==================== design 1
### Sequential cells grouped by signal name, design 1

Other sequential cells in the stronger gray, the rest of the logic in the fainter gray.
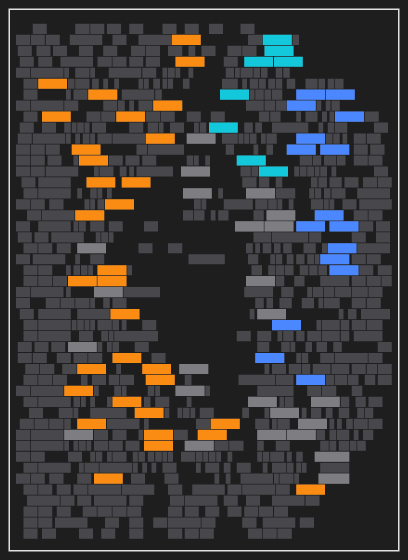

[src/rtl/noc_pkg.sv]
`default_nettype none
// ============================================================================
// Module   : noc_pkg
// Brief    : Shared NoC types for the collector drain path.
// Revision : 1.0 - initial release
// ============================================================================
package noc_pkg;

    localparam int NOC_NODE_COUNT = 8;
    localparam int NODE_W         = $clog2(NOC_NODE_COUNT);
    localparam int NOC_PKT_ID_W   = 5;

    typedef enum logic [1:0] {
        IDLE = 2'd0,
        REQ  = 2'd1,
        HOLD = 2'd2
    } drain_state_t;

    typedef struct packed {
        logic [NODE_W-1:0]       node_start;
        logic [NODE_W-1:0]       node_dest;
        logic [NOC_PKT_ID_W-1:0] packet_id;
    } packet_meta_t;

endpackage
`default_nettype wire

[src/rtl/collector_drain_arbiter_rr_pick.sv]
`default_nettype none
// ============================================================================
// Module   : rr_pick
// Brief    : Cyclic first-set search over req, starting at ptr.
// Revision : 1.0 - initial release
// ============================================================================
module rr_pick #(
    parameter int N_SRC = 4
) (
    input  logic [N_SRC-1:0]         req,
    input  logic [$clog2(N_SRC)-1:0] ptr,
    output logic [$clog2(N_SRC)-1:0] idx,
    output logic                     any
);

    localparam int IDX_W = $clog2(N_SRC);

    logic [31:0] cand;

    always_comb begin
        idx  = '0;
        any  = 1'b0;
        cand = '0;
        for (int i = 0; i < N_SRC; i++) begin
            // ptr < N_SRC, so a single subtraction performs the wrap
            cand = 32'(ptr) + 32'(i);
            if (cand >= 32'(N_SRC)) begin
                cand = cand - 32'(N_SRC);
            end
            if (!any && req[cand[IDX_W-1:0]]) begin
                any = 1'b1;
                idx = cand[IDX_W-1:0];
            end
        end
    end

endmodule
`default_nettype wire

[src/rtl/collector_drain_arbiter.sv]
`default_nettype none
// ============================================================================
// Module   : collector_drain_arbiter
// Brief    : Round-robin poller draining N_SRC packet collectors to one port.
// Revision : 1.0 - initial release
// ============================================================================
module collector_drain_arbiter
    import noc_pkg::*;
#(
    parameter int N_SRC           = 4,
    parameter int NODE_COUNT      = 8,
    parameter int PACKET_ID_WIDTH = 5,
    parameter int PAYLOAD         = 32,
    parameter int TIMEOUT         = 15
) (
    input  logic                                     clk,
    input  logic                                     rst,
    input  logic                                     en,
    input  logic [N_SRC-1:0]                         src_en,
    input  logic [N_SRC-1:0]                         src_valid,
    input  logic [N_SRC*PAYLOAD-1:0]                 src_packet,
    input  logic [N_SRC*$clog2(NODE_COUNT)-1:0]      src_node_start,
    input  logic [N_SRC*$clog2(NODE_COUNT)-1:0]      src_node_dest,
    input  logic [N_SRC*PACKET_ID_WIDTH-1:0]         src_packet_id,
    output logic [N_SRC-1:0]                         src_send,
    output logic                                     out_valid,
    input  logic                                     out_ready,
    output logic [PAYLOAD-1:0]                       out_packet,
    output logic [$clog2(NODE_COUNT)-1:0]            out_node_start,
    output logic [$clog2(NODE_COUNT)-1:0]            out_node_dest,
    output logic [PACKET_ID_WIDTH-1:0]               out_packet_id,
    output logic [$clog2(N_SRC)-1:0]                 out_src,
    output logic [15:0]                              pkt_count,
    output logic [7:0]                               timeout_count
);

    localparam int NODE_BITS = $clog2(NODE_COUNT);
    localparam int IDX_W     = $clog2(N_SRC);
    localparam int TMO_W     = $clog2(TIMEOUT + 1);
    localparam logic [IDX_W-1:0] LAST_IDX = IDX_W'(N_SRC - 1);
    localparam logic [TMO_W-1:0] TMO_MAX  = TMO_W'(TIMEOUT);

    drain_state_t                 state_q, state_d;
    logic [IDX_W-1:0]             ptr_q, ptr_d;
    logic [IDX_W-1:0]             grant_q, grant_d;
    logic [TMO_W-1:0]             tmo_q, tmo_d;
    logic                         out_valid_q, out_valid_d;
    logic [PAYLOAD-1:0]           out_packet_q, out_packet_d;
    logic [NODE_BITS-1:0]         out_node_start_q, out_node_start_d;
    logic [NODE_BITS-1:0]         out_node_dest_q, out_node_dest_d;
    logic [PACKET_ID_WIDTH-1:0]   out_packet_id_q, out_packet_id_d;
    logic [IDX_W-1:0]             out_src_q, out_src_d;
    logic [15:0]                  pkt_count_q, pkt_count_d;
    logic [7:0]                   timeout_count_q, timeout_count_d;

    logic [IDX_W-1:0]             pick_idx;
    logic                         pick_any;
    logic [IDX_W-1:0]             grant_next;

    rr_pick #(
        .N_SRC (N_SRC)
    ) u_rr_pick (
        .req (src_en),
        .ptr (ptr_q),
        .idx (pick_idx),
        .any (pick_any)
    );

    assign grant_next = (grant_q == LAST_IDX) ? '0 : grant_q + 1'b1;

    // Send strobe depends only on registered state so collectors see no comb path
    for (genvar i = 0; i < N_SRC; i++) begin : g_send
        assign src_send[i] = (state_q == REQ) && (grant_q == IDX_W'(i));
    end

    always_comb begin
        state_d          = state_q;
        ptr_d            = ptr_q;
        grant_d          = grant_q;
        tmo_d            = tmo_q;
        out_valid_d      = out_valid_q;
        out_packet_d     = out_packet_q;
        out_node_start_d = out_node_start_q;
        out_node_dest_d  = out_node_dest_q;
        out_packet_id_d  = out_packet_id_q;
        out_src_d        = out_src_q;
        pkt_count_d      = pkt_count_q;
        timeout_count_d  = timeout_count_q;

        case (state_q)
            IDLE: begin
                if (en && pick_any) begin
                    grant_d = pick_idx;
                    tmo_d   = '0;
                    state_d = REQ;
                end
            end
            REQ: begin
                if (src_valid[grant_q]) begin
                    out_packet_d     = src_packet[int'(grant_q)*PAYLOAD +: PAYLOAD];
                    out_node_start_d = src_node_start[int'(grant_q)*NODE_BITS +: NODE_BITS];
                    out_node_dest_d  = src_node_dest[int'(grant_q)*NODE_BITS +: NODE_BITS];
                    out_packet_id_d  = src_packet_id[int'(grant_q)*PACKET_ID_WIDTH +: PACKET_ID_WIDTH];
                    out_src_d        = grant_q;
                    out_valid_d      = 1'b1;
                    state_d          = HOLD;
                end else if (!src_en[grant_q]) begin
                    // Source withdrawn mid-poll: move on without charging a timeout
                    ptr_d   = grant_next;
                    state_d = IDLE;
                end else if (tmo_q == TMO_MAX) begin
                    if (timeout_count_q != 8'hFF) begin
                        timeout_count_d = timeout_count_q + 8'd1;
                    end
                    ptr_d   = grant_next;
                    state_d = IDLE;
                end else begin
                    tmo_d = tmo_q + 1'b1;
                end
            end
            HOLD: begin
                if (out_ready) begin
                    out_valid_d = 1'b0;
                    pkt_count_d = pkt_count_q + 16'd1;
                    ptr_d       = grant_next;
                    state_d     = IDLE;
                end
            end
            default: begin
                state_d = IDLE;
            end
        endcase
    end

    always_ff @(posedge clk) begin
        if (rst) begin
            state_q          <= IDLE;
            ptr_q            <= '0;
            grant_q          <= '0;
            tmo_q            <= '0;
            out_valid_q      <= 1'b0;
            out_packet_q     <= '0;
            out_node_start_q <= '0;
            out_node_dest_q  <= '0;
            out_packet_id_q  <= '0;
            out_src_q        <= '0;
            pkt_count_q      <= '0;
            timeout_count_q  <= '0;
        end else begin
            state_q          <= state_d;
            ptr_q            <= ptr_d;
            grant_q          <= grant_d;
            tmo_q            <= tmo_d;
            out_valid_q      <= out_valid_d;
            out_packet_q     <= out_packet_d;
            out_node_start_q <= out_node_start_d;
            out_node_dest_q  <= out_node_dest_d;
            out_packet_id_q  <= out_packet_id_d;
            out_src_q        <= out_src_d;
            pkt_count_q      <= pkt_count_d;
            timeout_count_q  <= timeout_count_d;
        end
    end

    assign out_valid      = out_valid_q;
    assign out_packet     = out_packet_q;
    assign out_node_start = out_node_start_q;
    assign out_node_dest  = out_node_dest_q;
    assign out_packet_id  = out_packet_id_q;
    assign out_src        = out_src_q;
    assign pkt_count      = pkt_count_q;
    assign timeout_count  = timeout_count_q;

endmodule
`default_nettype wire
[config.mk]
export PLATFORM = sky130hd
export DESIGN_NAME = collector_drain_arbiter
export DESIGN_NICKNAME = d
export VERILOG_FILES = /design/src/rtl/noc_pkg.sv /design/src/rtl/collector_drain_arbiter_rr_pick.sv /design/src/rtl/collector_drain_arbiter.sv
export SDC_FILE = /design/constraint.sdc
export NUM_CORES = 1
export LEC_CHECK = 0
export CAP_MARGIN = 20
export CORE_ASPECT_RATIO = 1.4
export CORE_UTILIZATION = 35
export CTS_CLUSTER_DIAMETER = 80
export CTS_CLUSTER_SIZE = 16
export DETAILED_ROUTE_END_ITERATION = 7
export GPL_ROUTABILITY_DRIVEN = 0
export PLACE_DENSITY = 0.76
export SETUP_SLACK_MARGIN = 0.02
export SLEW_MARGIN = 10
export SYNTH_ARGS = -nofsm -noshare
export SYNTH_HDL_FRONTEND = slang
export SYNTH_SLANG_ARGS = --single-unit
[constraint.sdc]
create_clock -name clk -period 2.4 [get_ports clk]
set_clock_uncertainty 0.05 [all_clocks]
set_input_delay 0.36 -clock clk [delete_from_list [all_inputs] [get_ports clk]]
set_output_delay 0.36 -clock clk [all_outputs]
set_load 0.05 [all_outputs]
==================== design 2
### src/rtl/reg_dump_reader_if.sv
// Word stream from the register dump engine to the debug/trace sink.
// The master drives the dump word; the slave returns ready.
interface reg_dump_reader_if #(
    parameter int ADDR_W = 5,
    parameter int DATA_W = 32
);
    logic              dump_valid;
    logic              dump_ready;
    logic [DATA_W-1:0] dump_data;
    logic [ADDR_W-1:0] dump_addr;
    logic              dump_last;

    modport master (
        output dump_valid,
        output dump_data,
        output dump_addr,
        output dump_last,
        input  dump_ready
    );

    modport slave (
        input  dump_valid,
        input  dump_data,
        input  dump_addr,
        input  dump_last,
        output dump_ready
    );
endinterface

### src/rtl/reg_dump_reader.sv
// Walks register-file addresses 0..NUM_REGS-1 and streams each value on a valid/ready port.
// REG_DUMP_CHECKSUM_EN appends one XOR checksum word (dump_addr=0, dump_last=1).
//   state | meaning
//   IDLE  | waiting for start
//   FETCH | rd_addr=idx, capture rd_data into the output word
//   SEND  | word valid, wait for handshake
//   CSUM  | checksum word valid (REG_DUMP_CHECKSUM_EN only)
//   DONE  | one-cycle done pulse
module reg_dump_reader #(
    parameter int NUM_REGS = 32,
    parameter int ADDR_W   = 5,
    parameter int DATA_W   = 32
) (
    input  logic              clk,
    input  logic              reset,
    input  logic              start,
    output logic [ADDR_W-1:0] rd_addr,
    input  logic [DATA_W-1:0] rd_data,
    reg_dump_reader_if.master dump_bus,
    output logic              busy,
    output logic              done
);
    localparam logic [ADDR_W-1:0] LAST_IDX = ADDR_W'(NUM_REGS - 1);

    typedef enum logic [2:0] {
        IDLE,
        FETCH,
        SEND,
`ifdef REG_DUMP_CHECKSUM_EN
        CSUM,
`endif
        DONE
    } state_t;

    state_t            state;
    state_t            state_next;
    logic [ADDR_W-1:0] idx;
    logic              valid_q;
    logic              last_q;
    logic [DATA_W-1:0] data_q;
    logic [ADDR_W-1:0] addr_q;
    logic              start_acc;
    logic              fetch_en;
    logic              word_acc;
    logic              handshake;
    logic              is_last_idx;
`ifdef REG_DUMP_CHECKSUM_EN
    logic              csum_acc;
    logic [DATA_W-1:0] csum;
`endif

    assign handshake   = valid_q && dump_bus.dump_ready;
    assign is_last_idx = (idx == LAST_IDX);

    always_ff @(posedge clk or posedge reset) begin
        if (reset) begin
            state <= IDLE;
        end else begin
            state <= state_next;
        end
    end

    always_comb begin
        state_next = state;
        start_acc  = 1'b0;
        fetch_en   = 1'b0;
        word_acc   = 1'b0;
`ifdef REG_DUMP_CHECKSUM_EN
        csum_acc   = 1'b0;
`endif
        case (state)
            IDLE: begin
                if (start) begin
                    start_acc  = 1'b1;
                    state_next = FETCH;
                end
            end
            FETCH: begin
                fetch_en   = 1'b1;
                state_next = SEND;
            end
            SEND: begin
                if (handshake) begin
                    word_acc = 1'b1;
                    if (!is_last_idx) begin
                        state_next = FETCH;
                    end else begin
`ifdef REG_DUMP_CHECKSUM_EN
                        state_next = CSUM;
`else
                        state_next = DONE;
`endif
                    end
                end
            end
`ifdef REG_DUMP_CHECKSUM_EN
            CSUM: begin
                if (handshake) begin
                    csum_acc   = 1'b1;
                    state_next = DONE;
                end
            end
`endif
            DONE: begin
                state_next = IDLE;
            end
            default: begin
                state_next = IDLE;
            end
        endcase
    end

    always_ff @(posedge clk or posedge reset) begin
        if (reset) begin
            idx     <= '0;
            valid_q <= 1'b0;
            last_q  <= 1'b0;
            data_q  <= '0;
            addr_q  <= '0;
`ifdef REG_DUMP_CHECKSUM_EN
            csum    <= '0;
`endif
        end else begin
            if (start_acc) begin
                idx <= '0;
`ifdef REG_DUMP_CHECKSUM_EN
                csum <= '0;
`endif
            end
            if (fetch_en) begin
                data_q  <= rd_data;
                addr_q  <= idx;
                valid_q <= 1'b1;
`ifdef REG_DUMP_CHECKSUM_EN
                last_q  <= 1'b0;
`else
                last_q  <= is_last_idx;
`endif
            end
            if (word_acc) begin
                valid_q <= 1'b0;
                if (!is_last_idx) begin
                    idx <= idx + 1'b1;
                end
`ifdef REG_DUMP_CHECKSUM_EN
                csum <= csum ^ data_q;
                // The checksum word follows the last register with no FETCH gap.
                if (is_last_idx) begin
                    data_q  <= csum ^ data_q;
                    addr_q  <= '0;
                    last_q  <= 1'b1;
                    valid_q <= 1'b1;
                end
`endif
            end
`ifdef REG_DUMP_CHECKSUM_EN
            if (csum_acc) begin
                valid_q <= 1'b0;
            end
`endif
        end
    end

    assign rd_addr             = idx;
    assign busy                = (state != IDLE);
    assign done                = (state == DONE);
    assign dump_bus.dump_valid = valid_q;
    assign dump_bus.dump_data  = data_q;
    assign dump_bus.dump_addr  = addr_q;
    assign dump_bus.dump_last  = last_q;
endmodule

### src/flat_wrapper.sv
// flat-port wrapper written by rule: the top's interface ports become plain ports
module reg_dump_reader_flat 
#(
    parameter int NUM_REGS = 32,
    parameter int ADDR_W   = 5,
    parameter int DATA_W   = 32
)
  (clk, reset, start, rd_addr, rd_data, busy, done, dump_bus_dump_valid, dump_bus_dump_data, dump_bus_dump_addr, dump_bus_dump_last, dump_bus_dump_ready);
  reg_dump_reader_if #(.ADDR_W(ADDR_W), .DATA_W(DATA_W)) dump_bus_i ();
  input  logic clk;
  input  logic reset;
  input  logic start;
  output logic [ADDR_W-1:0] rd_addr;
  input  logic [DATA_W-1:0] rd_data;
  output logic busy;
  output logic done;
  output wire logic [$bits(dump_bus_i.dump_valid)-1:0] dump_bus_dump_valid;
  output wire logic [$bits(dump_bus_i.dump_data)-1:0] dump_bus_dump_data;
  output wire logic [$bits(dump_bus_i.dump_addr)-1:0] dump_bus_dump_addr;
  output wire logic [$bits(dump_bus_i.dump_last)-1:0] dump_bus_dump_last;
  input wire logic [$bits(dump_bus_i.dump_ready)-1:0] dump_bus_dump_ready;
  assign dump_bus_dump_valid = dump_bus_i.dump_valid;
  assign dump_bus_dump_data = dump_bus_i.dump_data;
  assign dump_bus_dump_addr = dump_bus_i.dump_addr;
  assign dump_bus_dump_last = dump_bus_i.dump_last;
  assign dump_bus_i.dump_ready = dump_bus_dump_ready;
  reg_dump_reader #(.NUM_REGS(NUM_REGS), .ADDR_W(ADDR_W), .DATA_W(DATA_W)) u_core (.clk(clk), .reset(reset), .start(start), .rd_addr(rd_addr), .rd_data(rd_data), .dump_bus(dump_bus_i), .busy(busy), .done(done));
endmodule
### config.mk
export PLATFORM = sky130hd
export DESIGN_NAME = reg_dump_reader_flat
export DESIGN_NICKNAME = d
export VERILOG_FILES = /design/src/rtl/reg_dump_reader_if.sv /design/src/rtl/reg_dump_reader.sv /design/src/flat_wrapper.sv
export SDC_FILE = /design/constraint.sdc
export NUM_CORES = 1
export LEC_CHECK = 0
export CORE_MARGIN = 10
export CORE_UTILIZATION = 41
export CTS_CLUSTER_DIAMETER = 60
export DETAILED_ROUTE_END_ITERATION = 8
export PLACE_DENSITY = 0.79
export RECOVER_POWER = 100
export SLEW_MARGIN = 30
export SYNTH_ARGS = -nofsm -noshare
export SYNTH_HDL_FRONTEND = slang
export SYNTH_SLANG_ARGS = --single-unit
### constraint.sdc
create_clock -name clk -period 2.4 [get_ports clk]
set_clock_uncertainty 0.15 [all_clocks]
set_input_delay 0.48 -clock clk [delete_from_list [all_inputs] [get_ports clk]]
set_output_delay 0.48 -clock clk [all_outputs]
set_load 0.05 [all_outputs]
==================== design 3
===== config.mk =====
export PLATFORM = sky130hd
export DESIGN_NAME = fixpoint_iter_ctrl
export DESIGN_NICKNAME = d
export VERILOG_FILES = /design/src/rtl/fixpoint_pkg.sv /design/src/rtl/fixpoint_step.sv /design/src/rtl/fixpoint_iter_ctrl.sv
export SDC_FILE = /design/constraint.sdc
export NUM_CORES = 1
export LEC_CHECK = 0
export CAP_MARGIN = 20
export CORE_MARGIN = 2
export CORE_UTILIZATION = 46
export CTS_CLUSTER_DIAMETER = 50
export DETAILED_ROUTE_END_ITERATION = 16
export PLACE_DENSITY = 0.78
export SLEW_MARGIN = 5
export SYNTH_ARGS = -nofsm -noshare
export SYNTH_HDL_FRONTEND = slang
export SYNTH_SLANG_ARGS = --single-unit

===== constraint.sdc =====
create_clock -name clk -period 2.4 [get_ports clk]
set_clock_uncertainty 0.15 [all_clocks]
set_input_delay 0.6 -clock clk [delete_from_list [all_inputs] [get_ports clk]]
set_output_delay 0.6 -clock clk [all_outputs]
set_load 0.02 [all_outputs]

===== src/rtl/fixpoint_pkg.sv =====
// Shared types for the bounded reachability fixpoint controller.
package fixpoint_pkg;
   typedef enum logic [1:0] {
      FIXPOINT = 2'd0,
      BUG      = 2'd1,
      TIMEOUT  = 2'd2,
      ABORT    = 2'd3
   } result_e;

   typedef enum logic [1:0] {
      IDLE = 2'd0,
      STEP = 2'd1,
      DONE = 2'd2
   } state_e;
endpackage


===== src/rtl/fixpoint_step.sv =====
// One image step of the monotone shift-left step relation, plus convergence detect.
module fixpoint_step #(
   parameter int WIDTH = 8
) (
   input  logic [WIDTH-1:0] r_i,
   input  logic [WIDTH-1:0] allow_mask_i,
   output logic [WIDTH-1:0] nxt_o,
   output logic             converged_o
);
   assign nxt_o       = r_i | ((r_i << 1) & allow_mask_i);
   assign converged_o = (nxt_o == r_i);
endmodule


===== src/rtl/fixpoint_iter_ctrl.sv =====
// Bounded forward-reachability fixpoint controller, one image step per clock.
// Optional trace outputs are enabled by defining FIXPOINT_TRACE_EN.
module fixpoint_iter_ctrl
   import fixpoint_pkg::*;
#(
   parameter int WIDTH    = 8,
   parameter int MAX_ITER = 16,
   parameter int CNT_W    = $clog2(MAX_ITER + 1)
) (
   input  logic             clk,
   input  logic             rst,
   input  logic             start,
   input  logic             abort,
   input  logic [WIDTH-1:0] init_frame,
   input  logic [WIDTH-1:0] allow_mask,
   input  logic [WIDTH-1:0] bad_mask,
   output logic             busy,
   output logic             done,
   output logic [1:0]       result,
   output logic [WIDTH-1:0] frame,
   output logic [CNT_W-1:0] iter_cnt
`ifdef FIXPOINT_TRACE_EN
   ,
   output logic             trace_valid,
   output logic [WIDTH-1:0] trace_frame
`endif
);
   localparam logic [CNT_W-1:0] MAX_CNT = CNT_W'(MAX_ITER);

   state_e           state_q;
   result_e          result_q, result_d;
   logic [WIDTH-1:0] frame_q, allow_q, bad_q;
   logic [CNT_W-1:0] cnt_q;
   logic             busy_q, done_q;
   logic             term_d, step_d;
   logic [WIDTH-1:0] nxt;
   logic             converged;

   fixpoint_step #(.WIDTH(WIDTH)) u_step (
      .r_i          (frame_q),
      .allow_mask_i (allow_q),
      .nxt_o        (nxt),
      .converged_o  (converged)
   );

   // Termination priority: abort, bad hit, convergence, iteration bound.
   always_comb begin
      result_d = result_q;
      term_d   = 1'b1;
      step_d   = 1'b0;
      if (abort)                      result_d = ABORT;
      else if ((frame_q & bad_q) != '0) result_d = BUG;
      else if (converged)             result_d = FIXPOINT;
      else if (cnt_q == MAX_CNT)      result_d = TIMEOUT;
      else begin
         term_d = 1'b0;
         step_d = 1'b1;
      end
   end

   always_ff @(posedge clk) begin
      if (rst) begin
         state_q  <= IDLE;
         result_q <= FIXPOINT;
         frame_q  <= '0;
         allow_q  <= '0;
         bad_q    <= '0;
         cnt_q    <= '0;
         busy_q   <= 1'b0;
         done_q   <= 1'b0;
      end else begin
         case (state_q)
            IDLE: begin
               if (start) begin
                  allow_q <= allow_mask;
                  bad_q   <= bad_mask;
                  frame_q <= init_frame;
                  cnt_q   <= '0;
                  busy_q  <= 1'b1;
                  state_q <= STEP;
               end
            end
            STEP: begin
               if (term_d) begin
                  result_q <= result_d;
                  done_q   <= 1'b1;
                  state_q  <= DONE;
               end else if (step_d) begin
                  frame_q <= nxt;
                  cnt_q   <= cnt_q + CNT_W'(1);
               end
            end
            DONE: begin
               done_q  <= 1'b0;
               busy_q  <= 1'b0;
               state_q <= IDLE;
            end
            default: state_q <= IDLE;
         endcase
      end
   end

   assign busy     = busy_q;
   assign done     = done_q;
   assign result   = result_q;
   assign frame    = frame_q;
   assign iter_cnt = cnt_q;

`ifdef FIXPOINT_TRACE_EN
   assign trace_valid = (state_q == STEP) && step_d;
   assign trace_frame = nxt;
`endif
endmodule



==> gallery <==
Placement by cell class.
picture 1
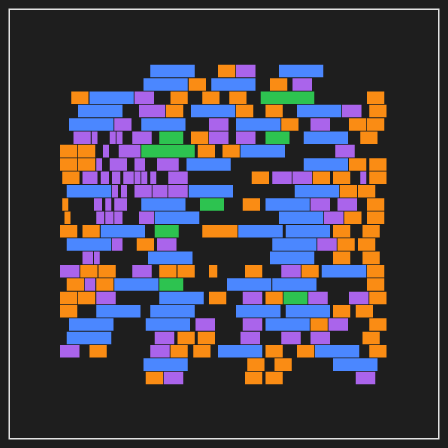
picture 2
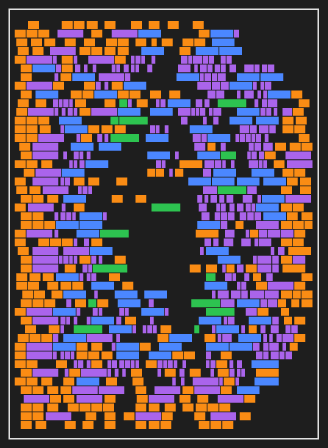
picture 3
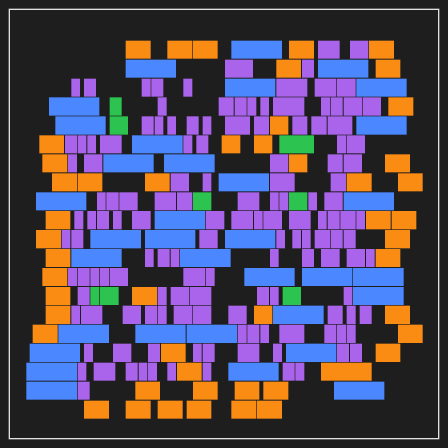
For design 1, see picture 2.
For design 3, see picture 3.
For design 2, see picture 1.
- most sequential cells: picture 2
- most cells: picture 2

Key to picture 2:
[blue] registers | cells: 80 | share of their area: 22%
[orange] remaining buffers and delay cells | cells: 274 | share of their area: 38%
[purple] remaining logic cells | cells: 346 | share of their area: 36%
[green] clock drivers and dummy loads | cells: 16 | share of their area: 4.2%

### Track usage over the die, design 3

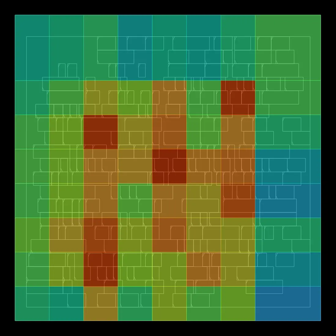
Total GRT Usage: 21.6%
final core utilization: 66.9%

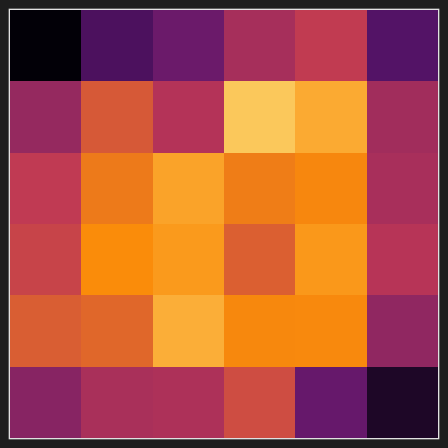
*Local utilization, design 3*
6 x 6 tiles, from black (low) to pale yellow (high), 0 to 100% covered.
nearly empty tiles: 2.8%
tiles over 75% full: 17%
emptiest ninth of the die: upper left
mean over tiles: 54%
densest ninth of the die: center
fullest tile: 88%
Initial Utilization: 49.0%
Placeable Area: 0.00310 mm2

==> impl_metrics.ini, design 3 <==
; generated from flow reports
[cells_and_area]
layout-area-overhead-vs-synth_pct = 36.7

[floorplanning]
num_rows = 20

[power_and_ir_drop]
max-vdd-ir-drop_uv = 347
top_power_group = sequential cells
p_int_uw = 867
totalPowerFinal_uw = 1220

[detailed_routing]
viasPerCell = 5.49
drt_iter0_drc = 114
ant_nets = 0

[hold_path]
hold_path.class = register to register

[synthesis]
async_flop_share_pct = 0
edf_count = 0

[final_timing]
rsz0062_at_grt = no
finalCriticalPeriod_ns = 2.23

[outcome]
status = completed

[setup_path]
reg2reg_from = iter_cnt[0]
path_buffers = 1

[clock_tree]
ctsRootBufferMaster = clkbuf_4
clkSinkCount = 34
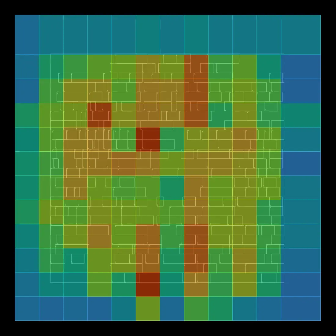
*Track usage over the die, design 2*
grt met3 use: 6.65%
WL per Instance: 18.3 um
busiest grt layer: met2
M2 GR Usage: 19.2%

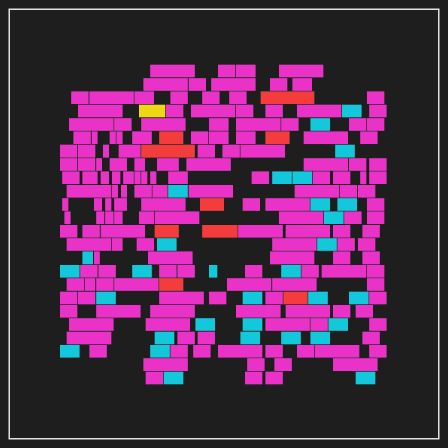
*Cell sizes after repair, design 2*
[red] x6 and larger | cells: 9 | share: 4.3%
[magenta] x1 and smaller | cells: 168 | share: 80%
[yellow] x3 and x4 | cells: 1 | share: 0.48%
[cyan] x2 | cells: 31 | share: 15%
Worst Setup Slack, final: 0.135 ns
nonclk buf count: 83
P&R area growth vs syn: 52.2%
Post-Layout Inst Area: 0.00282 mm2

==> impl_metrics.ini, design 2 <==
; generated from flow reports
[global_route]
first_global_vias = 1399
antenna_found_initial = 0

[synthesis]
synthDistinctLibCells = 22
edf_count = 0
synth_top_area_share_pct = 62.1
synth_nets = 160
top_cells_by_area = dfrtp_1 62%, mux2_2 18%, mux2_4 7.3%
syn_area_mm2 = 0.00185
ff_type = dfrtp_1

[cells_and_area]
comb_area_um2 = 618
flop-count = 46
non_clock_inverter_count = 6
layout_top_cells = 46 x dlygate4sd3_1, 46 x dfrtp_1, 33 x clkdlybuf4s50_1

[detailed_routing]
vias = 1298

[clock_tree]
clk_pin_slew_ns = 0.08
cts_buffers = 5
clk_latency_ns = 0.29

[job]
tool_warnings = 26
maxCapViolations = 0

[setup_path]
endpoint_kind = output port
r2r-end = u_core.rd_addr[0]

[power_and_ir_drop]
seq_power_share_pct = 29.1
top_power_group = combinational cells
share_comb_of_total_power_pct = 55.5

[final_timing]
hold_violations = 0
fin_setup_tns_ns = 0

[outcome]
status = completed
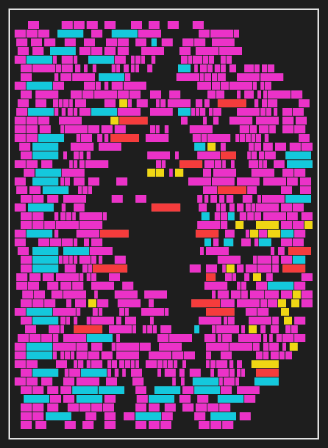
*Cell sizes after repair, design 1*
[cyan] x2 | cells: 57 | share: 8.0%
[magenta] x1 and smaller | cells: 620 | share: 87%
[yellow] x3 and x4 | cells: 22 | share: 3.1%
[red] x6 and larger | cells: 17 | share: 2.4%
nonclk buf count: 274
P&R area growth vs syn: 71.5%
Post-Layout Inst Area: 0.00746 mm2
Worst Setup Slack, final: 0.304 ns

## Picture notes: 'Sequential cells grouped by signal name' of design 1
[orange] out_packet | flops: 32
[blue] pkt_count | flops: 16
[cyan] timeout_count | flops: 8
not colored: 24
Seq group: 1400 uW
final core utilization: 62.5%
Reg area: 0.00161 mm2

==> impl_metrics.ini, design 1 <==
; generated from flow reports
[cells_and_area]
non_clock_inverter_count = 9
clkbuf_count = 10

[place]
io_buffer_count = 257

[setup_path]
crit_type = register to register
crit_start = timeout_count[2]
startpoint_type = register
crit_slowest_cell = o21ai_0

[clock_tree]
ctsRootBufferMaster = clkbuf_16
cts_htree_levels = 3

[power_and_ir_drop]
p_sw_uw = 943
share_comb_of_total_power_pct = 24.0

[outcome]
status = completed

[floorplanning]
dieWidth_um = 96.2
core-area_mm2 = 0.0119

[final_timing]
finalCriticalPeriod_ns = 2.10
worstMarginPinSlew_ns = 0.968

==================== design 4
### Cell sizes after repair, design 4

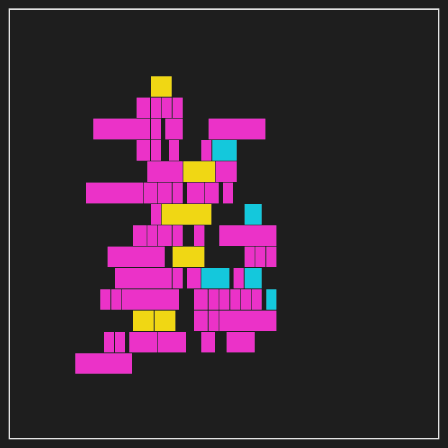

`src/rtl/input_debounce.sv`:
```
// rtl/input_debounce.sv - synchroniser plus stability-count debouncer for one raw input bit
// Optional rejected-bounce counter enabled by INPUT_DEBOUNCE_GLITCH_CNT_EN.
module input_debounce #(
    parameter int SYNC_STAGES     = 2,
    parameter int DEBOUNCE_CYCLES = 8,
    parameter int CNT_W           = $clog2(DEBOUNCE_CYCLES + 1)
) (
    input  logic       clk,
    input  logic       reset,
    input  logic       in,
`ifdef INPUT_DEBOUNCE_GLITCH_CNT_EN
    output logic [7:0] glitch_count,
`endif
    output logic       out
);

    typedef enum logic [1:0] {
        STABLE_LOW,
        ARMING_HIGH,
        STABLE_HIGH,
        ARMING_LOW
    } state_t;

    localparam logic [CNT_W-1:0] CNT_ONE  = CNT_W'(1);
    localparam logic [CNT_W-1:0] CNT_LAST = CNT_W'(DEBOUNCE_CYCLES - 1);

    logic [SYNC_STAGES-1:0] sync_q;
    logic                   s;
    state_t                 state;
    logic [CNT_W-1:0]       cnt;

    assign s = sync_q[SYNC_STAGES-1];

    always_ff @(posedge clk) begin
        if (reset) begin
            sync_q <= '0;
        end else begin
            sync_q <= {sync_q[SYNC_STAGES-2:0], in};
        end
    end

    // cnt counts synchronised samples already seen at the candidate level
    always_ff @(posedge clk) begin
        if (reset) begin
            state <= STABLE_LOW;
            cnt   <= '0;
            out   <= 1'b0;
        end else begin
            case (state)
                STABLE_LOW: begin
                    if (s) begin
                        if (DEBOUNCE_CYCLES == 1) begin
                            state <= STABLE_HIGH;
                            out   <= 1'b1;
                        end else begin
                            state <= ARMING_HIGH;
                            cnt   <= CNT_ONE;
                        end
                    end
                end
                ARMING_HIGH: begin
                    if (s) begin
                        if (cnt == CNT_LAST) begin
                            state <= STABLE_HIGH;
                            out   <= 1'b1;
                            cnt   <= '0;
                        end else begin
                            cnt <= cnt + CNT_ONE;
                        end
                    end else begin
                        state <= STABLE_LOW;
                        cnt   <= '0;
                    end
                end
                STABLE_HIGH: begin
                    if (!s) begin
                        if (DEBOUNCE_CYCLES == 1) begin
                            state <= STABLE_LOW;
                            out   <= 1'b0;
                        end else begin
                            state <= ARMING_LOW;
                            cnt   <= CNT_ONE;
                        end
                    end
                end
                ARMING_LOW: begin
                    if (!s) begin
                        if (cnt == CNT_LAST) begin
                            state <= STABLE_LOW;
                            out   <= 1'b0;
                            cnt   <= '0;
                        end else begin
                            cnt <= cnt + CNT_ONE;
                        end
                    end else begin
                        state <= STABLE_HIGH;
                        cnt   <= '0;
                    end
                end
                default: begin
                    state <= STABLE_LOW;
                    cnt   <= '0;
                    out   <= 1'b0;
                end
            endcase
        end
    end

`ifdef INPUT_DEBOUNCE_GLITCH_CNT_EN
    // A glitch is an arming run aborted back to the level already on out
    logic glitch_event;
    assign glitch_event = ((state == ARMING_HIGH) && !s) || ((state == ARMING_LOW) && s);

    always_ff @(posedge clk) begin
        if (reset) begin
            glitch_count <= '0;
        end else if (glitch_event && (glitch_count != 8'hFF)) begin
            glitch_count <= glitch_count + 8'd1;
        end
    end
`endif

endmodule

```
`config.mk`:
```
export PLATFORM = sky130hd
export DESIGN_NAME = input_debounce
export DESIGN_NICKNAME = d
export VERILOG_FILES = /design/src/rtl/input_debounce.sv
export SDC_FILE = /design/constraint.sdc
export NUM_CORES = 1
export LEC_CHECK = 0
export ABC_AREA = 1
export CAP_MARGIN = 20
export CORE_MARGIN = 8
export CORE_UTILIZATION = 30
export CTS_CLUSTER_DIAMETER = 40
export DETAILED_ROUTE_END_ITERATION = 10
export PLACE_DENSITY = 0.55
export SYNTH_ARGS = -nofsm -noshare
export SYNTH_HDL_FRONTEND = slang
export SYNTH_SLANG_ARGS = --single-unit
```
`constraint.sdc`:
```
create_clock -name clk -period 3 [get_ports clk]
set_input_delay 0.45 -clock clk [delete_from_list [all_inputs] [get_ports clk]]
set_output_delay 0.45 -clock clk [all_outputs]
set_load 0.03 [all_outputs]
```
==================== design 5
<file path="config.mk">
export PLATFORM = sky130hd
export DESIGN_NAME = systolic_feeder
export DESIGN_NICKNAME = d
export VERILOG_FILES = /design/src/rtl/systolic_feeder.sv
export SDC_FILE = /design/constraint.sdc
export NUM_CORES = 1
export LEC_CHECK = 0
export CAP_MARGIN = 20
export CORE_MARGIN = 2
export CORE_UTILIZATION = 43
export CTS_CLUSTER_SIZE = 8
export DETAILED_ROUTE_END_ITERATION = 8
export GPL_TIMING_DRIVEN = 0
export PLACE_DENSITY = 0.75
export SETUP_SLACK_MARGIN = 0.5
export SLEW_MARGIN = 20
export SYNTH_ARGS = -nofsm -noshare
export SYNTH_HDL_FRONTEND = slang
export SYNTH_SLANG_ARGS = --single-unit
</file>
<file path="constraint.sdc">
create_clock -name clk_i -period 22.6 [get_ports clk_i]
set_input_delay 4.52 -clock clk_i [delete_from_list [all_inputs] [get_ports clk_i]]
set_output_delay 4.52 -clock clk_i [all_outputs]
set_load 0.01 [all_outputs]
</file>
<file path="src/rtl/systolic_feeder.sv">
// systolic_feeder
//   Operand sequencer for an N x N systolic multiply array (N = MAX_DIM).
//   Reads one packed column of A and one packed row of B per cycle. It zero-pads
//   unused rows/cols for runtime dims M x K x N and skews lane i by i cycles.
//   It runs clear/feed/flush and then pulses done.
//
// Ports
//   clk_i, rst_i        clock (rising edge), asynchronous active-high reset
//   start_i             start request, honoured only in IDLE
//   accumulate_i        1: skip array clear (C += A*B)
//   m/k/n_dim_i         runtime dims, each 1..MAX_DIM
//   busy_o, done_o      op in progress / 1-cycle completion pulse
//   err_o               1-cycle pulse, start rejected because of bad dims
//   clear_o             1-cycle pulse, zero PE accumulators
//   rd_en_o, rd_addr_o  operand read strobe and k index
//   rd_data_a/b_i       A column k / B row k, valid 1 cycle after rd_en_o
//   left_o, up_o        skewed row/column lane inputs to the array
//   lane0_vld_o         slice 0 of left_o/up_o carries a real operand
//
// state  | meaning
// -------+--------------------------------------------------
// IDLE   | waiting for start_i, dims checked on start
// CLEAR  | one cycle, PE accumulators zeroed
// FEED   | one operand read per cycle, k = 0..K-1
// FLUSH  | FLUSH_LEN cycles for skewed data to drain
// DONE   | one cycle, then back to IDLE
//
// All outputs are registered from the state, so each one appears one cycle
// after the state that produces it.
module systolic_feeder #(
   parameter  int DATA_WIDTH = 32,
   parameter  int MAX_DIM    = 4,
   parameter  int PE_LAT     = 1,
   localparam int DIM_W      = $clog2(MAX_DIM + 1),
   localparam int KA_W       = (MAX_DIM > 1) ? $clog2(MAX_DIM) : 1
) (
   input  logic                          clk_i,
   input  logic                          rst_i,
   input  logic                          start_i,
   input  logic                          accumulate_i,
   input  logic [DIM_W-1:0]              m_dim_i,
   input  logic [DIM_W-1:0]              k_dim_i,
   input  logic [DIM_W-1:0]              n_dim_i,
   output logic                          busy_o,
   output logic                          done_o,
   output logic                          err_o,
   output logic                          clear_o,
   output logic                          rd_en_o,
   output logic [KA_W-1:0]               rd_addr_o,
   input  logic [MAX_DIM*DATA_WIDTH-1:0] rd_data_a_i,
   input  logic [MAX_DIM*DATA_WIDTH-1:0] rd_data_b_i,
   output logic [MAX_DIM*DATA_WIDTH-1:0] left_o,
   output logic [MAX_DIM*DATA_WIDTH-1:0] up_o,
   output logic                          lane0_vld_o
);

   localparam int FLUSH_LEN = 1 + 2 * (MAX_DIM - 1) + PE_LAT;
   localparam int FL_W      = $clog2(FLUSH_LEN + 1);
   localparam int W         = MAX_DIM * DATA_WIDTH;

   typedef enum logic [2:0] {S_IDLE, S_CLEAR, S_FEED, S_FLUSH, S_DONE} state_t;

   state_t            state_q, state_d;
   logic [DIM_W-1:0]  k_q, k_d;
   logic [FL_W-1:0]   flush_q, flush_d;
   logic [DIM_W-1:0]  m_q, m_d, n_q, n_d, kd_q, kd_d;
   logic              busy_q, busy_d, done_q, done_d, err_q, err_d;
   logic              clear_q, clear_d, rd_en_q, rd_en_d;
   logic [KA_W-1:0]   rd_addr_q, rd_addr_d;
   logic              vld_in_q, lane0_vld_q;
   logic [W-1:0]      stage0_a_d, stage0_b_d;
   logic              dims_ok;

   always_comb begin
      dims_ok = (m_dim_i != '0) && (m_dim_i <= DIM_W'(MAX_DIM)) &&
                (k_dim_i != '0) && (k_dim_i <= DIM_W'(MAX_DIM)) &&
                (n_dim_i != '0) && (n_dim_i <= DIM_W'(MAX_DIM));
   end

   always_comb begin
      state_d = state_q;
      k_d     = k_q;
      flush_d = flush_q;
      m_d     = m_q;
      n_d     = n_q;
      kd_d    = kd_q;
      err_d   = 1'b0;
      case (state_q)
         S_IDLE: begin
            // done_q high means this is the cycle the DONE pulse is visible;
            // a start seen then is dropped.
            if (start_i && !done_q) begin
               if (!dims_ok) begin
                  err_d = 1'b1;
               end else begin
                  m_d     = m_dim_i;
                  n_d     = n_dim_i;
                  kd_d    = k_dim_i;
                  k_d     = '0;
                  state_d = accumulate_i ? S_FEED : S_CLEAR;
               end
            end
         end
         S_CLEAR: state_d = S_FEED;
         S_FEED: begin
            if (k_q + DIM_W'(1) == kd_q) begin
               k_d     = '0;
               flush_d = FL_W'(FLUSH_LEN - 1);
               state_d = S_FLUSH;
            end else begin
               k_d = k_q + DIM_W'(1);
            end
         end
         S_FLUSH: begin
            if (flush_q == '0) state_d = S_DONE;
            else               flush_d = flush_q - FL_W'(1);
         end
         S_DONE:  state_d = S_IDLE;
         default: state_d = S_IDLE;
      endcase
      busy_d    = (state_q != S_IDLE);
      clear_d   = (state_q == S_CLEAR);
      rd_en_d   = (state_q == S_FEED);
      rd_addr_d = (state_q == S_FEED) ? k_q[KA_W-1:0] : '0;
      done_d    = (state_q == S_DONE);
   end

   // vld_in_q marks the cycle rd_data_* holds a requested column/row. Unused
   // lanes and idle cycles put zeros into the skew chains.
   always_comb begin
      stage0_a_d = '0;
      stage0_b_d = '0;
      for (int i = 0; i < MAX_DIM; i++) begin
         if (vld_in_q && (i < int'(m_q)))
            stage0_a_d[i*DATA_WIDTH +: DATA_WIDTH] = rd_data_a_i[i*DATA_WIDTH +: DATA_WIDTH];
         if (vld_in_q && (i < int'(n_q)))
            stage0_b_d[i*DATA_WIDTH +: DATA_WIDTH] = rd_data_b_i[i*DATA_WIDTH +: DATA_WIDTH];
      end
   end

   always_ff @(posedge clk_i or posedge rst_i) begin
      if (rst_i) begin
         state_q     <= S_IDLE;
         k_q         <= '0;
         flush_q     <= '0;
         m_q         <= '0;
         n_q         <= '0;
         kd_q        <= '0;
         busy_q      <= 1'b0;
         done_q      <= 1'b0;
         err_q       <= 1'b0;
         clear_q     <= 1'b0;
         rd_en_q     <= 1'b0;
         rd_addr_q   <= '0;
         vld_in_q    <= 1'b0;
         lane0_vld_q <= 1'b0;
      end else begin
         state_q     <= state_d;
         k_q         <= k_d;
         flush_q     <= flush_d;
         m_q         <= m_d;
         n_q         <= n_d;
         kd_q        <= kd_d;
         busy_q      <= busy_d;
         done_q      <= done_d;
         err_q       <= err_d;
         clear_q     <= clear_d;
         rd_en_q     <= rd_en_d;
         rd_addr_q   <= rd_addr_d;
         vld_in_q    <= rd_en_q;
         // Aligned with the stage-0 data register, not with rd_data_*.
         lane0_vld_q <= vld_in_q;
      end
   end

   // Lane i is the stage-0 register followed by i more registers.
   for (genvar i = 0; i < MAX_DIM; i++) begin : g_lane
      logic [DATA_WIDTH-1:0] skew_a_q [0:i];
      logic [DATA_WIDTH-1:0] skew_b_q [0:i];

      always_ff @(posedge clk_i or posedge rst_i) begin
         if (rst_i) begin
            for (int d = 0; d <= i; d++) begin
               skew_a_q[d] <= '0;
               skew_b_q[d] <= '0;
            end
         end else begin
            skew_a_q[0] <= stage0_a_d[i*DATA_WIDTH +: DATA_WIDTH];
            skew_b_q[0] <= stage0_b_d[i*DATA_WIDTH +: DATA_WIDTH];
            for (int d = 1; d <= i; d++) begin
               skew_a_q[d] <= skew_a_q[d-1];
               skew_b_q[d] <= skew_b_q[d-1];
            end
         end
      end

      assign left_o[i*DATA_WIDTH +: DATA_WIDTH] = skew_a_q[i];
      assign up_o[i*DATA_WIDTH +: DATA_WIDTH]   = skew_b_q[i];
   end

   assign busy_o      = busy_q;
   assign done_o      = done_q;
   assign err_o       = err_q;
   assign clear_o     = clear_q;
   assign rd_en_o     = rd_en_q;
   assign rd_addr_o   = rd_addr_q;
   assign lane0_vld_o = lane0_vld_q;

endmodule

</file>
==================== design 6
**config.mk**
```make
export PLATFORM = sky130hd
export DESIGN_NAME = multi_debouncer
export DESIGN_NICKNAME = d
export VERILOG_FILES = /design/src/rtl/debounce_pkg.sv /design/src/rtl/debounce_chan.sv /design/src/rtl/multi_debouncer.sv
export SDC_FILE = /design/constraint.sdc
export NUM_CORES = 1
export LEC_CHECK = 0
export ABC_AREA = 1
export CAP_MARGIN = 20
export CORE_UTILIZATION = 65
export CTS_CLUSTER_SIZE = 25
export DETAILED_ROUTE_END_ITERATION = 12
export GPL_TIMING_DRIVEN = 0
export PLACE_DENSITY = 0.93
export SYNTH_ARGS = -nofsm -noshare
export SYNTH_HDL_FRONTEND = slang
export SYNTH_SLANG_ARGS = --single-unit
```
**constraint.sdc**
```tcl
create_clock -name clk -period 2.2 [get_ports clk]
set_input_delay 0.66 -clock clk [delete_from_list [all_inputs] [get_ports clk]]
set_output_delay 0.66 -clock clk [all_outputs]
set_load 0.01 [all_outputs]
```
**src/rtl/debounce_pkg.sv**
```systemverilog
// Shared constants and helpers for the push-button debouncer family.
// Optional long-press support is enabled by defining DEBOUNCE_LONG_PRESS_EN.
package debounce_pkg;

   localparam int DEF_CNT_W    = 21;
   localparam int DEF_LONG_CNT = 50000000;

   // Raw level of a released button: pull-up buttons idle high.
   function automatic logic idle_level(input int active_low);
      return (active_low != 0);
   endfunction

   function automatic int settle_cycles(input int cnt_w);
      return 1 << (cnt_w - 1);
   endfunction

   // Counter width whose MSB first sets after the given settle time.
   function automatic int settle_cnt_w(input int settle);
      return $clog2(settle) + 1;
   endfunction

   function automatic int hold_w(input int long_cnt);
      return (long_cnt < 1) ? 1 : $clog2(long_cnt + 1);
   endfunction

endpackage

```
**src/rtl/debounce_chan.sv**
```systemverilog
// One debouncer channel: synchroniser, settle counter, level and edge pulses.
// Hold counter and long_pulse exist only when DEBOUNCE_LONG_PRESS_EN is defined.
module debounce_chan
   import debounce_pkg::*;
#(
   parameter int CNT_W      = DEF_CNT_W,
   parameter int ACTIVE_LOW = 1,
   parameter int LONG_CNT   = DEF_LONG_CNT
) (
   input  logic clk,
   input  logic rst,
   input  logic btn_raw,
   output logic level,
   output logic level_next,
   output logic press_pulse,
   output logic release_pulse,
   output logic long_pulse
);

   localparam logic             IDLE    = idle_level(ACTIVE_LOW);
   localparam logic [CNT_W-1:0] CNT_ONE = CNT_W'(1);

   if (CNT_W < 2 || LONG_CNT < 1) begin : g_bad_cfg
      $error("debounce_chan: CNT_W must be >= 2 and LONG_CNT >= 1");
   end

   logic             s1_q, s1_d, s2_q, s2_d;
   logic [CNT_W-1:0] cnt_q, cnt_d;
   logic             level_q, level_d;
   logic             press_q, press_d, release_q, release_d;

   always_comb begin
      s1_d  = btn_raw;
      s2_d  = s1_q;
      cnt_d = cnt_q;
      if (s1_q != s2_q)
         cnt_d = '0;
      else if (!cnt_q[CNT_W-1])
         cnt_d = cnt_q + CNT_ONE;
      // XOR with the idle level turns the raw sample into 1 = pressed.
      level_d   = cnt_q[CNT_W-1] ? (s2_q ^ IDLE) : level_q;
      press_d   = level_d & ~level_q;
      release_d = ~level_d & level_q;
   end

   always_ff @(posedge clk) begin
      if (!rst) begin
         s1_q      <= IDLE;
         s2_q      <= IDLE;
         cnt_q     <= '0;
         level_q   <= 1'b0;
         press_q   <= 1'b0;
         release_q <= 1'b0;
      end else begin
         s1_q      <= s1_d;
         s2_q      <= s2_d;
         cnt_q     <= cnt_d;
         level_q   <= level_d;
         press_q   <= press_d;
         release_q <= release_d;
      end
   end

   assign level         = level_q;
   assign level_next    = level_d;
   assign press_pulse   = press_q;
   assign release_pulse = release_q;

`ifdef DEBOUNCE_LONG_PRESS_EN
   localparam int           HW       = hold_w(LONG_CNT);
   localparam logic [HW-1:0] HOLD_MAX = HW'(LONG_CNT);
   localparam logic [HW-1:0] HOLD_ONE = HW'(1);

   logic [HW-1:0] hold_q, hold_d;
   logic          long_q, long_d;

   // Saturating at LONG_CNT makes the pulse fire once per press.
   always_comb begin
      hold_d = hold_q;
      long_d = 1'b0;
      if (!level_q) begin
         hold_d = '0;
      end else if (hold_q != HOLD_MAX) begin
         hold_d = hold_q + HOLD_ONE;
         long_d = (hold_d == HOLD_MAX);
      end
   end

   always_ff @(posedge clk) begin
      if (!rst) begin
         hold_q <= '0;
         long_q <= 1'b0;
      end else begin
         hold_q <= hold_d;
         long_q <= long_d;
      end
   end

   assign long_pulse = long_q;
`else
   assign long_pulse = 1'b0;
`endif

endmodule

```
**src/rtl/multi_debouncer.sv**
```systemverilog
// N-channel push-button debouncer with press/release pulses and any_pressed.
// Define DEBOUNCE_LONG_PRESS_EN to build per-channel long-press detection.
module multi_debouncer
   import debounce_pkg::*;
#(
   parameter int CHANNELS   = 4,
   parameter int CNT_W      = DEF_CNT_W,
   parameter int ACTIVE_LOW = 1,
   parameter int LONG_CNT   = DEF_LONG_CNT
) (
   input  logic                clk,
   input  logic                rst,
   input  logic [CHANNELS-1:0] btn_in,
   output logic [CHANNELS-1:0] btn_level,
   output logic [CHANNELS-1:0] press_pulse,
   output logic [CHANNELS-1:0] release_pulse,
   output logic                any_pressed,
   output logic [CHANNELS-1:0] long_pulse
);

   if (CHANNELS < 1 || CHANNELS > 32) begin : g_bad_cfg
      $error("multi_debouncer: CHANNELS must be in 1..32");
   end

   logic [CHANNELS-1:0] level_next;
   logic                any_q, any_d;

   for (genvar gi = 0; gi < CHANNELS; gi++) begin : g_chan
      debounce_chan #(
         .CNT_W      (CNT_W),
         .ACTIVE_LOW (ACTIVE_LOW),
         .LONG_CNT   (LONG_CNT)
      ) u_chan (
         .clk           (clk),
         .rst           (rst),
         .btn_raw       (btn_in[gi]),
         .level         (btn_level[gi]),
         .level_next    (level_next[gi]),
         .press_pulse   (press_pulse[gi]),
         .release_pulse (release_pulse[gi]),
         .long_pulse    (long_pulse[gi])
      );
   end

   // Built from the next-level vector so it lines up with btn_level.
   always_comb begin
      any_d = |level_next;
   end

   always_ff @(posedge clk) begin
      if (!rst)
         any_q <= 1'b0;
      else
         any_q <= any_d;
   end

   assign any_pressed = any_q;

endmodule

```
==================== design 7
[src/rtl/sonic_mac_pause_pkg.sv]
// Shared definitions for the 10G MAC pause-quanta controller: FSM encoding,
// datapath-specific quantum length and pause-quanta width.
package sonic_mac_pause_pkg;

  typedef enum logic [1:0] {
    IDLE   = 2'd0,
    DRAIN  = 2'd1,
    PAUSED = 2'd2
  } pause_state_t;

  // One 512-bit-time quantum on the 64-bit datapath.
  localparam int QUANTUM_CYCLES_64B = 8;

  localparam int QUANTA_W = 16;

endpackage

[src/rtl/sonic_pause_quanta_timer.sv]
// Pause timer: a per-quantum prescaler feeding a quanta down-counter.
// Priority is clear > load > run; the prescaler sits at 0 whenever not running.
module sonic_pause_quanta_timer
  import sonic_mac_pause_pkg::*;
#(
  parameter int QUANTUM_CYCLES = QUANTUM_CYCLES_64B
) (
  input  logic                clk,
  input  logic                reset,
  input  logic                load,
  input  logic [QUANTA_W-1:0] load_val,
  input  logic                run,
  input  logic                clear,
  output logic [QUANTA_W-1:0] remaining,
  output logic                expire
);

  localparam int PS_W = $clog2(QUANTUM_CYCLES);
  localparam logic [PS_W-1:0] PS_LAST = PS_W'(QUANTUM_CYCLES - 1);

  logic [PS_W-1:0] prescaler;
  logic            wrap;

  assign wrap   = run && (prescaler == PS_LAST);
  assign expire = wrap && (remaining == QUANTA_W'(1));

  always_ff @(posedge clk) begin
    if (reset || clear) begin
      prescaler <= '0;
      remaining <= '0;
    end else if (load) begin
      prescaler <= '0;
      remaining <= load_val;
    end else if (run) begin
      if (wrap) begin
        prescaler <= '0;
        // Saturate at zero so a stray run can never wrap the count.
        if (remaining != '0) begin
          remaining <= remaining - QUANTA_W'(1);
        end
      end else begin
        prescaler <= prescaler + PS_W'(1);
      end
    end else begin
      prescaler <= '0;
    end
  end

endmodule

[src/rtl/sonic_pcs_eth_10g_mac_pause_quanta_ctrl.sv]
// 802.3x pause controller: consumes received pause quanta and gates new TX
// frame starts until the pause expires, draining any frame already in flight.
module sonic_pcs_eth_10g_mac_pause_quanta_ctrl
  import sonic_mac_pause_pkg::*;
#(
  parameter int QUANTUM_CYCLES = QUANTUM_CYCLES_64B,
  parameter int PCNT_W         = 32
) (
  input  logic                clk,
  input  logic                reset,
  input  logic                cfg_pause_en,
  input  logic                pauselen_valid,
  input  logic [QUANTA_W-1:0] pauselen_data,
  output logic                pauselen_ready,
  input  logic                tx_frame_active,
  input  logic                tx_start_req,
  output logic                tx_start_gnt,
  output logic                tx_allow,
  output logic                tx_paused,
  output logic [QUANTA_W-1:0] quanta_remaining,
  output logic [PCNT_W-1:0]   pause_count
);

  pause_state_t        state;
  pause_state_t        state_next;
  logic                accept;
  logic                accept_nonzero;
  logic                accept_zero;
  logic                timer_load;
  logic                timer_clear;
  logic                timer_run;
  logic                timer_expire;
  logic [QUANTA_W-1:0] timer_remaining;

  assign accept         = pauselen_valid && cfg_pause_en;
  assign accept_nonzero = accept && (pauselen_data != '0);
  assign accept_zero    = accept && (pauselen_data == '0);

  always_ff @(posedge clk) begin
    if (reset) begin
      state <= IDLE;
    end else begin
      state <= state_next;
    end
  end

  // A new pause always replaces the old one, even on the terminal-count cycle.
  always_comb begin
    state_next = state;
    if (!cfg_pause_en) begin
      state_next = IDLE;
    end else if (accept_nonzero) begin
      state_next = tx_frame_active ? DRAIN : PAUSED;
    end else if (accept_zero) begin
      state_next = IDLE;
    end else begin
      case (state)
        IDLE:    state_next = IDLE;
        DRAIN:   if (!tx_frame_active) state_next = PAUSED;
        PAUSED:  if (timer_expire) state_next = IDLE;
        default: state_next = IDLE;
      endcase
    end
  end

  always_comb begin
    timer_clear  = !cfg_pause_en || accept_zero;
    timer_load   = accept_nonzero;
    timer_run    = (state == PAUSED);
    tx_start_gnt = tx_start_req && tx_allow;
  end

  sonic_pause_quanta_timer #(
    .QUANTUM_CYCLES (QUANTUM_CYCLES)
  ) u_timer (
    .clk       (clk),
    .reset     (reset),
    .load      (timer_load),
    .load_val  (pauselen_data),
    .run       (timer_run),
    .clear     (timer_clear),
    .remaining (timer_remaining),
    .expire    (timer_expire)
  );

  assign quanta_remaining = timer_remaining;

  // Outputs are registered from the next state so they line up with the state register.
  always_ff @(posedge clk) begin
    if (reset) begin
      pauselen_ready <= 1'b0;
      tx_allow       <= 1'b0;
      tx_paused      <= 1'b0;
    end else begin
      pauselen_ready <= 1'b1;
      tx_allow       <= (state_next == IDLE);
      tx_paused      <= (state_next == DRAIN) || (state_next == PAUSED);
    end
  end

  always_ff @(posedge clk) begin
    if (reset) begin
      pause_count <= '0;
    end else if (accept_nonzero && (pause_count != {PCNT_W{1'b1}})) begin
      pause_count <= pause_count + PCNT_W'(1);
    end
  end

endmodule

[config.mk]
export PLATFORM = sky130hd
export DESIGN_NAME = sonic_pcs_eth_10g_mac_pause_quanta_ctrl
export DESIGN_NICKNAME = d
export VERILOG_FILES = /design/src/rtl/sonic_mac_pause_pkg.sv /design/src/rtl/sonic_pause_quanta_timer.sv /design/src/rtl/sonic_pcs_eth_10g_mac_pause_quanta_ctrl.sv
export SDC_FILE = /design/constraint.sdc
export NUM_CORES = 1
export LEC_CHECK = 0
export CORE_MARGIN = 1
export CORE_UTILIZATION = 50
export CTS_CLUSTER_DIAMETER = 60
export DETAILED_ROUTE_END_ITERATION = 16
export HOLD_SLACK_MARGIN = 0.1
export PLACE_DENSITY = 0.87
export SETUP_SLACK_MARGIN = 0.1
export SYNTH_ARGS = -nofsm -noshare
export SYNTH_HDL_FRONTEND = slang
export SYNTH_HIERARCHICAL = 1
export SYNTH_SLANG_ARGS = --single-unit
export TNS_END_PERCENT = 1
[constraint.sdc]
create_clock -name clk -period 3.29 [get_ports clk]
set_input_delay 0.329 -clock clk [delete_from_list [all_inputs] [get_ports clk]]
set_output_delay 0.329 -clock clk [all_outputs]
set_load 0.02 [all_outputs]
### Track usage over the die, design 7

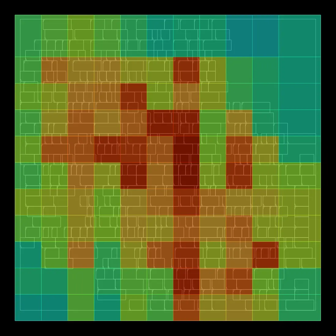
WL per Instance: 15.5 um
Total GRT Usage: 24.2%
final core utilization: 66.9%
grt met3 use: 5.14%

==> impl_metrics.ini, design 7 <==
; generated from flow reports
[setup_path]
cp_top_family = simple AND/OR/NAND/NOR gates
reg2reg_from = u_timer/prescaler[0]
path_max_fanout = 7
worstRegToRegCells = 11
startpoint_type = register

[synthesis]
yosys.area.top_type = dfxtp_1
ys_seq_share_pct = 36.9
synth_cells = 354

[hold_path]
min_path_cells = 1
hold_path.class = register to register

[clock_tree]
cts_tree = built

[power_and_ir_drop]
clkPwrFrac_pct = 35.3
pg_seq_uw = 703

[place]
placed_area_mm2 = 0.00381

[cells_and_area]
largestRegisters = pause_count x32, u_timer/remaining x16, u_timer/prescaler x3
seq_share_pct = 28.5

[final_timing]
whs_ns = 0.474
worstMarginPinSlew_ns = 1.14
max_freq_mhz = 359

[floorplanning]
initial_utilization_pct = 51.6

[outcome]
status = completed
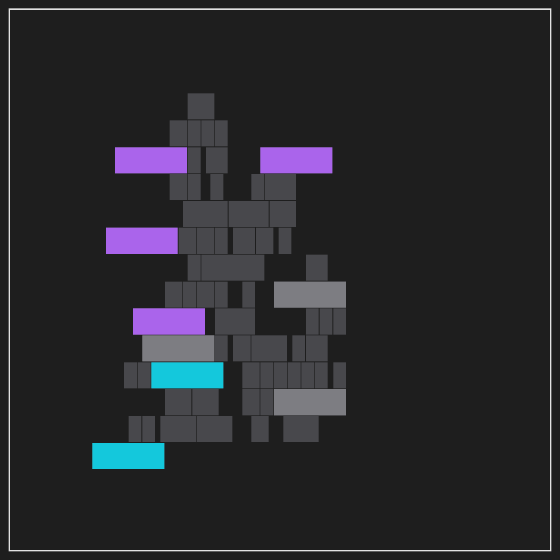
*Sequential cells grouped by signal name, design 4*
Other sequential cells in the stronger gray, the rest of the logic in the fainter gray.
[cyan] sync_q | flops: 2
[purple] cnt | flops: 4
not colored: 3
Reg area: 180 um2
final core utilization: 35.8%

About 'Cell sizes after repair' of design 4:
[yellow] x3 and x4 | cells: 6 | share: 9.1%
[cyan] x2 | cells: 5 | share: 7.6%
[magenta] x1 and smaller | cells: 55 | share: 83%
nonclk buf count: 3
Post-Layout Inst Area: 520 um2
Worst Setup Slack, final: 1.28 ns

==> impl_metrics.ini, design 4 <==
; generated from flow reports
[outcome]
status = completed

[detailed_routing]
wl_met2_um = 402

[floorplanning]
core-area_mm2 = 0.00145
die_h_um = 54.6

[clock_tree]
postCtsSetupBuffers = 0

[setup_path]
endpoint = out
startpoint_type = register
critPathMaxStageDelay_ns = 0.67
reg2reg_from = cnt[0]
r2r_slack_ns = 1.75

[power_and_ir_drop]
seq_power_share_pct = 53.6
power_density_mw_per_mm2 = 446
p_sw_uw = 53.1

[synthesis]
ys_cells = 60
yosys.area_share.adder_pct = 2.79
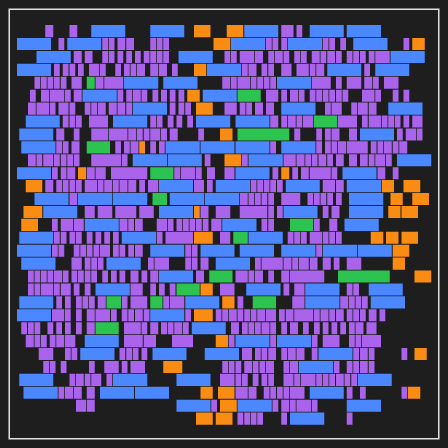
*Placement by cell class, design 6*
[purple] remaining logic cells | cells: 577 | share of their area: 51%
[blue] registers | cells: 105 | share of their area: 39%
[green] clock drivers and dummy loads | cells: 16 | share of their area: 4.1%
[orange] remaining buffers and delay cells | cells: 41 | share of their area: 6.5%
Post-Layout Inst Area: 0.00558 mm2
final core utilization: 75.7%
FP Rows: 31

==> impl_metrics.ini, design 6 <==
; generated from flow reports
[outcome]
status = completed

[cells_and_area]
flop-count = 105
seqCellArea_mm2 = 0.00210
sh_comb_area_pct = 44.5
logic_gates = 500
drive_gt1_share_pct = 12.0

[global_route]
use_met1_pct = 29.5
grt_overflow = 0
grtUsageMet3_pct = 5.92

[clock_tree]
cts_max_path_buffers = 2
cts_tree = built

[detailed_routing]
drt_pass1_iterations = 5
drc = 0

[hold_path]
min_path_cells = 2

[synthesis]
compound_area_share_pct = 7.91
top_cells_by_area = dfxtp_1 42%, nand2_1 13%, nor2_1 8.7%

[setup_path]
cp_top_family = buffers and inverters
startpoint_type = register
crit_slowest_cell = clkdlybuf4s50_1
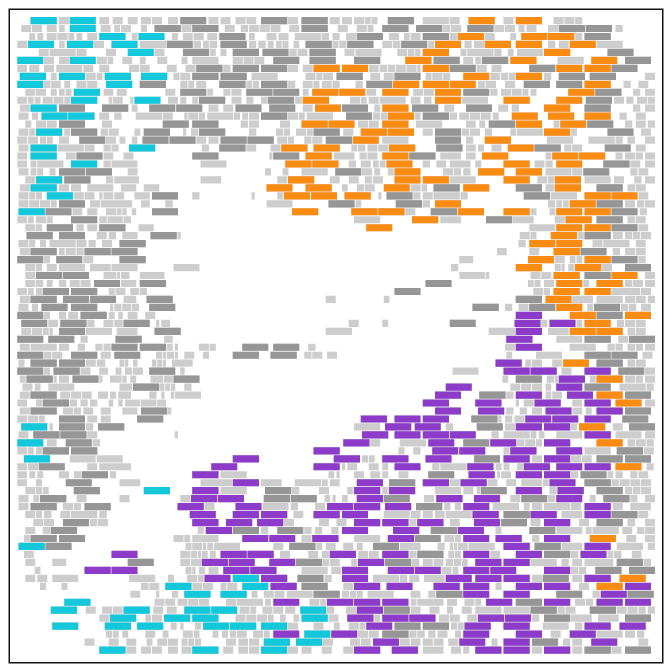
*Flops by top-level scope, design 5*
Other sequential cells in the stronger gray, the rest of the logic in the fainter gray.
[cyan] g_lane[0] | flops: 64
[purple] g_lane[3] | flops: 192
[orange] g_lane[2] | flops: 128
DIE AREA: 0.0495 mm2
Finished Layout Cells: 2,500
final core utilization: 62.3%

==> impl_metrics.ini, design 5 <==
; generated from flow reports
[outcome]
status = completed

[setup_path]
crit_type = input pin to asynchronous set/reset pin
endpoint = g_lane[0].skew_a_q[4]
crit_chain = clkdlybuf4s50_1 > clkinvlp_4 > buf_12 > buf_16 > buf_12 > buf_12 > buf_12 > buf_12 > buf_12

[job]
tool_warnings = 26

[cells_and_area]
nNonClkBuffers = 779
non_clock_inverter_count = 5
layout-area-overhead-vs-synth_pct = 44.0

[final_timing]
max_freq_mhz = 160

[synthesis]
compound_area_share_pct = 0.828

[clock_tree]
clk_pin_slew_ns = 0.05

[floorplanning]
core-area_mm2 = 0.0474

[power_and_ir_drop]
totalPowerFinal_uw = 3510
seq_power_share_pct = 44.4

[hold_path]
min_path_cells = 0

==> notes/layouts.md <==
Pictures saved along the way, in no particular order.

Local utilization.
shot_01.png
11 x 11 tiles, from black (low) to pale yellow (high), 0 to 100% covered.
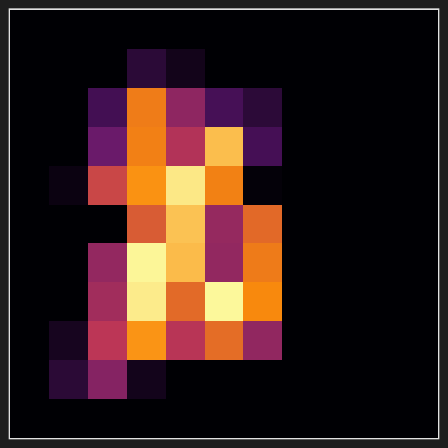
shot_02.png
22 x 22 tiles, from black (low) to pale yellow (high), 0 to 100% covered.
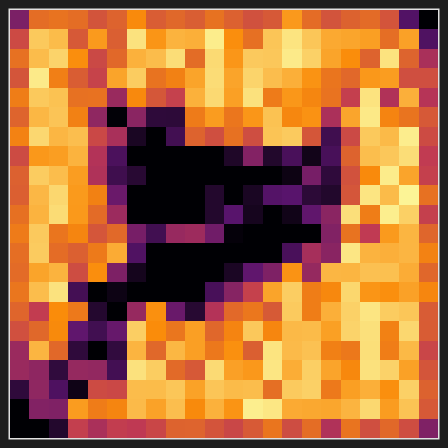
shot_03.png
8 x 8 tiles, from black (low) to pale yellow (high), 0 to 100% covered.
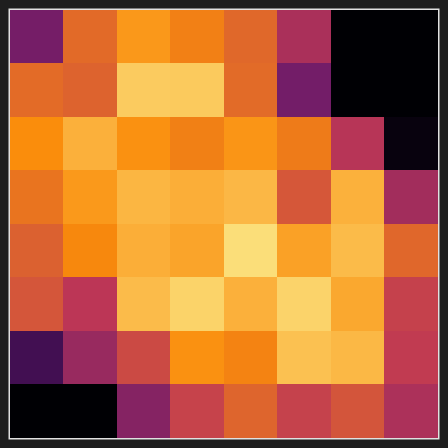
shot_04.png
9 x 9 tiles, from black (low) to pale yellow (high), 0 to 100% covered.
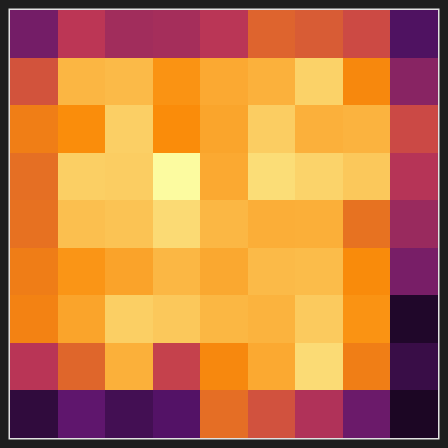
- lowest utilization: shot_01.png
design 5 -> shot_02.png
design 7 -> shot_03.png
design 6 -> shot_04.png
design 4 -> shot_01.png


==================== design 8
File: config.mk
export PLATFORM = sky130hd
export DESIGN_NAME = nrzi_tx_flat
export DESIGN_NICKNAME = d
export VERILOG_FILES = /design/src/rtl/nrzi_tx_pkg.sv /design/src/rtl/nrzi_tx_if.sv /design/src/rtl/nrzi_bit_enc.sv /design/src/rtl/nrzi_tx.sv /design/src/flat_wrapper.sv
export SDC_FILE = /design/constraint.sdc
export NUM_CORES = 1
export LEC_CHECK = 0
export CORE_MARGIN = 3
export CORE_UTILIZATION = 44
export DETAILED_ROUTE_END_ITERATION = 16
export HOLD_SLACK_MARGIN = 0.06
export PLACE_DENSITY = 0.78
export SYNTH_ARGS = -nofsm -noshare
export SYNTH_HDL_FRONTEND = slang
export SYNTH_SLANG_ARGS = --single-unit
File: constraint.sdc
create_clock -name clk -period 1.45 [get_ports clk]
set_input_delay 0.3625 -clock clk [delete_from_list [all_inputs] [get_ports clk]]
set_output_delay 0.3625 -clock clk [all_outputs]
set_load 0.02 [all_outputs]
File: src/rtl/nrzi_tx_pkg.sv
// nrzi_pkg: shared FSM state type and default sizing for the NRZI transmitter.
package nrzi_pkg;

  localparam int DATA_W_DEF    = 8;
  localparam int STUFF_RUN_DEF = 6;

  typedef enum logic [0:0] {
    IDLE  = 1'b0,
    SHIFT = 1'b1
  } nrzi_state_e;

endpackage : nrzi_pkg

File: src/rtl/nrzi_tx_if.sv
// nrzi_tx_if: word handshake into the transmitter plus its serial line and
// status. The master is the word producer, the slave is nrzi_tx.
interface nrzi_tx_if
  import nrzi_pkg::*;
#(
  parameter int DATA_W = DATA_W_DEF
) ();

  logic [DATA_W-1:0] din;
  logic              din_valid;
  logic              din_ready;
  logic              op;
  logic              busy;

  modport master (
    output din,
    output din_valid,
    input  din_ready,
    input  op,
    input  busy
  );

  modport slave (
    input  din,
    input  din_valid,
    output din_ready,
    output op,
    output busy
  );

endinterface : nrzi_tx_if

File: src/rtl/nrzi_bit_enc.sv
// nrzi_bit_enc: NRZI line flop. An enabled 1 flips the line, a 0 (or no
// enable) leaves it where it is.
module nrzi_bit_enc (
  input  logic clk,
  input  logic rst,
  input  logic en,
  input  logic bit_val,
  output logic op
);

  // Line level: toggle on every enabled 1, otherwise hold
  always_ff @(posedge clk or posedge rst) begin
    if (rst) begin
      op <= 1'b0;
    end else if (en && bit_val) begin
      op <= ~op;
    end else begin
      op <= op;
    end
  end

endmodule : nrzi_bit_enc

File: src/rtl/nrzi_tx.sv
// nrzi_tx: serialises DATA_W-bit words, LSB first, onto an NRZI line.
// Words are accepted through a valid/ready handshake; a new word can be
// taken on the edge that emits the last bit of the current one, so
// back-to-back words leave no gap on the line.
// Optional feature: define NRZI_TX_STUFF_EN to insert a 1 after every
// STUFF_RUN consecutive 0s on the line (the run carries across words).
module nrzi_tx
  import nrzi_pkg::*;
#(
  parameter int DATA_W    = DATA_W_DEF,
  parameter int STUFF_RUN = STUFF_RUN_DEF
) (
  input logic      clk,
  input logic      rst,
  nrzi_tx_if.slave bus
);

  localparam int              CW       = $clog2(DATA_W);
  localparam logic [CW-1:0]   LAST_IDX = CW'(DATA_W - 1);

  // Reject configurations the counters are not sized for
  if (DATA_W < 2 || STUFF_RUN < 1) begin : g_param_check
    $error("nrzi_tx: DATA_W must be >= 2 and STUFF_RUN >= 1");
  end

  nrzi_state_e       state_r;
  logic              busy_r;
  logic [DATA_W-1:0] sh_r;
  logic [CW-1:0]     cnt_r;
  logic              ready_s;
  logic              xfer_s;
  logic              enc_en_s;
  logic              enc_bit_s;
  logic              op_s;

`ifdef NRZI_TX_STUFF_EN
  localparam int            ZW      = $clog2(STUFF_RUN + 1);
  localparam logic [ZW-1:0] RUN_MAX = ZW'(STUFF_RUN);
  localparam logic [ZW-1:0] RUN_PRE = ZW'(STUFF_RUN - 1);

  logic [ZW-1:0] zrun_r;      // consecutive 0s already on the line
  logic          tail_r;      // data done, only a stuff bit still owed
  logic          stuff_due_s; // this edge emits a stuffed 1
  logic          tail_owed_s; // last data bit completes a zero run

  // Stuffing decisions for the current SHIFT edge
  always_comb begin
    stuff_due_s = 1'b0;
    tail_owed_s = 1'b0;
    if (state_r == SHIFT) begin
      stuff_due_s = (zrun_r == RUN_MAX);
      tail_owed_s = (cnt_r == LAST_IDX) && !sh_r[0] && (zrun_r == RUN_PRE);
    end else begin
      stuff_due_s = 1'b0;
      tail_owed_s = 1'b0;
    end
  end
`endif

  // Handshake ready: always in IDLE, on the last data bit in SHIFT unless a
  // stuff bit must go out first
  always_comb begin
    ready_s = 1'b0;
    case (state_r)
      IDLE:    ready_s = 1'b1;
`ifdef NRZI_TX_STUFF_EN
      SHIFT:   ready_s = !tail_r && (cnt_r == LAST_IDX) && !stuff_due_s && !tail_owed_s;
`else
      SHIFT:   ready_s = (cnt_r == LAST_IDX);
`endif
      default: ready_s = 1'b0;
    endcase
  end

  // Transfer strobe and the bit presented to the line encoder
  always_comb begin
    xfer_s   = bus.din_valid && ready_s;
    enc_en_s = (state_r == SHIFT);
`ifdef NRZI_TX_STUFF_EN
    enc_bit_s = stuff_due_s | sh_r[0];
`else
    enc_bit_s = sh_r[0];
`endif
  end

  // Word FSM: load on transfer, then one data bit (or stuffed 1) per edge
  always_ff @(posedge clk or posedge rst) begin
    if (rst) begin
      state_r <= IDLE;
      busy_r  <= 1'b0;
      sh_r    <= '0;
      cnt_r   <= '0;
`ifdef NRZI_TX_STUFF_EN
      zrun_r  <= '0;
      tail_r  <= 1'b0;
`endif
    end else begin
      case (state_r)
        IDLE: begin
          if (xfer_s) begin
            state_r <= SHIFT;
            busy_r  <= 1'b1;
            sh_r    <= bus.din;
            cnt_r   <= '0;
          end else begin
            busy_r  <= 1'b0;
          end
        end
        SHIFT: begin
`ifdef NRZI_TX_STUFF_EN
          if (stuff_due_s) begin
            // Stuffed 1: data register and bit counter stay put
            zrun_r <= '0;
            tail_r <= 1'b0;
            if (tail_r) begin
              state_r <= IDLE;
              busy_r  <= 1'b0;
            end else begin
              busy_r  <= 1'b1;
            end
          end else begin
            zrun_r <= sh_r[0] ? '0 : zrun_r + ZW'(1);
            if (cnt_r == LAST_IDX) begin
              if (xfer_s) begin
                sh_r  <= bus.din;
                cnt_r <= '0;
              end else if (tail_owed_s) begin
                tail_r <= 1'b1;
              end else begin
                state_r <= IDLE;
                busy_r  <= 1'b0;
                zrun_r  <= '0;
              end
            end else begin
              sh_r  <= {1'b0, sh_r[DATA_W-1:1]};
              cnt_r <= cnt_r + CW'(1);
            end
          end
`else
          if (cnt_r == LAST_IDX) begin
            if (xfer_s) begin
              sh_r  <= bus.din;
              cnt_r <= '0;
            end else begin
              state_r <= IDLE;
              busy_r  <= 1'b0;
            end
          end else begin
            sh_r  <= {1'b0, sh_r[DATA_W-1:1]};
            cnt_r <= cnt_r + CW'(1);
          end
`endif
        end
        default: begin
          state_r <= IDLE;
          busy_r  <= 1'b0;
        end
      endcase
    end
  end

  nrzi_bit_enc u_enc (
    .clk     (clk),
    .rst     (rst),
    .en      (enc_en_s),
    .bit_val (enc_bit_s),
    .op      (op_s)
  );

  assign bus.din_ready = ready_s;
  assign bus.op        = op_s;
  assign bus.busy      = busy_r;

endmodule : nrzi_tx

File: src/flat_wrapper.sv
// flat-port wrapper written by rule: the top's interface ports become plain ports
module nrzi_tx_flat import nrzi_pkg::*;
#(
  parameter int DATA_W    = DATA_W_DEF,
  parameter int STUFF_RUN = STUFF_RUN_DEF
)
  (clk, rst, bus_din, bus_din_valid, bus_din_ready, bus_op, bus_busy);
  nrzi_tx_if #(.DATA_W(DATA_W)) bus_i ();
  input logic clk;
  input logic rst;
  input wire logic [$bits(bus_i.din)-1:0] bus_din;
  input wire logic [$bits(bus_i.din_valid)-1:0] bus_din_valid;
  output wire logic [$bits(bus_i.din_ready)-1:0] bus_din_ready;
  output wire logic [$bits(bus_i.op)-1:0] bus_op;
  output wire logic [$bits(bus_i.busy)-1:0] bus_busy;
  assign bus_i.din = bus_din;
  assign bus_i.din_valid = bus_din_valid;
  assign bus_din_ready = bus_i.din_ready;
  assign bus_op = bus_i.op;
  assign bus_busy = bus_i.busy;
  nrzi_tx #(.DATA_W(DATA_W), .STUFF_RUN(STUFF_RUN)) u_core (.clk(clk), .rst(rst), .bus(bus_i));
endmodule
==================== design 9
--- src/rtl/alu_scheduler_if.sv ---
// Bus bundle for alu_scheduler: requester handshakes, tagged response channel and
// the operand/opcode/result wires of the shared combinational ALU.
interface alu_scheduler_if #(
  parameter int DataSize  = 32,
  parameter int ALUopSize = 4,
  parameter int NUM_REQ   = 4,
  parameter int IdSize    = 2
);
  // Valid/ready: a transfer happens on a rising clk edge where both valid and ready
  // are high; the sender holds valid and its payload stable until that edge.
  logic [NUM_REQ-1:0]           req_valid;
  logic [NUM_REQ-1:0]           req_ready;
  logic [NUM_REQ*DataSize-1:0]  req_src1;
  logic [NUM_REQ*DataSize-1:0]  req_src2;
  logic [NUM_REQ*ALUopSize-1:0] req_type;
  logic                         resp_valid;
  logic                         resp_ready;
  logic [IdSize-1:0]            resp_id;
  logic [DataSize-1:0]          resp_result;
  logic                         resp_zero;
  logic                         resp_err;
  logic [DataSize-1:0]          alu_src1;
  logic [DataSize-1:0]          alu_src2;
  logic [ALUopSize-1:0]         alu_type;
  logic                         alu_rst;
  logic [DataSize-1:0]          alu_result;
  logic                         alu_zero;

  modport slave (
    input  req_valid, req_src1, req_src2, req_type, resp_ready, alu_result, alu_zero,
    output req_ready, resp_valid, resp_id, resp_result, resp_zero, resp_err,
           alu_src1, alu_src2, alu_type, alu_rst
  );

  modport master (
    output req_valid, req_src1, req_src2, req_type, resp_ready, alu_result, alu_zero,
    input  req_ready, resp_valid, resp_id, resp_result, resp_zero, resp_err,
           alu_src1, alu_src2, alu_type, alu_rst
  );
endinterface

--- src/rtl/alu_scheduler.sv ---
// Round-robin arbiter sharing one combinational ALU among NUM_REQ requesters;
// one operation in flight, result registered and returned tagged with its requester ID.
module alu_scheduler #(
  parameter int DataSize  = 32,
  parameter int ALUopSize = 4,
  parameter int NUM_REQ   = 4,
  parameter int IdSize    = 2
) (
  input  logic           clk,
  input  logic           rst,
  alu_scheduler_if.slave bus,
  output logic [1:0]     dbg_state_o
);
  localparam logic [1:0] IDLE = 2'd0;
  localparam logic [1:0] EXEC = 2'd1;
  localparam logic [1:0] RESP = 2'd2;
  localparam int CW = IdSize + 1;

  logic [1:0]           state_q, state_d;
  logic [IdSize-1:0]    rr_ptr_q, rr_ptr_d;
  logic [DataSize-1:0]  op_src1_q, op_src1_d;
  logic [DataSize-1:0]  op_src2_q, op_src2_d;
  logic [ALUopSize-1:0] op_type_q, op_type_d;
  logic [IdSize-1:0]    op_id_q, op_id_d;
  logic                 resp_valid_q, resp_valid_d;
  logic [IdSize-1:0]    resp_id_q, resp_id_d;
  logic [DataSize-1:0]  resp_result_q, resp_result_d;
  logic                 resp_zero_q, resp_zero_d;
  logic                 resp_err_q, resp_err_d;

  logic                 grant_found;
  logic [IdSize-1:0]    grant_idx;
  logic [CW-1:0]        cand;
  logic [CW-1:0]        rr_next;
  logic                 do_grant;

  // First valid requester scanning upward from rr_ptr, wrapping at NUM_REQ.
  always_comb begin
    grant_found = 1'b0;
    grant_idx   = '0;
    cand        = '0;
    for (int k = 0; k < NUM_REQ; k++) begin
      cand = {1'b0, rr_ptr_q} + CW'(k);
      if (cand >= CW'(NUM_REQ)) cand = cand - CW'(NUM_REQ);
      if (!grant_found && bus.req_valid[cand[IdSize-1:0]]) begin
        grant_found = 1'b1;
        grant_idx   = cand[IdSize-1:0];
      end
    end
  end

  always_comb begin
    state_d       = state_q;
    rr_ptr_d      = rr_ptr_q;
    op_src1_d     = op_src1_q;
    op_src2_d     = op_src2_q;
    op_type_d     = op_type_q;
    op_id_d       = op_id_q;
    resp_valid_d  = resp_valid_q;
    resp_id_d     = resp_id_q;
    resp_result_d = resp_result_q;
    resp_zero_d   = resp_zero_q;
    resp_err_d    = resp_err_q;
    do_grant      = 1'b0;
    rr_next       = {1'b0, grant_idx} + CW'(1);
    if (rr_next == CW'(NUM_REQ)) rr_next = '0;

    case (state_q)
      IDLE: do_grant = grant_found;
      EXEC: begin
        resp_result_d = bus.alu_result;
        resp_zero_d   = (op_type_q == ALUopSize'(4)) ? bus.alu_zero : 1'b0;
        resp_err_d    = (op_type_q >= ALUopSize'(8));
        resp_id_d     = op_id_q;
        resp_valid_d  = 1'b1;
        state_d       = RESP;
      end
      RESP: begin
        if (bus.resp_ready) begin
          resp_valid_d = 1'b0;
          state_d      = IDLE;
          do_grant     = grant_found;
        end
      end
      default: state_d = IDLE;
    endcase

    // A grant from IDLE or from a completing RESP both launch straight into EXEC.
    if (do_grant) begin
      op_src1_d = bus.req_src1[int'(grant_idx) * DataSize +: DataSize];
      op_src2_d = bus.req_src2[int'(grant_idx) * DataSize +: DataSize];
      op_type_d = bus.req_type[int'(grant_idx) * ALUopSize +: ALUopSize];
      op_id_d   = grant_idx;
      rr_ptr_d  = rr_next[IdSize-1:0];
      state_d   = EXEC;
    end
  end

  always_ff @(posedge clk) begin
    if (rst) begin
      state_q       <= IDLE;
      rr_ptr_q      <= '0;
      op_src1_q     <= '0;
      op_src2_q     <= '0;
      op_type_q     <= '0;
      op_id_q       <= '0;
      resp_valid_q  <= 1'b0;
      resp_id_q     <= '0;
      resp_result_q <= '0;
      resp_zero_q   <= 1'b0;
      resp_err_q    <= 1'b0;
    end else begin
      state_q       <= state_d;
      rr_ptr_q      <= rr_ptr_d;
      op_src1_q     <= op_src1_d;
      op_src2_q     <= op_src2_d;
      op_type_q     <= op_type_d;
      op_id_q       <= op_id_d;
      resp_valid_q  <= resp_valid_d;
      resp_id_q     <= resp_id_d;
      resp_result_q <= resp_result_d;
      resp_zero_q   <= resp_zero_d;
      resp_err_q    <= resp_err_d;
    end
  end

  assign bus.req_ready   = (do_grant && !rst) ? (NUM_REQ'(1) << grant_idx) : '0;
  assign bus.resp_valid  = resp_valid_q;
  assign bus.resp_id     = resp_id_q;
  assign bus.resp_result = resp_result_q;
  assign bus.resp_zero   = resp_zero_q;
  assign bus.resp_err    = resp_err_q;
  // Op regs keep driving the ALU outside EXEC; alu_rst marks those cycles as don't-care.
  assign bus.alu_src1    = op_src1_q;
  assign bus.alu_src2    = op_src2_q;
  assign bus.alu_type    = op_type_q;
  assign bus.alu_rst     = rst || (state_q != EXEC);
  assign dbg_state_o     = state_q;
endmodule
--- src/flat_wrapper.sv ---
// flat-port wrapper written by rule: the top's interface ports become plain ports
module alu_scheduler_flat 
#(
  parameter int DataSize  = 32,
  parameter int ALUopSize = 4,
  parameter int NUM_REQ   = 4,
  parameter int IdSize    = 2
)
  (clk, rst, dbg_state_o, bus_req_valid, bus_req_src1, bus_req_src2, bus_req_type, bus_resp_ready, bus_alu_result, bus_alu_zero, bus_req_ready, bus_resp_valid, bus_resp_id, bus_resp_result, bus_resp_zero, bus_resp_err, bus_alu_src1, bus_alu_src2, bus_alu_type, bus_alu_rst);
  alu_scheduler_if #(.DataSize(DataSize), .ALUopSize(ALUopSize), .NUM_REQ(NUM_REQ), .IdSize(IdSize)) bus_i ();
  input  logic clk;
  input  logic rst;
  output logic [1:0] dbg_state_o;
  input wire logic [$bits(bus_i.req_valid)-1:0] bus_req_valid;
  input wire logic [$bits(bus_i.req_src1)-1:0] bus_req_src1;
  input wire logic [$bits(bus_i.req_src2)-1:0] bus_req_src2;
  input wire logic [$bits(bus_i.req_type)-1:0] bus_req_type;
  input wire logic [$bits(bus_i.resp_ready)-1:0] bus_resp_ready;
  input wire logic [$bits(bus_i.alu_result)-1:0] bus_alu_result;
  input wire logic [$bits(bus_i.alu_zero)-1:0] bus_alu_zero;
  output wire logic [$bits(bus_i.req_ready)-1:0] bus_req_ready;
  output wire logic [$bits(bus_i.resp_valid)-1:0] bus_resp_valid;
  output wire logic [$bits(bus_i.resp_id)-1:0] bus_resp_id;
  output wire logic [$bits(bus_i.resp_result)-1:0] bus_resp_result;
  output wire logic [$bits(bus_i.resp_zero)-1:0] bus_resp_zero;
  output wire logic [$bits(bus_i.resp_err)-1:0] bus_resp_err;
  output wire logic [$bits(bus_i.alu_src1)-1:0] bus_alu_src1;
  output wire logic [$bits(bus_i.alu_src2)-1:0] bus_alu_src2;
  output wire logic [$bits(bus_i.alu_type)-1:0] bus_alu_type;
  output wire logic [$bits(bus_i.alu_rst)-1:0] bus_alu_rst;
  assign bus_i.req_valid = bus_req_valid;
  assign bus_i.req_src1 = bus_req_src1;
  assign bus_i.req_src2 = bus_req_src2;
  assign bus_i.req_type = bus_req_type;
  assign bus_i.resp_ready = bus_resp_ready;
  assign bus_i.alu_result = bus_alu_result;
  assign bus_i.alu_zero = bus_alu_zero;
  assign bus_req_ready = bus_i.req_ready;
  assign bus_resp_valid = bus_i.resp_valid;
  assign bus_resp_id = bus_i.resp_id;
  assign bus_resp_result = bus_i.resp_result;
  assign bus_resp_zero = bus_i.resp_zero;
  assign bus_resp_err = bus_i.resp_err;
  assign bus_alu_src1 = bus_i.alu_src1;
  assign bus_alu_src2 = bus_i.alu_src2;
  assign bus_alu_type = bus_i.alu_type;
  assign bus_alu_rst = bus_i.alu_rst;
  alu_scheduler #(.DataSize(DataSize), .ALUopSize(ALUopSize), .NUM_REQ(NUM_REQ), .IdSize(IdSize)) u_core (.clk(clk), .rst(rst), .bus(bus_i), .dbg_state_o(dbg_state_o));
endmodule
--- config.mk ---
export PLATFORM = sky130hd
export DESIGN_NAME = alu_scheduler_flat
export DESIGN_NICKNAME = d
export VERILOG_FILES = /design/src/rtl/alu_scheduler_if.sv /design/src/rtl/alu_scheduler.sv /design/src/flat_wrapper.sv
export SDC_FILE = /design/constraint.sdc
export NUM_CORES = 1
export LEC_CHECK = 0
export ABC_CLOCK_PERIOD_IN_PS = 4800
export CAP_MARGIN = 20
export CORE_AREA = 2 2 167 169
export CTS_CLUSTER_DIAMETER = 120
export DETAILED_ROUTE_END_ITERATION = 10
export DIE_AREA = 0 0 169 171
export MAX_ROUTING_LAYER = met4
export PLACE_DENSITY = 0.6
export SLEW_MARGIN = 20
export SYNTH_ARGS = -nofsm -noshare
export SYNTH_HDL_FRONTEND = slang
export SYNTH_SLANG_ARGS = --single-unit
--- constraint.sdc ---
create_clock -name clk -period 4.8 [get_ports clk]
set_input_delay 1.44 -clock clk [delete_from_list [all_inputs] [get_ports clk]]
set_output_delay 1.44 -clock clk [all_outputs]
set_load 0.05 [all_outputs]
==================== design 10
<file path="src/rtl/wavefront_scheduler_pkg.sv">
// Shared types and default sizing for the wavefront scheduler.
package wavefront_scheduler_pkg;

    typedef enum logic [1:0] {
        IDLE,
        RUN,
        DRAIN,
        DONE
    } sched_state_t;

    localparam int unsigned NUM_PU_DEFAULT          = 4;
    localparam int unsigned CYCLES_PER_DIAG_DEFAULT = 4;
    localparam int unsigned DRAIN_CYCLES_DEFAULT    = 2;

    localparam int unsigned NUM_DIAGONALS   = 2 * NUM_PU_DEFAULT - 1;
    localparam int unsigned NUM_DIAGONALS_W = $clog2(NUM_DIAGONALS);

endpackage

</file>
<file path="src/rtl/wavefront_scheduler_pu_mask_gen.sv">
// Combinational diagonal -> PU write mask. PU i owns tile (row i, col diag-i),
// so it is active when that column lies inside the grid.
module pu_mask_gen #(
    parameter int unsigned NUM_PU = 4,
    parameter int unsigned DIAG_W = 3
) (
    input  logic [DIAG_W-1:0] diag,
    output logic [NUM_PU-1:0] mask
);

    // Bit i set iff 0 <= diag-i <= NUM_PU-1.
    always_comb begin
        mask = '0;
        for (int i = 0; i < int'(NUM_PU); i++) begin
            mask[i] = (i <= int'(diag)) && (int'(diag) <= i + int'(NUM_PU) - 1);
        end
    end

endmodule

</file>
<file path="src/rtl/wavefront_scheduler.sv">
// Steps the PU array through the anti-diagonal wavefronts of an NUM_PU x NUM_PU
// tile grid, pulsing the write strobes once per diagonal, then drains.
module wavefront_scheduler
    import wavefront_scheduler_pkg::*;
#(
    parameter int unsigned NUM_PU          = NUM_PU_DEFAULT,
    parameter int unsigned CYCLES_PER_DIAG = CYCLES_PER_DIAG_DEFAULT,
    parameter int unsigned DRAIN_CYCLES    = DRAIN_CYCLES_DEFAULT,
    localparam int unsigned N_DIAG         = 2 * NUM_PU - 1,
    // Clamped to 1 so a single-PU build keeps a legal port width.
    localparam int unsigned DIAG_W         = (N_DIAG > 1) ? $clog2(N_DIAG) : 1
) (
    input  logic              clk,
    input  logic              rst_n,
    input  logic              start,
    input  logic              stall,
    output logic              ready,
    output logic              busy,
    output logic [NUM_PU-1:0] wr_en_pu,
    output logic [N_DIAG-1:0] write_ctl,
    output logic [DIAG_W-1:0] choose_diagonal,
    output logic              wr_en_max,
    output logic              done
);

    localparam int unsigned CYC_W = (CYCLES_PER_DIAG > 1) ? $clog2(CYCLES_PER_DIAG) : 1;
    localparam int unsigned DRN_W = (DRAIN_CYCLES > 1) ? $clog2(DRAIN_CYCLES) : 1;

    localparam logic [CYC_W-1:0]  CYC_LAST  = CYC_W'(CYCLES_PER_DIAG - 1);
    localparam logic [DIAG_W-1:0] DIAG_LAST = DIAG_W'(N_DIAG - 1);
    localparam logic [DRN_W-1:0]  DRN_LAST  = DRN_W'(DRAIN_CYCLES - 1);

    sched_state_t      state_q, state_d;
    logic [DIAG_W-1:0] diag_q, diag_d;
    logic [CYC_W-1:0]  cyc_q, cyc_d;
    logic [DRN_W-1:0]  drain_q, drain_d;

    logic              write_cycle;
    logic [NUM_PU-1:0] diag_mask;

    pu_mask_gen #(
        .NUM_PU (NUM_PU),
        .DIAG_W (DIAG_W)
    ) u_mask (
        .diag (diag_q),
        .mask (diag_mask)
    );

    // A stalled write cycle is simply not a write cycle; it recurs once stall drops.
    assign write_cycle = (state_q == RUN) && (cyc_q == CYC_LAST) && !stall;

    // State and counter registers.
    always_ff @(posedge clk or negedge rst_n) begin
        if (!rst_n) begin
            state_q <= IDLE;
            diag_q  <= '0;
            cyc_q   <= '0;
            drain_q <= '0;
        end else begin
            state_q <= state_d;
            diag_q  <= diag_d;
            cyc_q   <= cyc_d;
            drain_q <= drain_d;
        end
    end

    // Next-state and counter update.
    always_comb begin
        state_d = state_q;
        diag_d  = diag_q;
        cyc_d   = cyc_q;
        drain_d = drain_q;
        case (state_q)
            IDLE: begin
                if (start) begin
                    state_d = RUN;
                    diag_d  = '0;
                    cyc_d   = '0;
                end
            end
            RUN: begin
                if (!stall) begin
                    if (cyc_q == CYC_LAST) begin
                        cyc_d = '0;
                        if (diag_q == DIAG_LAST) begin
                            state_d = DRAIN;
                            drain_d = '0;
                        end else begin
                            diag_d = diag_q + 1'b1;
                        end
                    end else begin
                        cyc_d = cyc_q + 1'b1;
                    end
                end
            end
            DRAIN: begin
                if (drain_q == DRN_LAST) begin
                    state_d = DONE;
                end else begin
                    drain_d = drain_q + 1'b1;
                end
            end
            DONE: begin
                state_d = IDLE;
                diag_d  = '0;
                cyc_d   = '0;
                drain_d = '0;
            end
            default: state_d = IDLE;
        endcase
    end

    // Output decode from registered state (stall only gates the write strobes).
    always_comb begin
        ready           = (state_q == IDLE);
        busy            = (state_q != IDLE);
        done            = (state_q == DONE);
        choose_diagonal = (state_q == RUN) ? diag_q : '0;
        wr_en_max       = write_cycle;
        wr_en_pu        = write_cycle ? diag_mask : '0;
        write_ctl       = write_cycle ? (N_DIAG'(1) << diag_q) : '0;
    end

endmodule
</file>
<file path="config.mk">
export PLATFORM = sky130hd
export DESIGN_NAME = wavefront_scheduler
export DESIGN_NICKNAME = d
export VERILOG_FILES = /design/src/rtl/wavefront_scheduler_pkg.sv /design/src/rtl/wavefront_scheduler_pu_mask_gen.sv /design/src/rtl/wavefront_scheduler.sv
export SDC_FILE = /design/constraint.sdc
export NUM_CORES = 1
export LEC_CHECK = 0
export ABC_AREA = 1
export CORE_ASPECT_RATIO = 0.6
export CORE_MARGIN = 2
export CORE_UTILIZATION = 35
export DETAILED_ROUTE_END_ITERATION = 10
export PLACE_DENSITY = 0.6
export SKIP_LAST_GASP = 1
export SLEW_MARGIN = 0
export SYNTH_ARGS = -nofsm -noshare
export SYNTH_HDL_FRONTEND = slang
export SYNTH_SLANG_ARGS = --single-unit
</file>
<file path="constraint.sdc">
create_clock -name clk -period 1.75 [get_ports clk]
set_input_delay 0.4375 -clock clk [delete_from_list [all_inputs] [get_ports clk]]
set_output_delay 0.4375 -clock clk [all_outputs]
set_load 0.02 [all_outputs]
</file>
### Cell sizes after repair, design 10

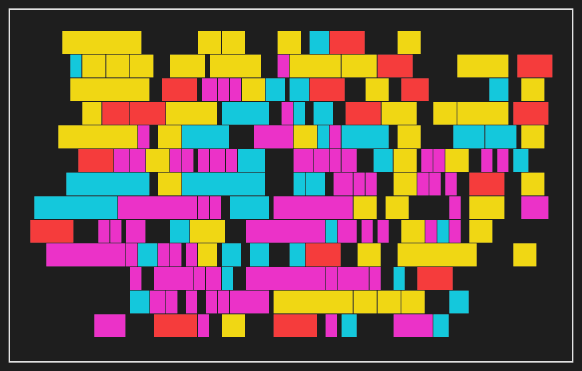
[yellow] x3 and x4 | cells: 48 | share: 29%
[red] x6 and larger | cells: 17 | share: 10%
[magenta] x1 and smaller | cells: 67 | share: 40%
[cyan] x2 | cells: 35 | share: 21%
Post-Layout Inst Area: 0.00147 mm2
P&R area growth vs syn: 89.0%
Worst Setup Slack, final: -0.115 ns
nonclk buf count: 50

==> impl_metrics.ini, design 10 <==
; generated from flow reports
[outcome]
status = complete, but fails checks
violations = setup timing

[detailed_routing]
vias = 891

[final_timing]
worst_slack_ns = -0.115
finalClockPeriodUsage_pct = 107
setup_viol = 11

[floorplanning]
initial_utilization_pct = 36.4

[setup_path]
crit_type = register to output port
crit_path_frequent_cell = nand2_2
r2r_slack_ns = 0.07

[cells_and_area]
comb_area_um2 = 666
largest_reg_flops = 3

[clock_tree]
cts_tree = built

[place]
hpwl_um = 1780

[global_route]
grt_pass1_wl_um = 3590
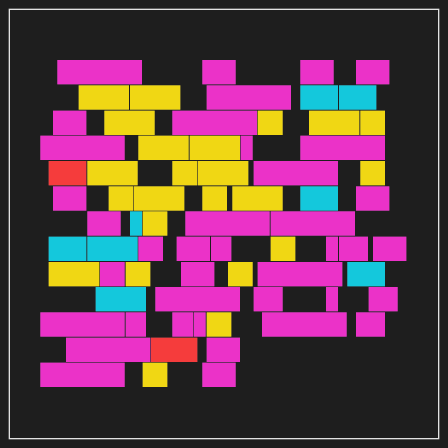
*Cell sizes after repair, design 8*
[magenta] x1 and smaller | cells: 39 | share: 54%
[red] x6 and larger | cells: 2 | share: 2.8%
[yellow] x3 and x4 | cells: 23 | share: 32%
[cyan] x2 | cells: 8 | share: 11%
Worst Setup Slack, final: -0.290 ns
P&R area growth vs syn: 33.0%

==> impl_metrics.ini, design 8 <==
; generated from flow reports
[outcome]
status = complete, but fails checks
violations = setup timing

[synthesis]
top_cells_by_area = dfrtp_1 49%, mux2_4 23%, mux2_2 7.9%
synth_top_area_share_pct = 49.4
simple_gate_share_pct = 5.82
syn_area_um2 = 709
ff_type = dfrtp_1
edf_count = 0
ys.warnings.count = 0

[final_timing]
worst_slack_ns = -0.290
setup_viol = 11

[power_and_ir_drop]
p_sw_uw = 517
clock_power_uw = 276

[global_route]
grt_pass1_wl_um = 2080

[detailed_routing]
wl_met2_um = 540
drt_iter0_drc = 1

[clock_tree]
postCtsHoldBufs = 0
clkSinkCount = 14

[cells_and_area]
final_cell_area_um2 = 943
seq_share_pct = 37.1

[hold_path]
hold_path.class = input pin to asynchronous set/reset pin
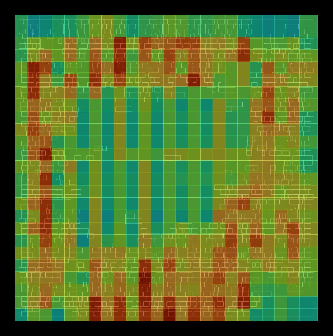
*Track usage over the die, design 9*
grt met3 use: 4.49%
WL per Instance: 20.8 um
GR Layer Usage met1: 24.5%
busiest grt layer: met2
M2 GR Usage: 35.1%

==> impl_metrics.ini, design 9 <==
; generated from flow reports
[synthesis]
yosys.area_share.adder_pct = 1.01
simple_gate_share_pct = 21.9
compound_area_share_pct = 34.3
ys.warnings.count = 0
ys_sh_mux_pct = 0

[power_and_ir_drop]
clock_power_uw = 771
p_sw_uw = 1820

[setup_path]
cp.required_ns = 3.36
path_max_fanout = 6

[place]
hpwl_um = 21500
dpl_worst_slack_ns = 0.162

[clock_tree]
clk_latency_ns = 0.36

[floorplanning]
taps = 346
initial_utilization_pct = 22.6

[cells_and_area]
flop-count = 111
buf_share_pct = 40.4
drive_gt1_share_pct = 4.64

[final_timing]
finalCriticalPeriod_ns = 4.66

[outcome]
status = completed

[detailed_routing]
wl_met2_um = 15200

==================== design 11
### Cell sizes after repair, design 11

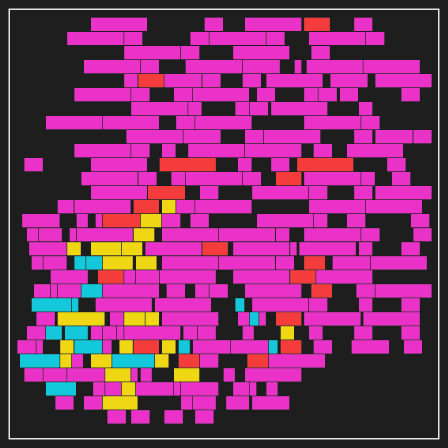

`config.mk`:
```
export PLATFORM = sky130hd
export DESIGN_NAME = fifo_buffer
export DESIGN_NICKNAME = d
export VERILOG_FILES = /design/src/rtl/fifo_buffer_pkg.sv /design/src/rtl/fifo_buffer_mem.sv /design/src/rtl/fifo_buffer.sv
export SDC_FILE = /design/constraint.sdc
export NUM_CORES = 1
export LEC_CHECK = 0
export ABC_CLOCK_PERIOD_IN_PS = 2000
export CAP_MARGIN = 20
export CORE_UTILIZATION = 50
export DETAILED_ROUTE_END_ITERATION = 8
export GPL_TIMING_DRIVEN = 0
export PLACE_DENSITY = 0.73
export SLEW_MARGIN = 30
export SYNTH_ARGS = -nofsm -noshare
export SYNTH_HDL_FRONTEND = slang
export SYNTH_SLANG_ARGS = --single-unit
export TNS_END_PERCENT = 50
```
`constraint.sdc`:
```
create_clock -name clk -period 2 [get_ports clk]
set_input_delay 0.3 -clock clk [delete_from_list [all_inputs] [get_ports clk]]
set_output_delay 0.3 -clock clk [all_outputs]
set_load 0.005 [all_outputs]
```
`src/rtl/fifo_buffer_pkg.sv`:
```
// fifo_buffer_pkg: shared widths and types for the fifo_buffer block
package fifo_buffer_pkg;
    localparam int DATA_W = 8;
    localparam int ADDR_W = 3;
    localparam int DEPTH  = 1 << ADDR_W;
    typedef logic [DATA_W-1:0] data_t;
    typedef logic [ADDR_W-1:0] ptr_t;
endpackage

```
`src/rtl/fifo_buffer_mem.sv`:
```
// fifo_buffer_mem: DEPTH x DATA_W storage, sync write port, registered read port with enable
module fifo_buffer_mem
    import fifo_buffer_pkg::*;
#(
    parameter int DW = DATA_W,
    parameter int AW = ADDR_W
) (
    input  logic          clk,
    input  logic          rst,
    input  logic          we,
    input  logic [AW-1:0] waddr,
    input  logic [DW-1:0] wdata,
    input  logic          re,
    input  logic [AW-1:0] raddr,
    output logic [DW-1:0] rdata
);
    logic [DW-1:0] mem [1<<AW];
    always_ff @(posedge clk)
        if (we)
            mem[waddr] <= wdata;
    // only the read register is reset; the array keeps stale contents
    always_ff @(posedge clk)
        if (rst)
            rdata <= '0;
        else if (re)
            rdata <= mem[raddr];
endmodule

```
`src/rtl/fifo_buffer.sv`:
```
// fifo_buffer: 8x8 single-clock FIFO with registered read data and occupancy count
// Optional FIFO_BUFFER_ERR_FLAGS_EN adds registered overflow/underflow pulses.
module fifo_buffer
    import fifo_buffer_pkg::*;
(
    input  logic              clk,
    input  logic              rst,
    input  logic              push,
    input  logic              pop,
    input  data_t             data_in,
    output data_t             data_out,
    output logic              full,
    output logic              empty,
    output logic [ADDR_W:0]   count
`ifdef FIFO_BUFFER_ERR_FLAGS_EN
    ,
    output logic              overflow,
    output logic              underflow
`endif
);
    ptr_t wr_ptr, rd_ptr;
    logic do_push, do_pop;
    assign empty   = count == '0;
    assign full    = count == (ADDR_W+1)'(DEPTH);
    assign do_pop  = pop && !empty;
    assign do_push = push && (!full || do_pop);
    always_ff @(posedge clk)
        if (rst) begin
            wr_ptr <= '0;
            rd_ptr <= '0;
            count  <= '0;
        end else begin
            wr_ptr <= wr_ptr + ptr_t'(do_push);
            rd_ptr <= rd_ptr + ptr_t'(do_pop);
            count  <= count + (ADDR_W+1)'(do_push) - (ADDR_W+1)'(do_pop);
        end
`ifdef FIFO_BUFFER_ERR_FLAGS_EN
    always_ff @(posedge clk)
        if (rst) begin
            overflow  <= 1'b0;
            underflow <= 1'b0;
        end else begin
            overflow  <= push && full && !do_pop;
            underflow <= pop && empty;
        end
`endif
    fifo_buffer_mem #(.DW(DATA_W), .AW(ADDR_W)) u_mem (
        .clk   (clk),
        .rst   (rst),
        .we    (do_push),
        .waddr (wr_ptr),
        .wdata (data_in),
        .re    (do_pop),
        .raddr (rd_ptr),
        .rdata (data_out)
    );
endmodule

```
==================== design 12
[config.mk]
export PLATFORM = sky130hd
export DESIGN_NAME = regfile_scoreboard
export DESIGN_NICKNAME = d
export VERILOG_FILES = /design/src/rtl/regfile_scoreboard.sv
export SDC_FILE = /design/constraint.sdc
export NUM_CORES = 1
export LEC_CHECK = 0
export ABC_CLOCK_PERIOD_IN_PS = 6700
export CORE_ASPECT_RATIO = 1.5
export CORE_MARGIN = 2
export CORE_UTILIZATION = 42
export CTS_CLUSTER_SIZE = 40
export DETAILED_ROUTE_END_ITERATION = 6
export HOLD_SLACK_MARGIN = 0.02
export PLACE_DENSITY_LB_ADDON = 0.1
export SLEW_MARGIN = 20
export SYNTH_ARGS = -nofsm -noshare
export SYNTH_HDL_FRONTEND = slang
export SYNTH_SLANG_ARGS = --single-unit
[constraint.sdc]
create_clock -name clk -period 6.7 [get_ports clk]
set_input_delay 1.005 -clock clk [delete_from_list [all_inputs] [get_ports clk]]
set_output_delay 1.005 -clock clk [all_outputs]
set_load 0.02 [all_outputs]
[src/rtl/regfile_scoreboard.sv]
// regfile_scoreboard
// -----------------------------------------------------------------------------
// Register file with two combinational read ports, two write ports and a
// per-register busy scoreboard for tracking outstanding loads.
//
// Handshake: there is no valid/ready flow control. issue_en is a request that
// takes effect on the next rising edge only when issue_ready is high in the
// same cycle. When issue_ready is low the request is dropped and
// err_reissue pulses the following cycle.
//
// Ports
//   clk, rst_n                  clock, asynchronous active-low reset
//   rd_addr1/2  -> rd_data1/2   read ports, bypassed from same-cycle writes
//   rd_busy1/2                  addressed register has a pending load
//   wa_en/wa_addr/wa_data       write port A (ALU result), higher priority
//   wb_en/wb_addr/wb_data       write port B (load writeback), clears busy
//   issue_en/issue_addr         mark destination busy (load issued)
//   issue_ready                 issue_addr is not busy (wb-bypassed)
//   busy_vec, busy_cnt          registered busy bits and their popcount
//   err_wr_conflict             pulse: wa and wb hit the same register
//   err_reissue                 pulse: issue to a register already busy
// Register 0 is hardwired to zero and can never be marked busy.
// -----------------------------------------------------------------------------
module regfile_scoreboard #(
    parameter int DATA_W = 19,
    parameter int ADDR_W = 3
) (
    input  logic                   clk,
    input  logic                   rst_n,
    input  logic [ADDR_W-1:0]      rd_addr1,
    input  logic [ADDR_W-1:0]      rd_addr2,
    output logic [DATA_W-1:0]      rd_data1,
    output logic [DATA_W-1:0]      rd_data2,
    output logic                   rd_busy1,
    output logic                   rd_busy2,
    input  logic                   wa_en,
    input  logic [ADDR_W-1:0]      wa_addr,
    input  logic [DATA_W-1:0]      wa_data,
    input  logic                   wb_en,
    input  logic [ADDR_W-1:0]      wb_addr,
    input  logic [DATA_W-1:0]      wb_data,
    input  logic                   issue_en,
    input  logic [ADDR_W-1:0]      issue_addr,
    output logic                   issue_ready,
    output logic [(1<<ADDR_W)-1:0] busy_vec,
    output logic [ADDR_W:0]        busy_cnt,
    output logic                   err_wr_conflict,
    output logic                   err_reissue
);

    localparam int DEPTH = 1 << ADDR_W;
    localparam int CNT_W = ADDR_W + 1;

    logic [DATA_W-1:0] regs_q [DEPTH];
    logic [DATA_W-1:0] regs_d [DEPTH];
    logic [DEPTH-1:0]  busy_q, busy_d;
    logic [CNT_W-1:0]  cnt_q, cnt_d;
    logic              err_conf_q, err_conf_d;
    logic              err_re_q, err_re_d;

    logic wa_hit, wb_hit, issue_fire;

    assign wa_hit = wa_en && (wa_addr != '0);
    assign wb_hit = wb_en && (wb_addr != '0);

    // Read bypass: port A beats port B beats stored value; r0 is always zero.
    assign rd_data1 = (rd_addr1 == '0)                 ? '0      :
                      (wa_en && (wa_addr == rd_addr1)) ? wa_data :
                      (wb_en && (wb_addr == rd_addr1)) ? wb_data :
                                                         regs_q[rd_addr1];
    assign rd_data2 = (rd_addr2 == '0)                 ? '0      :
                      (wa_en && (wa_addr == rd_addr2)) ? wa_data :
                      (wb_en && (wb_addr == rd_addr2)) ? wb_data :
                                                         regs_q[rd_addr2];

    // A writeback arriving this cycle already counts as having cleared busy.
    assign rd_busy1    = busy_q[rd_addr1]   && !(wb_en && (wb_addr == rd_addr1));
    assign rd_busy2    = busy_q[rd_addr2]   && !(wb_en && (wb_addr == rd_addr2));
    assign issue_ready = !(busy_q[issue_addr] && !(wb_en && (wb_addr == issue_addr)));
    assign issue_fire  = issue_en && issue_ready && (issue_addr != '0);

    always_comb begin
        regs_d = regs_q;
        // Port B first so port A overwrites it on an address conflict.
        if (wb_hit) regs_d[wb_addr] = wb_data;
        if (wa_hit) regs_d[wa_addr] = wa_data;
    end

    always_comb begin
        busy_d = busy_q;
        // Clear before set: a same-cycle issue to the written-back register wins.
        if (wb_en)      busy_d[wb_addr]    = 1'b0;
        if (issue_fire) busy_d[issue_addr] = 1'b1;
        busy_d[0] = 1'b0;
    end

    // The count tracks the next busy vector so the two registers agree every cycle.
    always_comb begin
        cnt_d = '0;
        for (int i = 0; i < DEPTH; i++) begin
            cnt_d = cnt_d + CNT_W'(busy_d[i]);
        end
    end

    assign err_conf_d = wa_hit && wb_en && (wa_addr == wb_addr);
    assign err_re_d   = issue_en && !issue_ready;

    always_ff @(posedge clk or negedge rst_n) begin
        if (!rst_n) begin
            for (int i = 0; i < DEPTH; i++) begin
                regs_q[i] <= '0;
            end
            busy_q     <= '0;
            cnt_q      <= '0;
            err_conf_q <= 1'b0;
            err_re_q   <= 1'b0;
        end else begin
            regs_q     <= regs_d;
            busy_q     <= busy_d;
            cnt_q      <= cnt_d;
            err_conf_q <= err_conf_d;
            err_re_q   <= err_re_d;
        end
    end

    assign busy_vec        = busy_q;
    assign busy_cnt        = cnt_q;
    assign err_wr_conflict = err_conf_q;
    assign err_reissue     = err_re_q;

endmodule
==================== design 13
==> config.mk <==
export PLATFORM = sky130hd
export DESIGN_NAME = nibble_adder_scheduler
export DESIGN_NICKNAME = d
export VERILOG_FILES = /design/src/rtl/nibble_adder_scheduler.sv
export SDC_FILE = /design/constraint.sdc
export NUM_CORES = 1
export LEC_CHECK = 0
export ABC_CLOCK_PERIOD_IN_PS = 4050
export CORE_AREA = 2 2 87 89
export DETAILED_ROUTE_END_ITERATION = 6
export DIE_AREA = 0 0 89 91
export GPL_TIMING_DRIVEN = 1
export PLACE_DENSITY = 0.78
export SLEW_MARGIN = 20
export SYNTH_ARGS = -nofsm -noshare
export SYNTH_HDL_FRONTEND = slang
export SYNTH_SLANG_ARGS = --single-unit
==> constraint.sdc <==
create_clock -name clk -period 4.05 [get_ports clk]
set_input_delay 0.81 -clock clk [delete_from_list [all_inputs] [get_ports clk]]
set_output_delay 0.81 -clock clk [all_outputs]
set_load 0.02 [all_outputs]
==> src/rtl/nibble_adder_scheduler.sv <==
// Time-shares one external 4-bit adder slice between two requesters. Each accepted
// request is added LSB nibble first, with the carry chained through a register.
module nibble_adder_scheduler #(
  parameter int unsigned WIDTH = 16
) (
  input  logic             clk,
  input  logic             rst_n,
  input  logic             req0_valid,
  output logic             req0_ready,
  input  logic [WIDTH-1:0] req0_a,
  input  logic [WIDTH-1:0] req0_b,
  input  logic             req0_cin,
  input  logic             req1_valid,
  output logic             req1_ready,
  input  logic [WIDTH-1:0] req1_a,
  input  logic [WIDTH-1:0] req1_b,
  input  logic             req1_cin,
  output logic             rsp_valid,
  input  logic             rsp_ready,
  output logic             rsp_id,
  output logic [WIDTH-1:0] rsp_sum,
  output logic             rsp_cout,
  output logic [3:0]       add_a,
  output logic [3:0]       add_b,
  output logic             add_cin,
  input  logic [3:0]       add_s,
  input  logic             add_co,
  output logic             busy
);

  localparam int unsigned NIB = WIDTH / 4;
  localparam int unsigned IW  = (NIB > 1) ? $clog2(NIB) : 1;

  typedef enum logic [1:0] {StIdle, StRun, StDone} state_e;

  state_e           r_state;
  logic [WIDTH-1:0] r_a;
  logic [WIDTH-1:0] r_b;
  logic [WIDTH-1:0] r_sum;
  logic             r_carry;
  logic             r_id;
  logic             r_last;
  logic [IW-1:0]    r_idx;
  logic             r_rsp_valid;
  logic             r_busy;

  logic             w_idle;
  logic             w_run;
  logic             w_grant;
  logic             w_accept;
  logic [IW+1:0]    w_base;

  assign w_idle = (r_state == StIdle);
  assign w_run  = (r_state == StRun);
  assign w_base = {r_idx, 2'b00};

  // With both requesters valid, the one not served last wins; r_last resets to 1
  // so requester 0 goes first after reset.
  always_comb begin
    w_grant = 1'b0;
    if (req0_valid && req1_valid) begin
      w_grant = ~r_last;
    end else begin
      w_grant = req1_valid;
    end
  end

  assign req0_ready = w_idle && req0_valid && !w_grant;
  assign req1_ready = w_idle && req1_valid && w_grant;
  assign w_accept   = req0_ready || req1_ready;

  assign add_a   = w_run ? r_a[w_base +: 4] : 4'h0;
  assign add_b   = w_run ? r_b[w_base +: 4] : 4'h0;
  assign add_cin = w_run ? r_carry : 1'b0;

  assign rsp_valid = r_rsp_valid;
  assign rsp_id    = r_id;
  assign rsp_sum   = r_sum;
  assign rsp_cout  = r_carry;
  assign busy      = r_busy;

  always_ff @(posedge clk or negedge rst_n) begin
    if (!rst_n) begin
      r_state     <= StIdle;
      r_a         <= '0;
      r_b         <= '0;
      r_sum       <= '0;
      r_carry     <= 1'b0;
      r_id        <= 1'b0;
      r_last      <= 1'b1;
      r_idx       <= '0;
      r_rsp_valid <= 1'b0;
      r_busy      <= 1'b0;
    end else begin
      case (r_state)
        StIdle: begin
          if (w_accept) begin
            r_a     <= w_grant ? req1_a : req0_a;
            r_b     <= w_grant ? req1_b : req0_b;
            r_carry <= w_grant ? req1_cin : req0_cin;
            r_id    <= w_grant;
            r_idx   <= '0;
            r_busy  <= 1'b1;
            r_state <= StRun;
          end
        end
        StRun: begin
          r_sum[w_base +: 4] <= add_s;
          r_carry            <= add_co;
          if (r_idx == IW'(NIB - 1)) begin
            r_idx       <= '0;
            r_rsp_valid <= 1'b1;
            r_state     <= StDone;
          end else begin
            r_idx <= r_idx + 1'b1;
          end
        end
        StDone: begin
          if (rsp_ready) begin
            r_rsp_valid <= 1'b0;
            r_busy      <= 1'b0;
            r_last      <= r_id;
            r_state     <= StIdle;
          end
        end
        default: begin
          r_rsp_valid <= 1'b0;
          r_busy      <= 1'b0;
          r_state     <= StIdle;
        end
      endcase
    end
  end

endmodule

### Cell sizes after repair, design 13

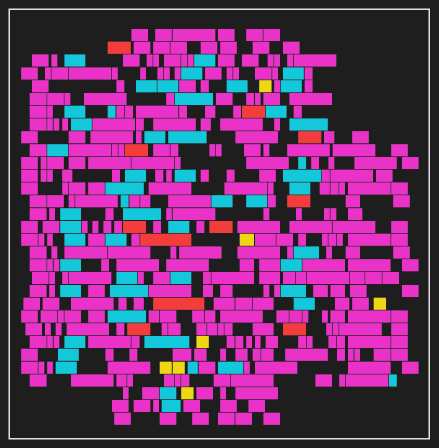
[magenta] x1 and smaller | cells: 340 | share: 83%
[yellow] x3 and x4 | cells: 7 | share: 1.7%
[cyan] x2 | cells: 51 | share: 12%
[red] x6 and larger | cells: 11 | share: 2.7%
P&R area growth vs syn: 40.7%
nonclk buf count: 111

==> impl_metrics.ini, design 13 <==
; generated from flow reports
[clock_tree]
cts_buffers = 9
postCtsHoldBufs = 0
ctsResizeCount = 0

[power_and_ir_drop]
p_sw_uw = 1310
swShare_pct = 39.2
max-vdd-ir-drop_uv = 360

[setup_path]
critPathMaxStageDelay_ns = 0.88
endpoint = add_a[3]
r2r_slack_ns = 1.84
crit_slowest_cell = dfrtp_1

[synthesis]
yosys.area.top_type = dfrtp_1
syn-mean-instance-area_um2 = 10.3

[cells_and_area]
lay_top_count = clkdlybuf4s50_1
utilization_pct = 62.1
layout_top_cells = 105 x clkdlybuf4s50_1, 82 x nand2_1, 56 x dfrtp_1
buf_share_pct = 24.7
non_clock_inverter_count = 4

[global_route]
grt_overflow = 0
grt_usage_pct = 20.3
met2_usage_pct = 33.7
grtUsageMet3_pct = 5.00

[final_timing]
hold_violations = 0

[outcome]
status = completed

[job]
maxCapViolations = 0
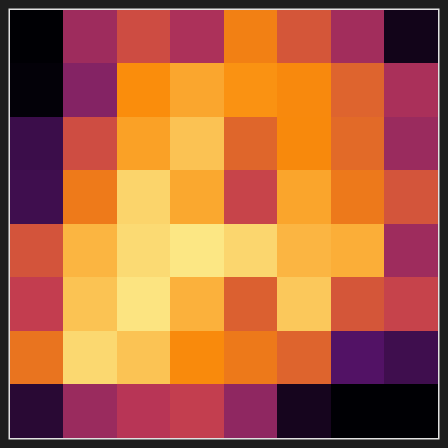
*Local utilization, design 11*
8 x 8 tiles, from black (low) to pale yellow (high), 0 to 100% covered.
mean over tiles: 57%
nearly empty tiles: 6.2%
fullest tile: 95%
Placeable Area: 0.00635 mm2
final core utilization: 63.9%
Initial Utilization: 51.7%

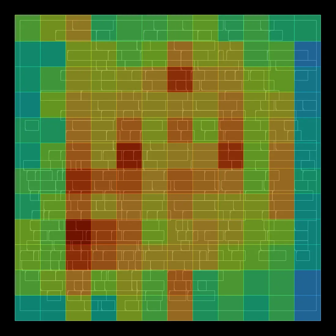
*Track usage over the die, design 11*
busiest grt layer: met2
GR Layer Usage met1: 24.9%
Total GRT Usage: 19.7%
M2 GR Usage: 32.8%
WL per Instance: 19.8 um

Notes on 'Cell sizes after repair' of design 11 above:
[cyan] x2 | cells: 15 | share: 5.9%
[yellow] x3 and x4 | cells: 22 | share: 8.7%
[red] x6 and larger | cells: 18 | share: 7.1%
[magenta] x1 and smaller | cells: 198 | share: 78%
nonclk buf count: 43
P&R area growth vs syn: 23.6%

==> impl_metrics.ini, design 11 <==
; generated from flow reports
[final_timing]
setup_viol = 4
rsz0062_at_grt = yes
worst_slack_ns = -0.0783
max_freq_mhz = 481

[setup_path]
endpoint = count[1]
critPathMaxStageDelay_ns = 0.43
startpoint_type = register
cp.depth = 9
path_max_fanout = 3
cp.required_ns = 2.22

[clock_tree]
clk_latency_ns = 0.35
ctsResizeCount = 7
cts_htree_levels = 3

[floorplanning]
dieWidth_um = 83.1
die_h_um = 83.1

[place]
place.gp.congestion = 0.780

[power_and_ir_drop]
share_comb_of_total_power_pct = 32.5

[outcome]
status = complete, but fails checks
violations = setup timing

[cells_and_area]
non_clock_inverter_count = 3
seq_share_pct = 56.3
fin_nets = 270

[synthesis]
ys_seq_share_pct = 69.5
yosys.area.top_type = edfxtp_1
ys.flops = 82
top_cell = edfxtp_1

[detailed_routing]
drc = 0

[global_route]
antenna_found_initial = 0
grt_max_degree = 14

[job]
maxCapViolations = 0
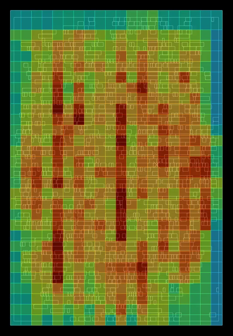
*Track usage over the die, design 12*
M2 GR Usage: 49.9%
GR Layer Usage met1: 34.7%

==> impl_metrics.ini, design 12 <==
; generated from flow reports
[setup_path]
critPathMaxStageDelay_ns = 0.97
crit_type = input pin to output port

[clock_tree]
cts_tree = built
ctsRootBufferMaster = clkbuf_16
clk_pin_slew_ns = 0.07

[synthesis]
ys_area_mm2 = 0.0114
simple_gate_share_pct = 11.2
ys.flops = 164
ys_cells = 1174
synth_cells = 1174

[cells_and_area]
layout_top_cells = 214 x mux2i_1, 164 x dfrtp_1, 107 x clkdlybuf4s50_1

[outcome]
status = complete, but fails checks
violations = DRC

[detailed_routing]
drt_pass1_iterations = 7
wl_met2_um = 20200
drc = 1

[floorplanning]
chip_area_mm2 = 0.0285
dieWidth_um = 139

[final_timing]
worst_slack_ns = 1.48

==> notes/layouts.md <==
Pictures saved along the way, in no particular order.

Placement by cell class.
image #1
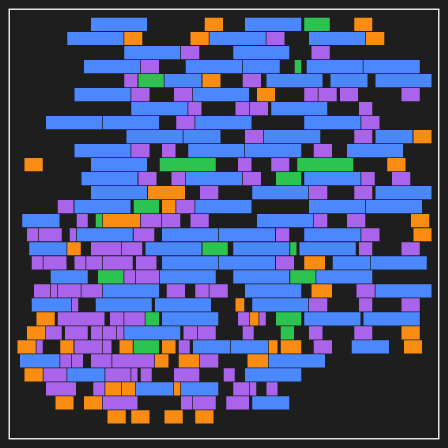
image #2
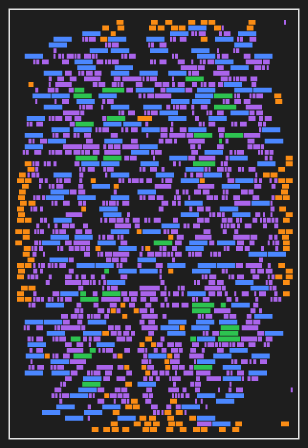
image #3
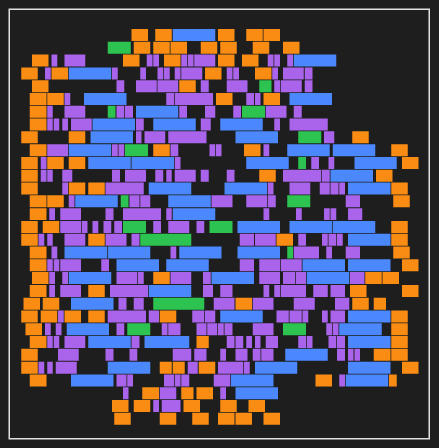
image #1 -> design 11
image #3 -> design 13
image #2 -> design 12

Key to image #1:
[orange] remaining buffers and delay cells | cells: 43 | share of their area: 11%
[green] clock drivers and dummy loads | cells: 16 | share of their area: 5.3%
[purple] remaining logic cells | cells: 112 | share of their area: 27%
[blue] registers | cells: 82 | share of their area: 58%



## Gallery

Track usage over the die.
panel A
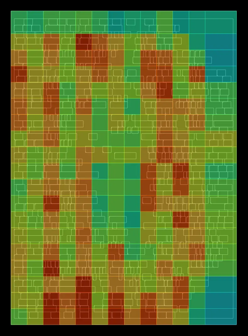
panel B
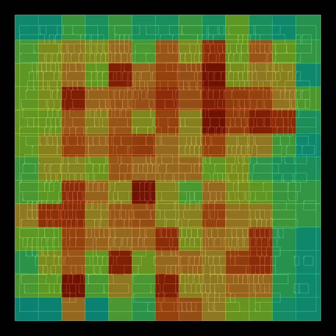
panel C
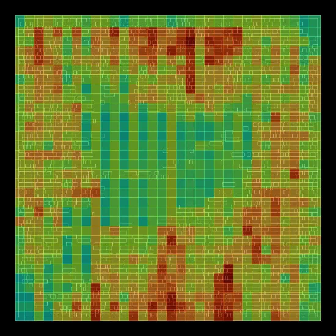
panel D
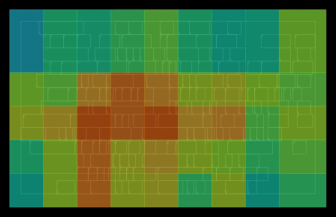
panel E
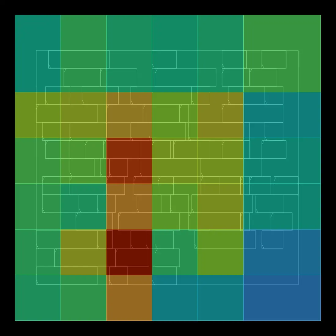
panel F
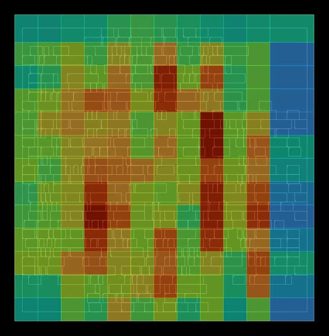
- design 8 = panel E
- design 1 = panel A
- design 6 = panel B
- design 10 = panel D
- design 5 = panel C
- design 13 = panel F
The one with the lowest track usage is panel E.


==> notes/layouts.md <==
Pictures saved along the way, in no particular order.

Cell sizes after repair.
Plate I
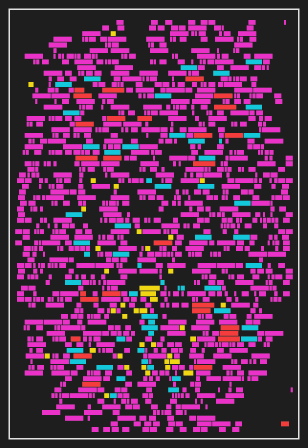
Plate II
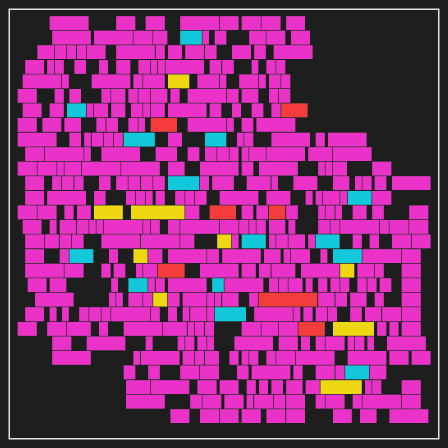
Plate III
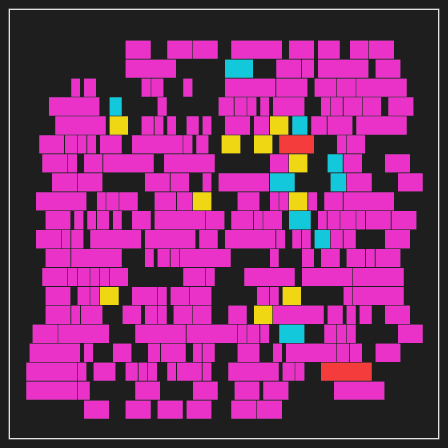
Plate IV
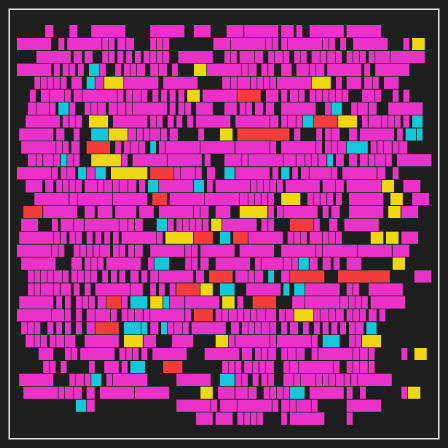
Plate V
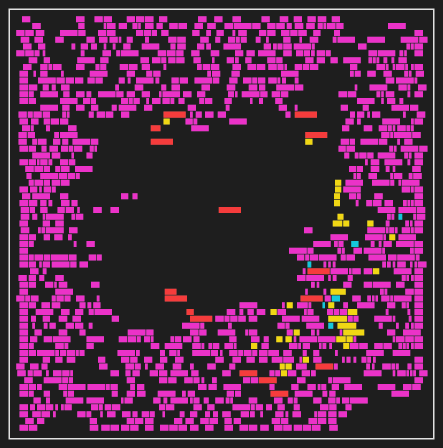
| picture | from |
|---|---|
| Plate V | design 9 |
| Plate IV | design 6 |
| Plate I | design 12 |
| Plate III | design 3 |
| Plate II | design 7 |
The one with the fewest cells is Plate III.

Key to Plate I:
[magenta] x1 and smaller | cells: 1,061 | share: 90%
[cyan] x2 | cells: 53 | share: 4.5%
[red] x6 and larger | cells: 28 | share: 2.4%
[yellow] x3 and x4 | cells: 37 | share: 3.1%

Power figures rest on the tool's default switching activity, not on a simulated workload.
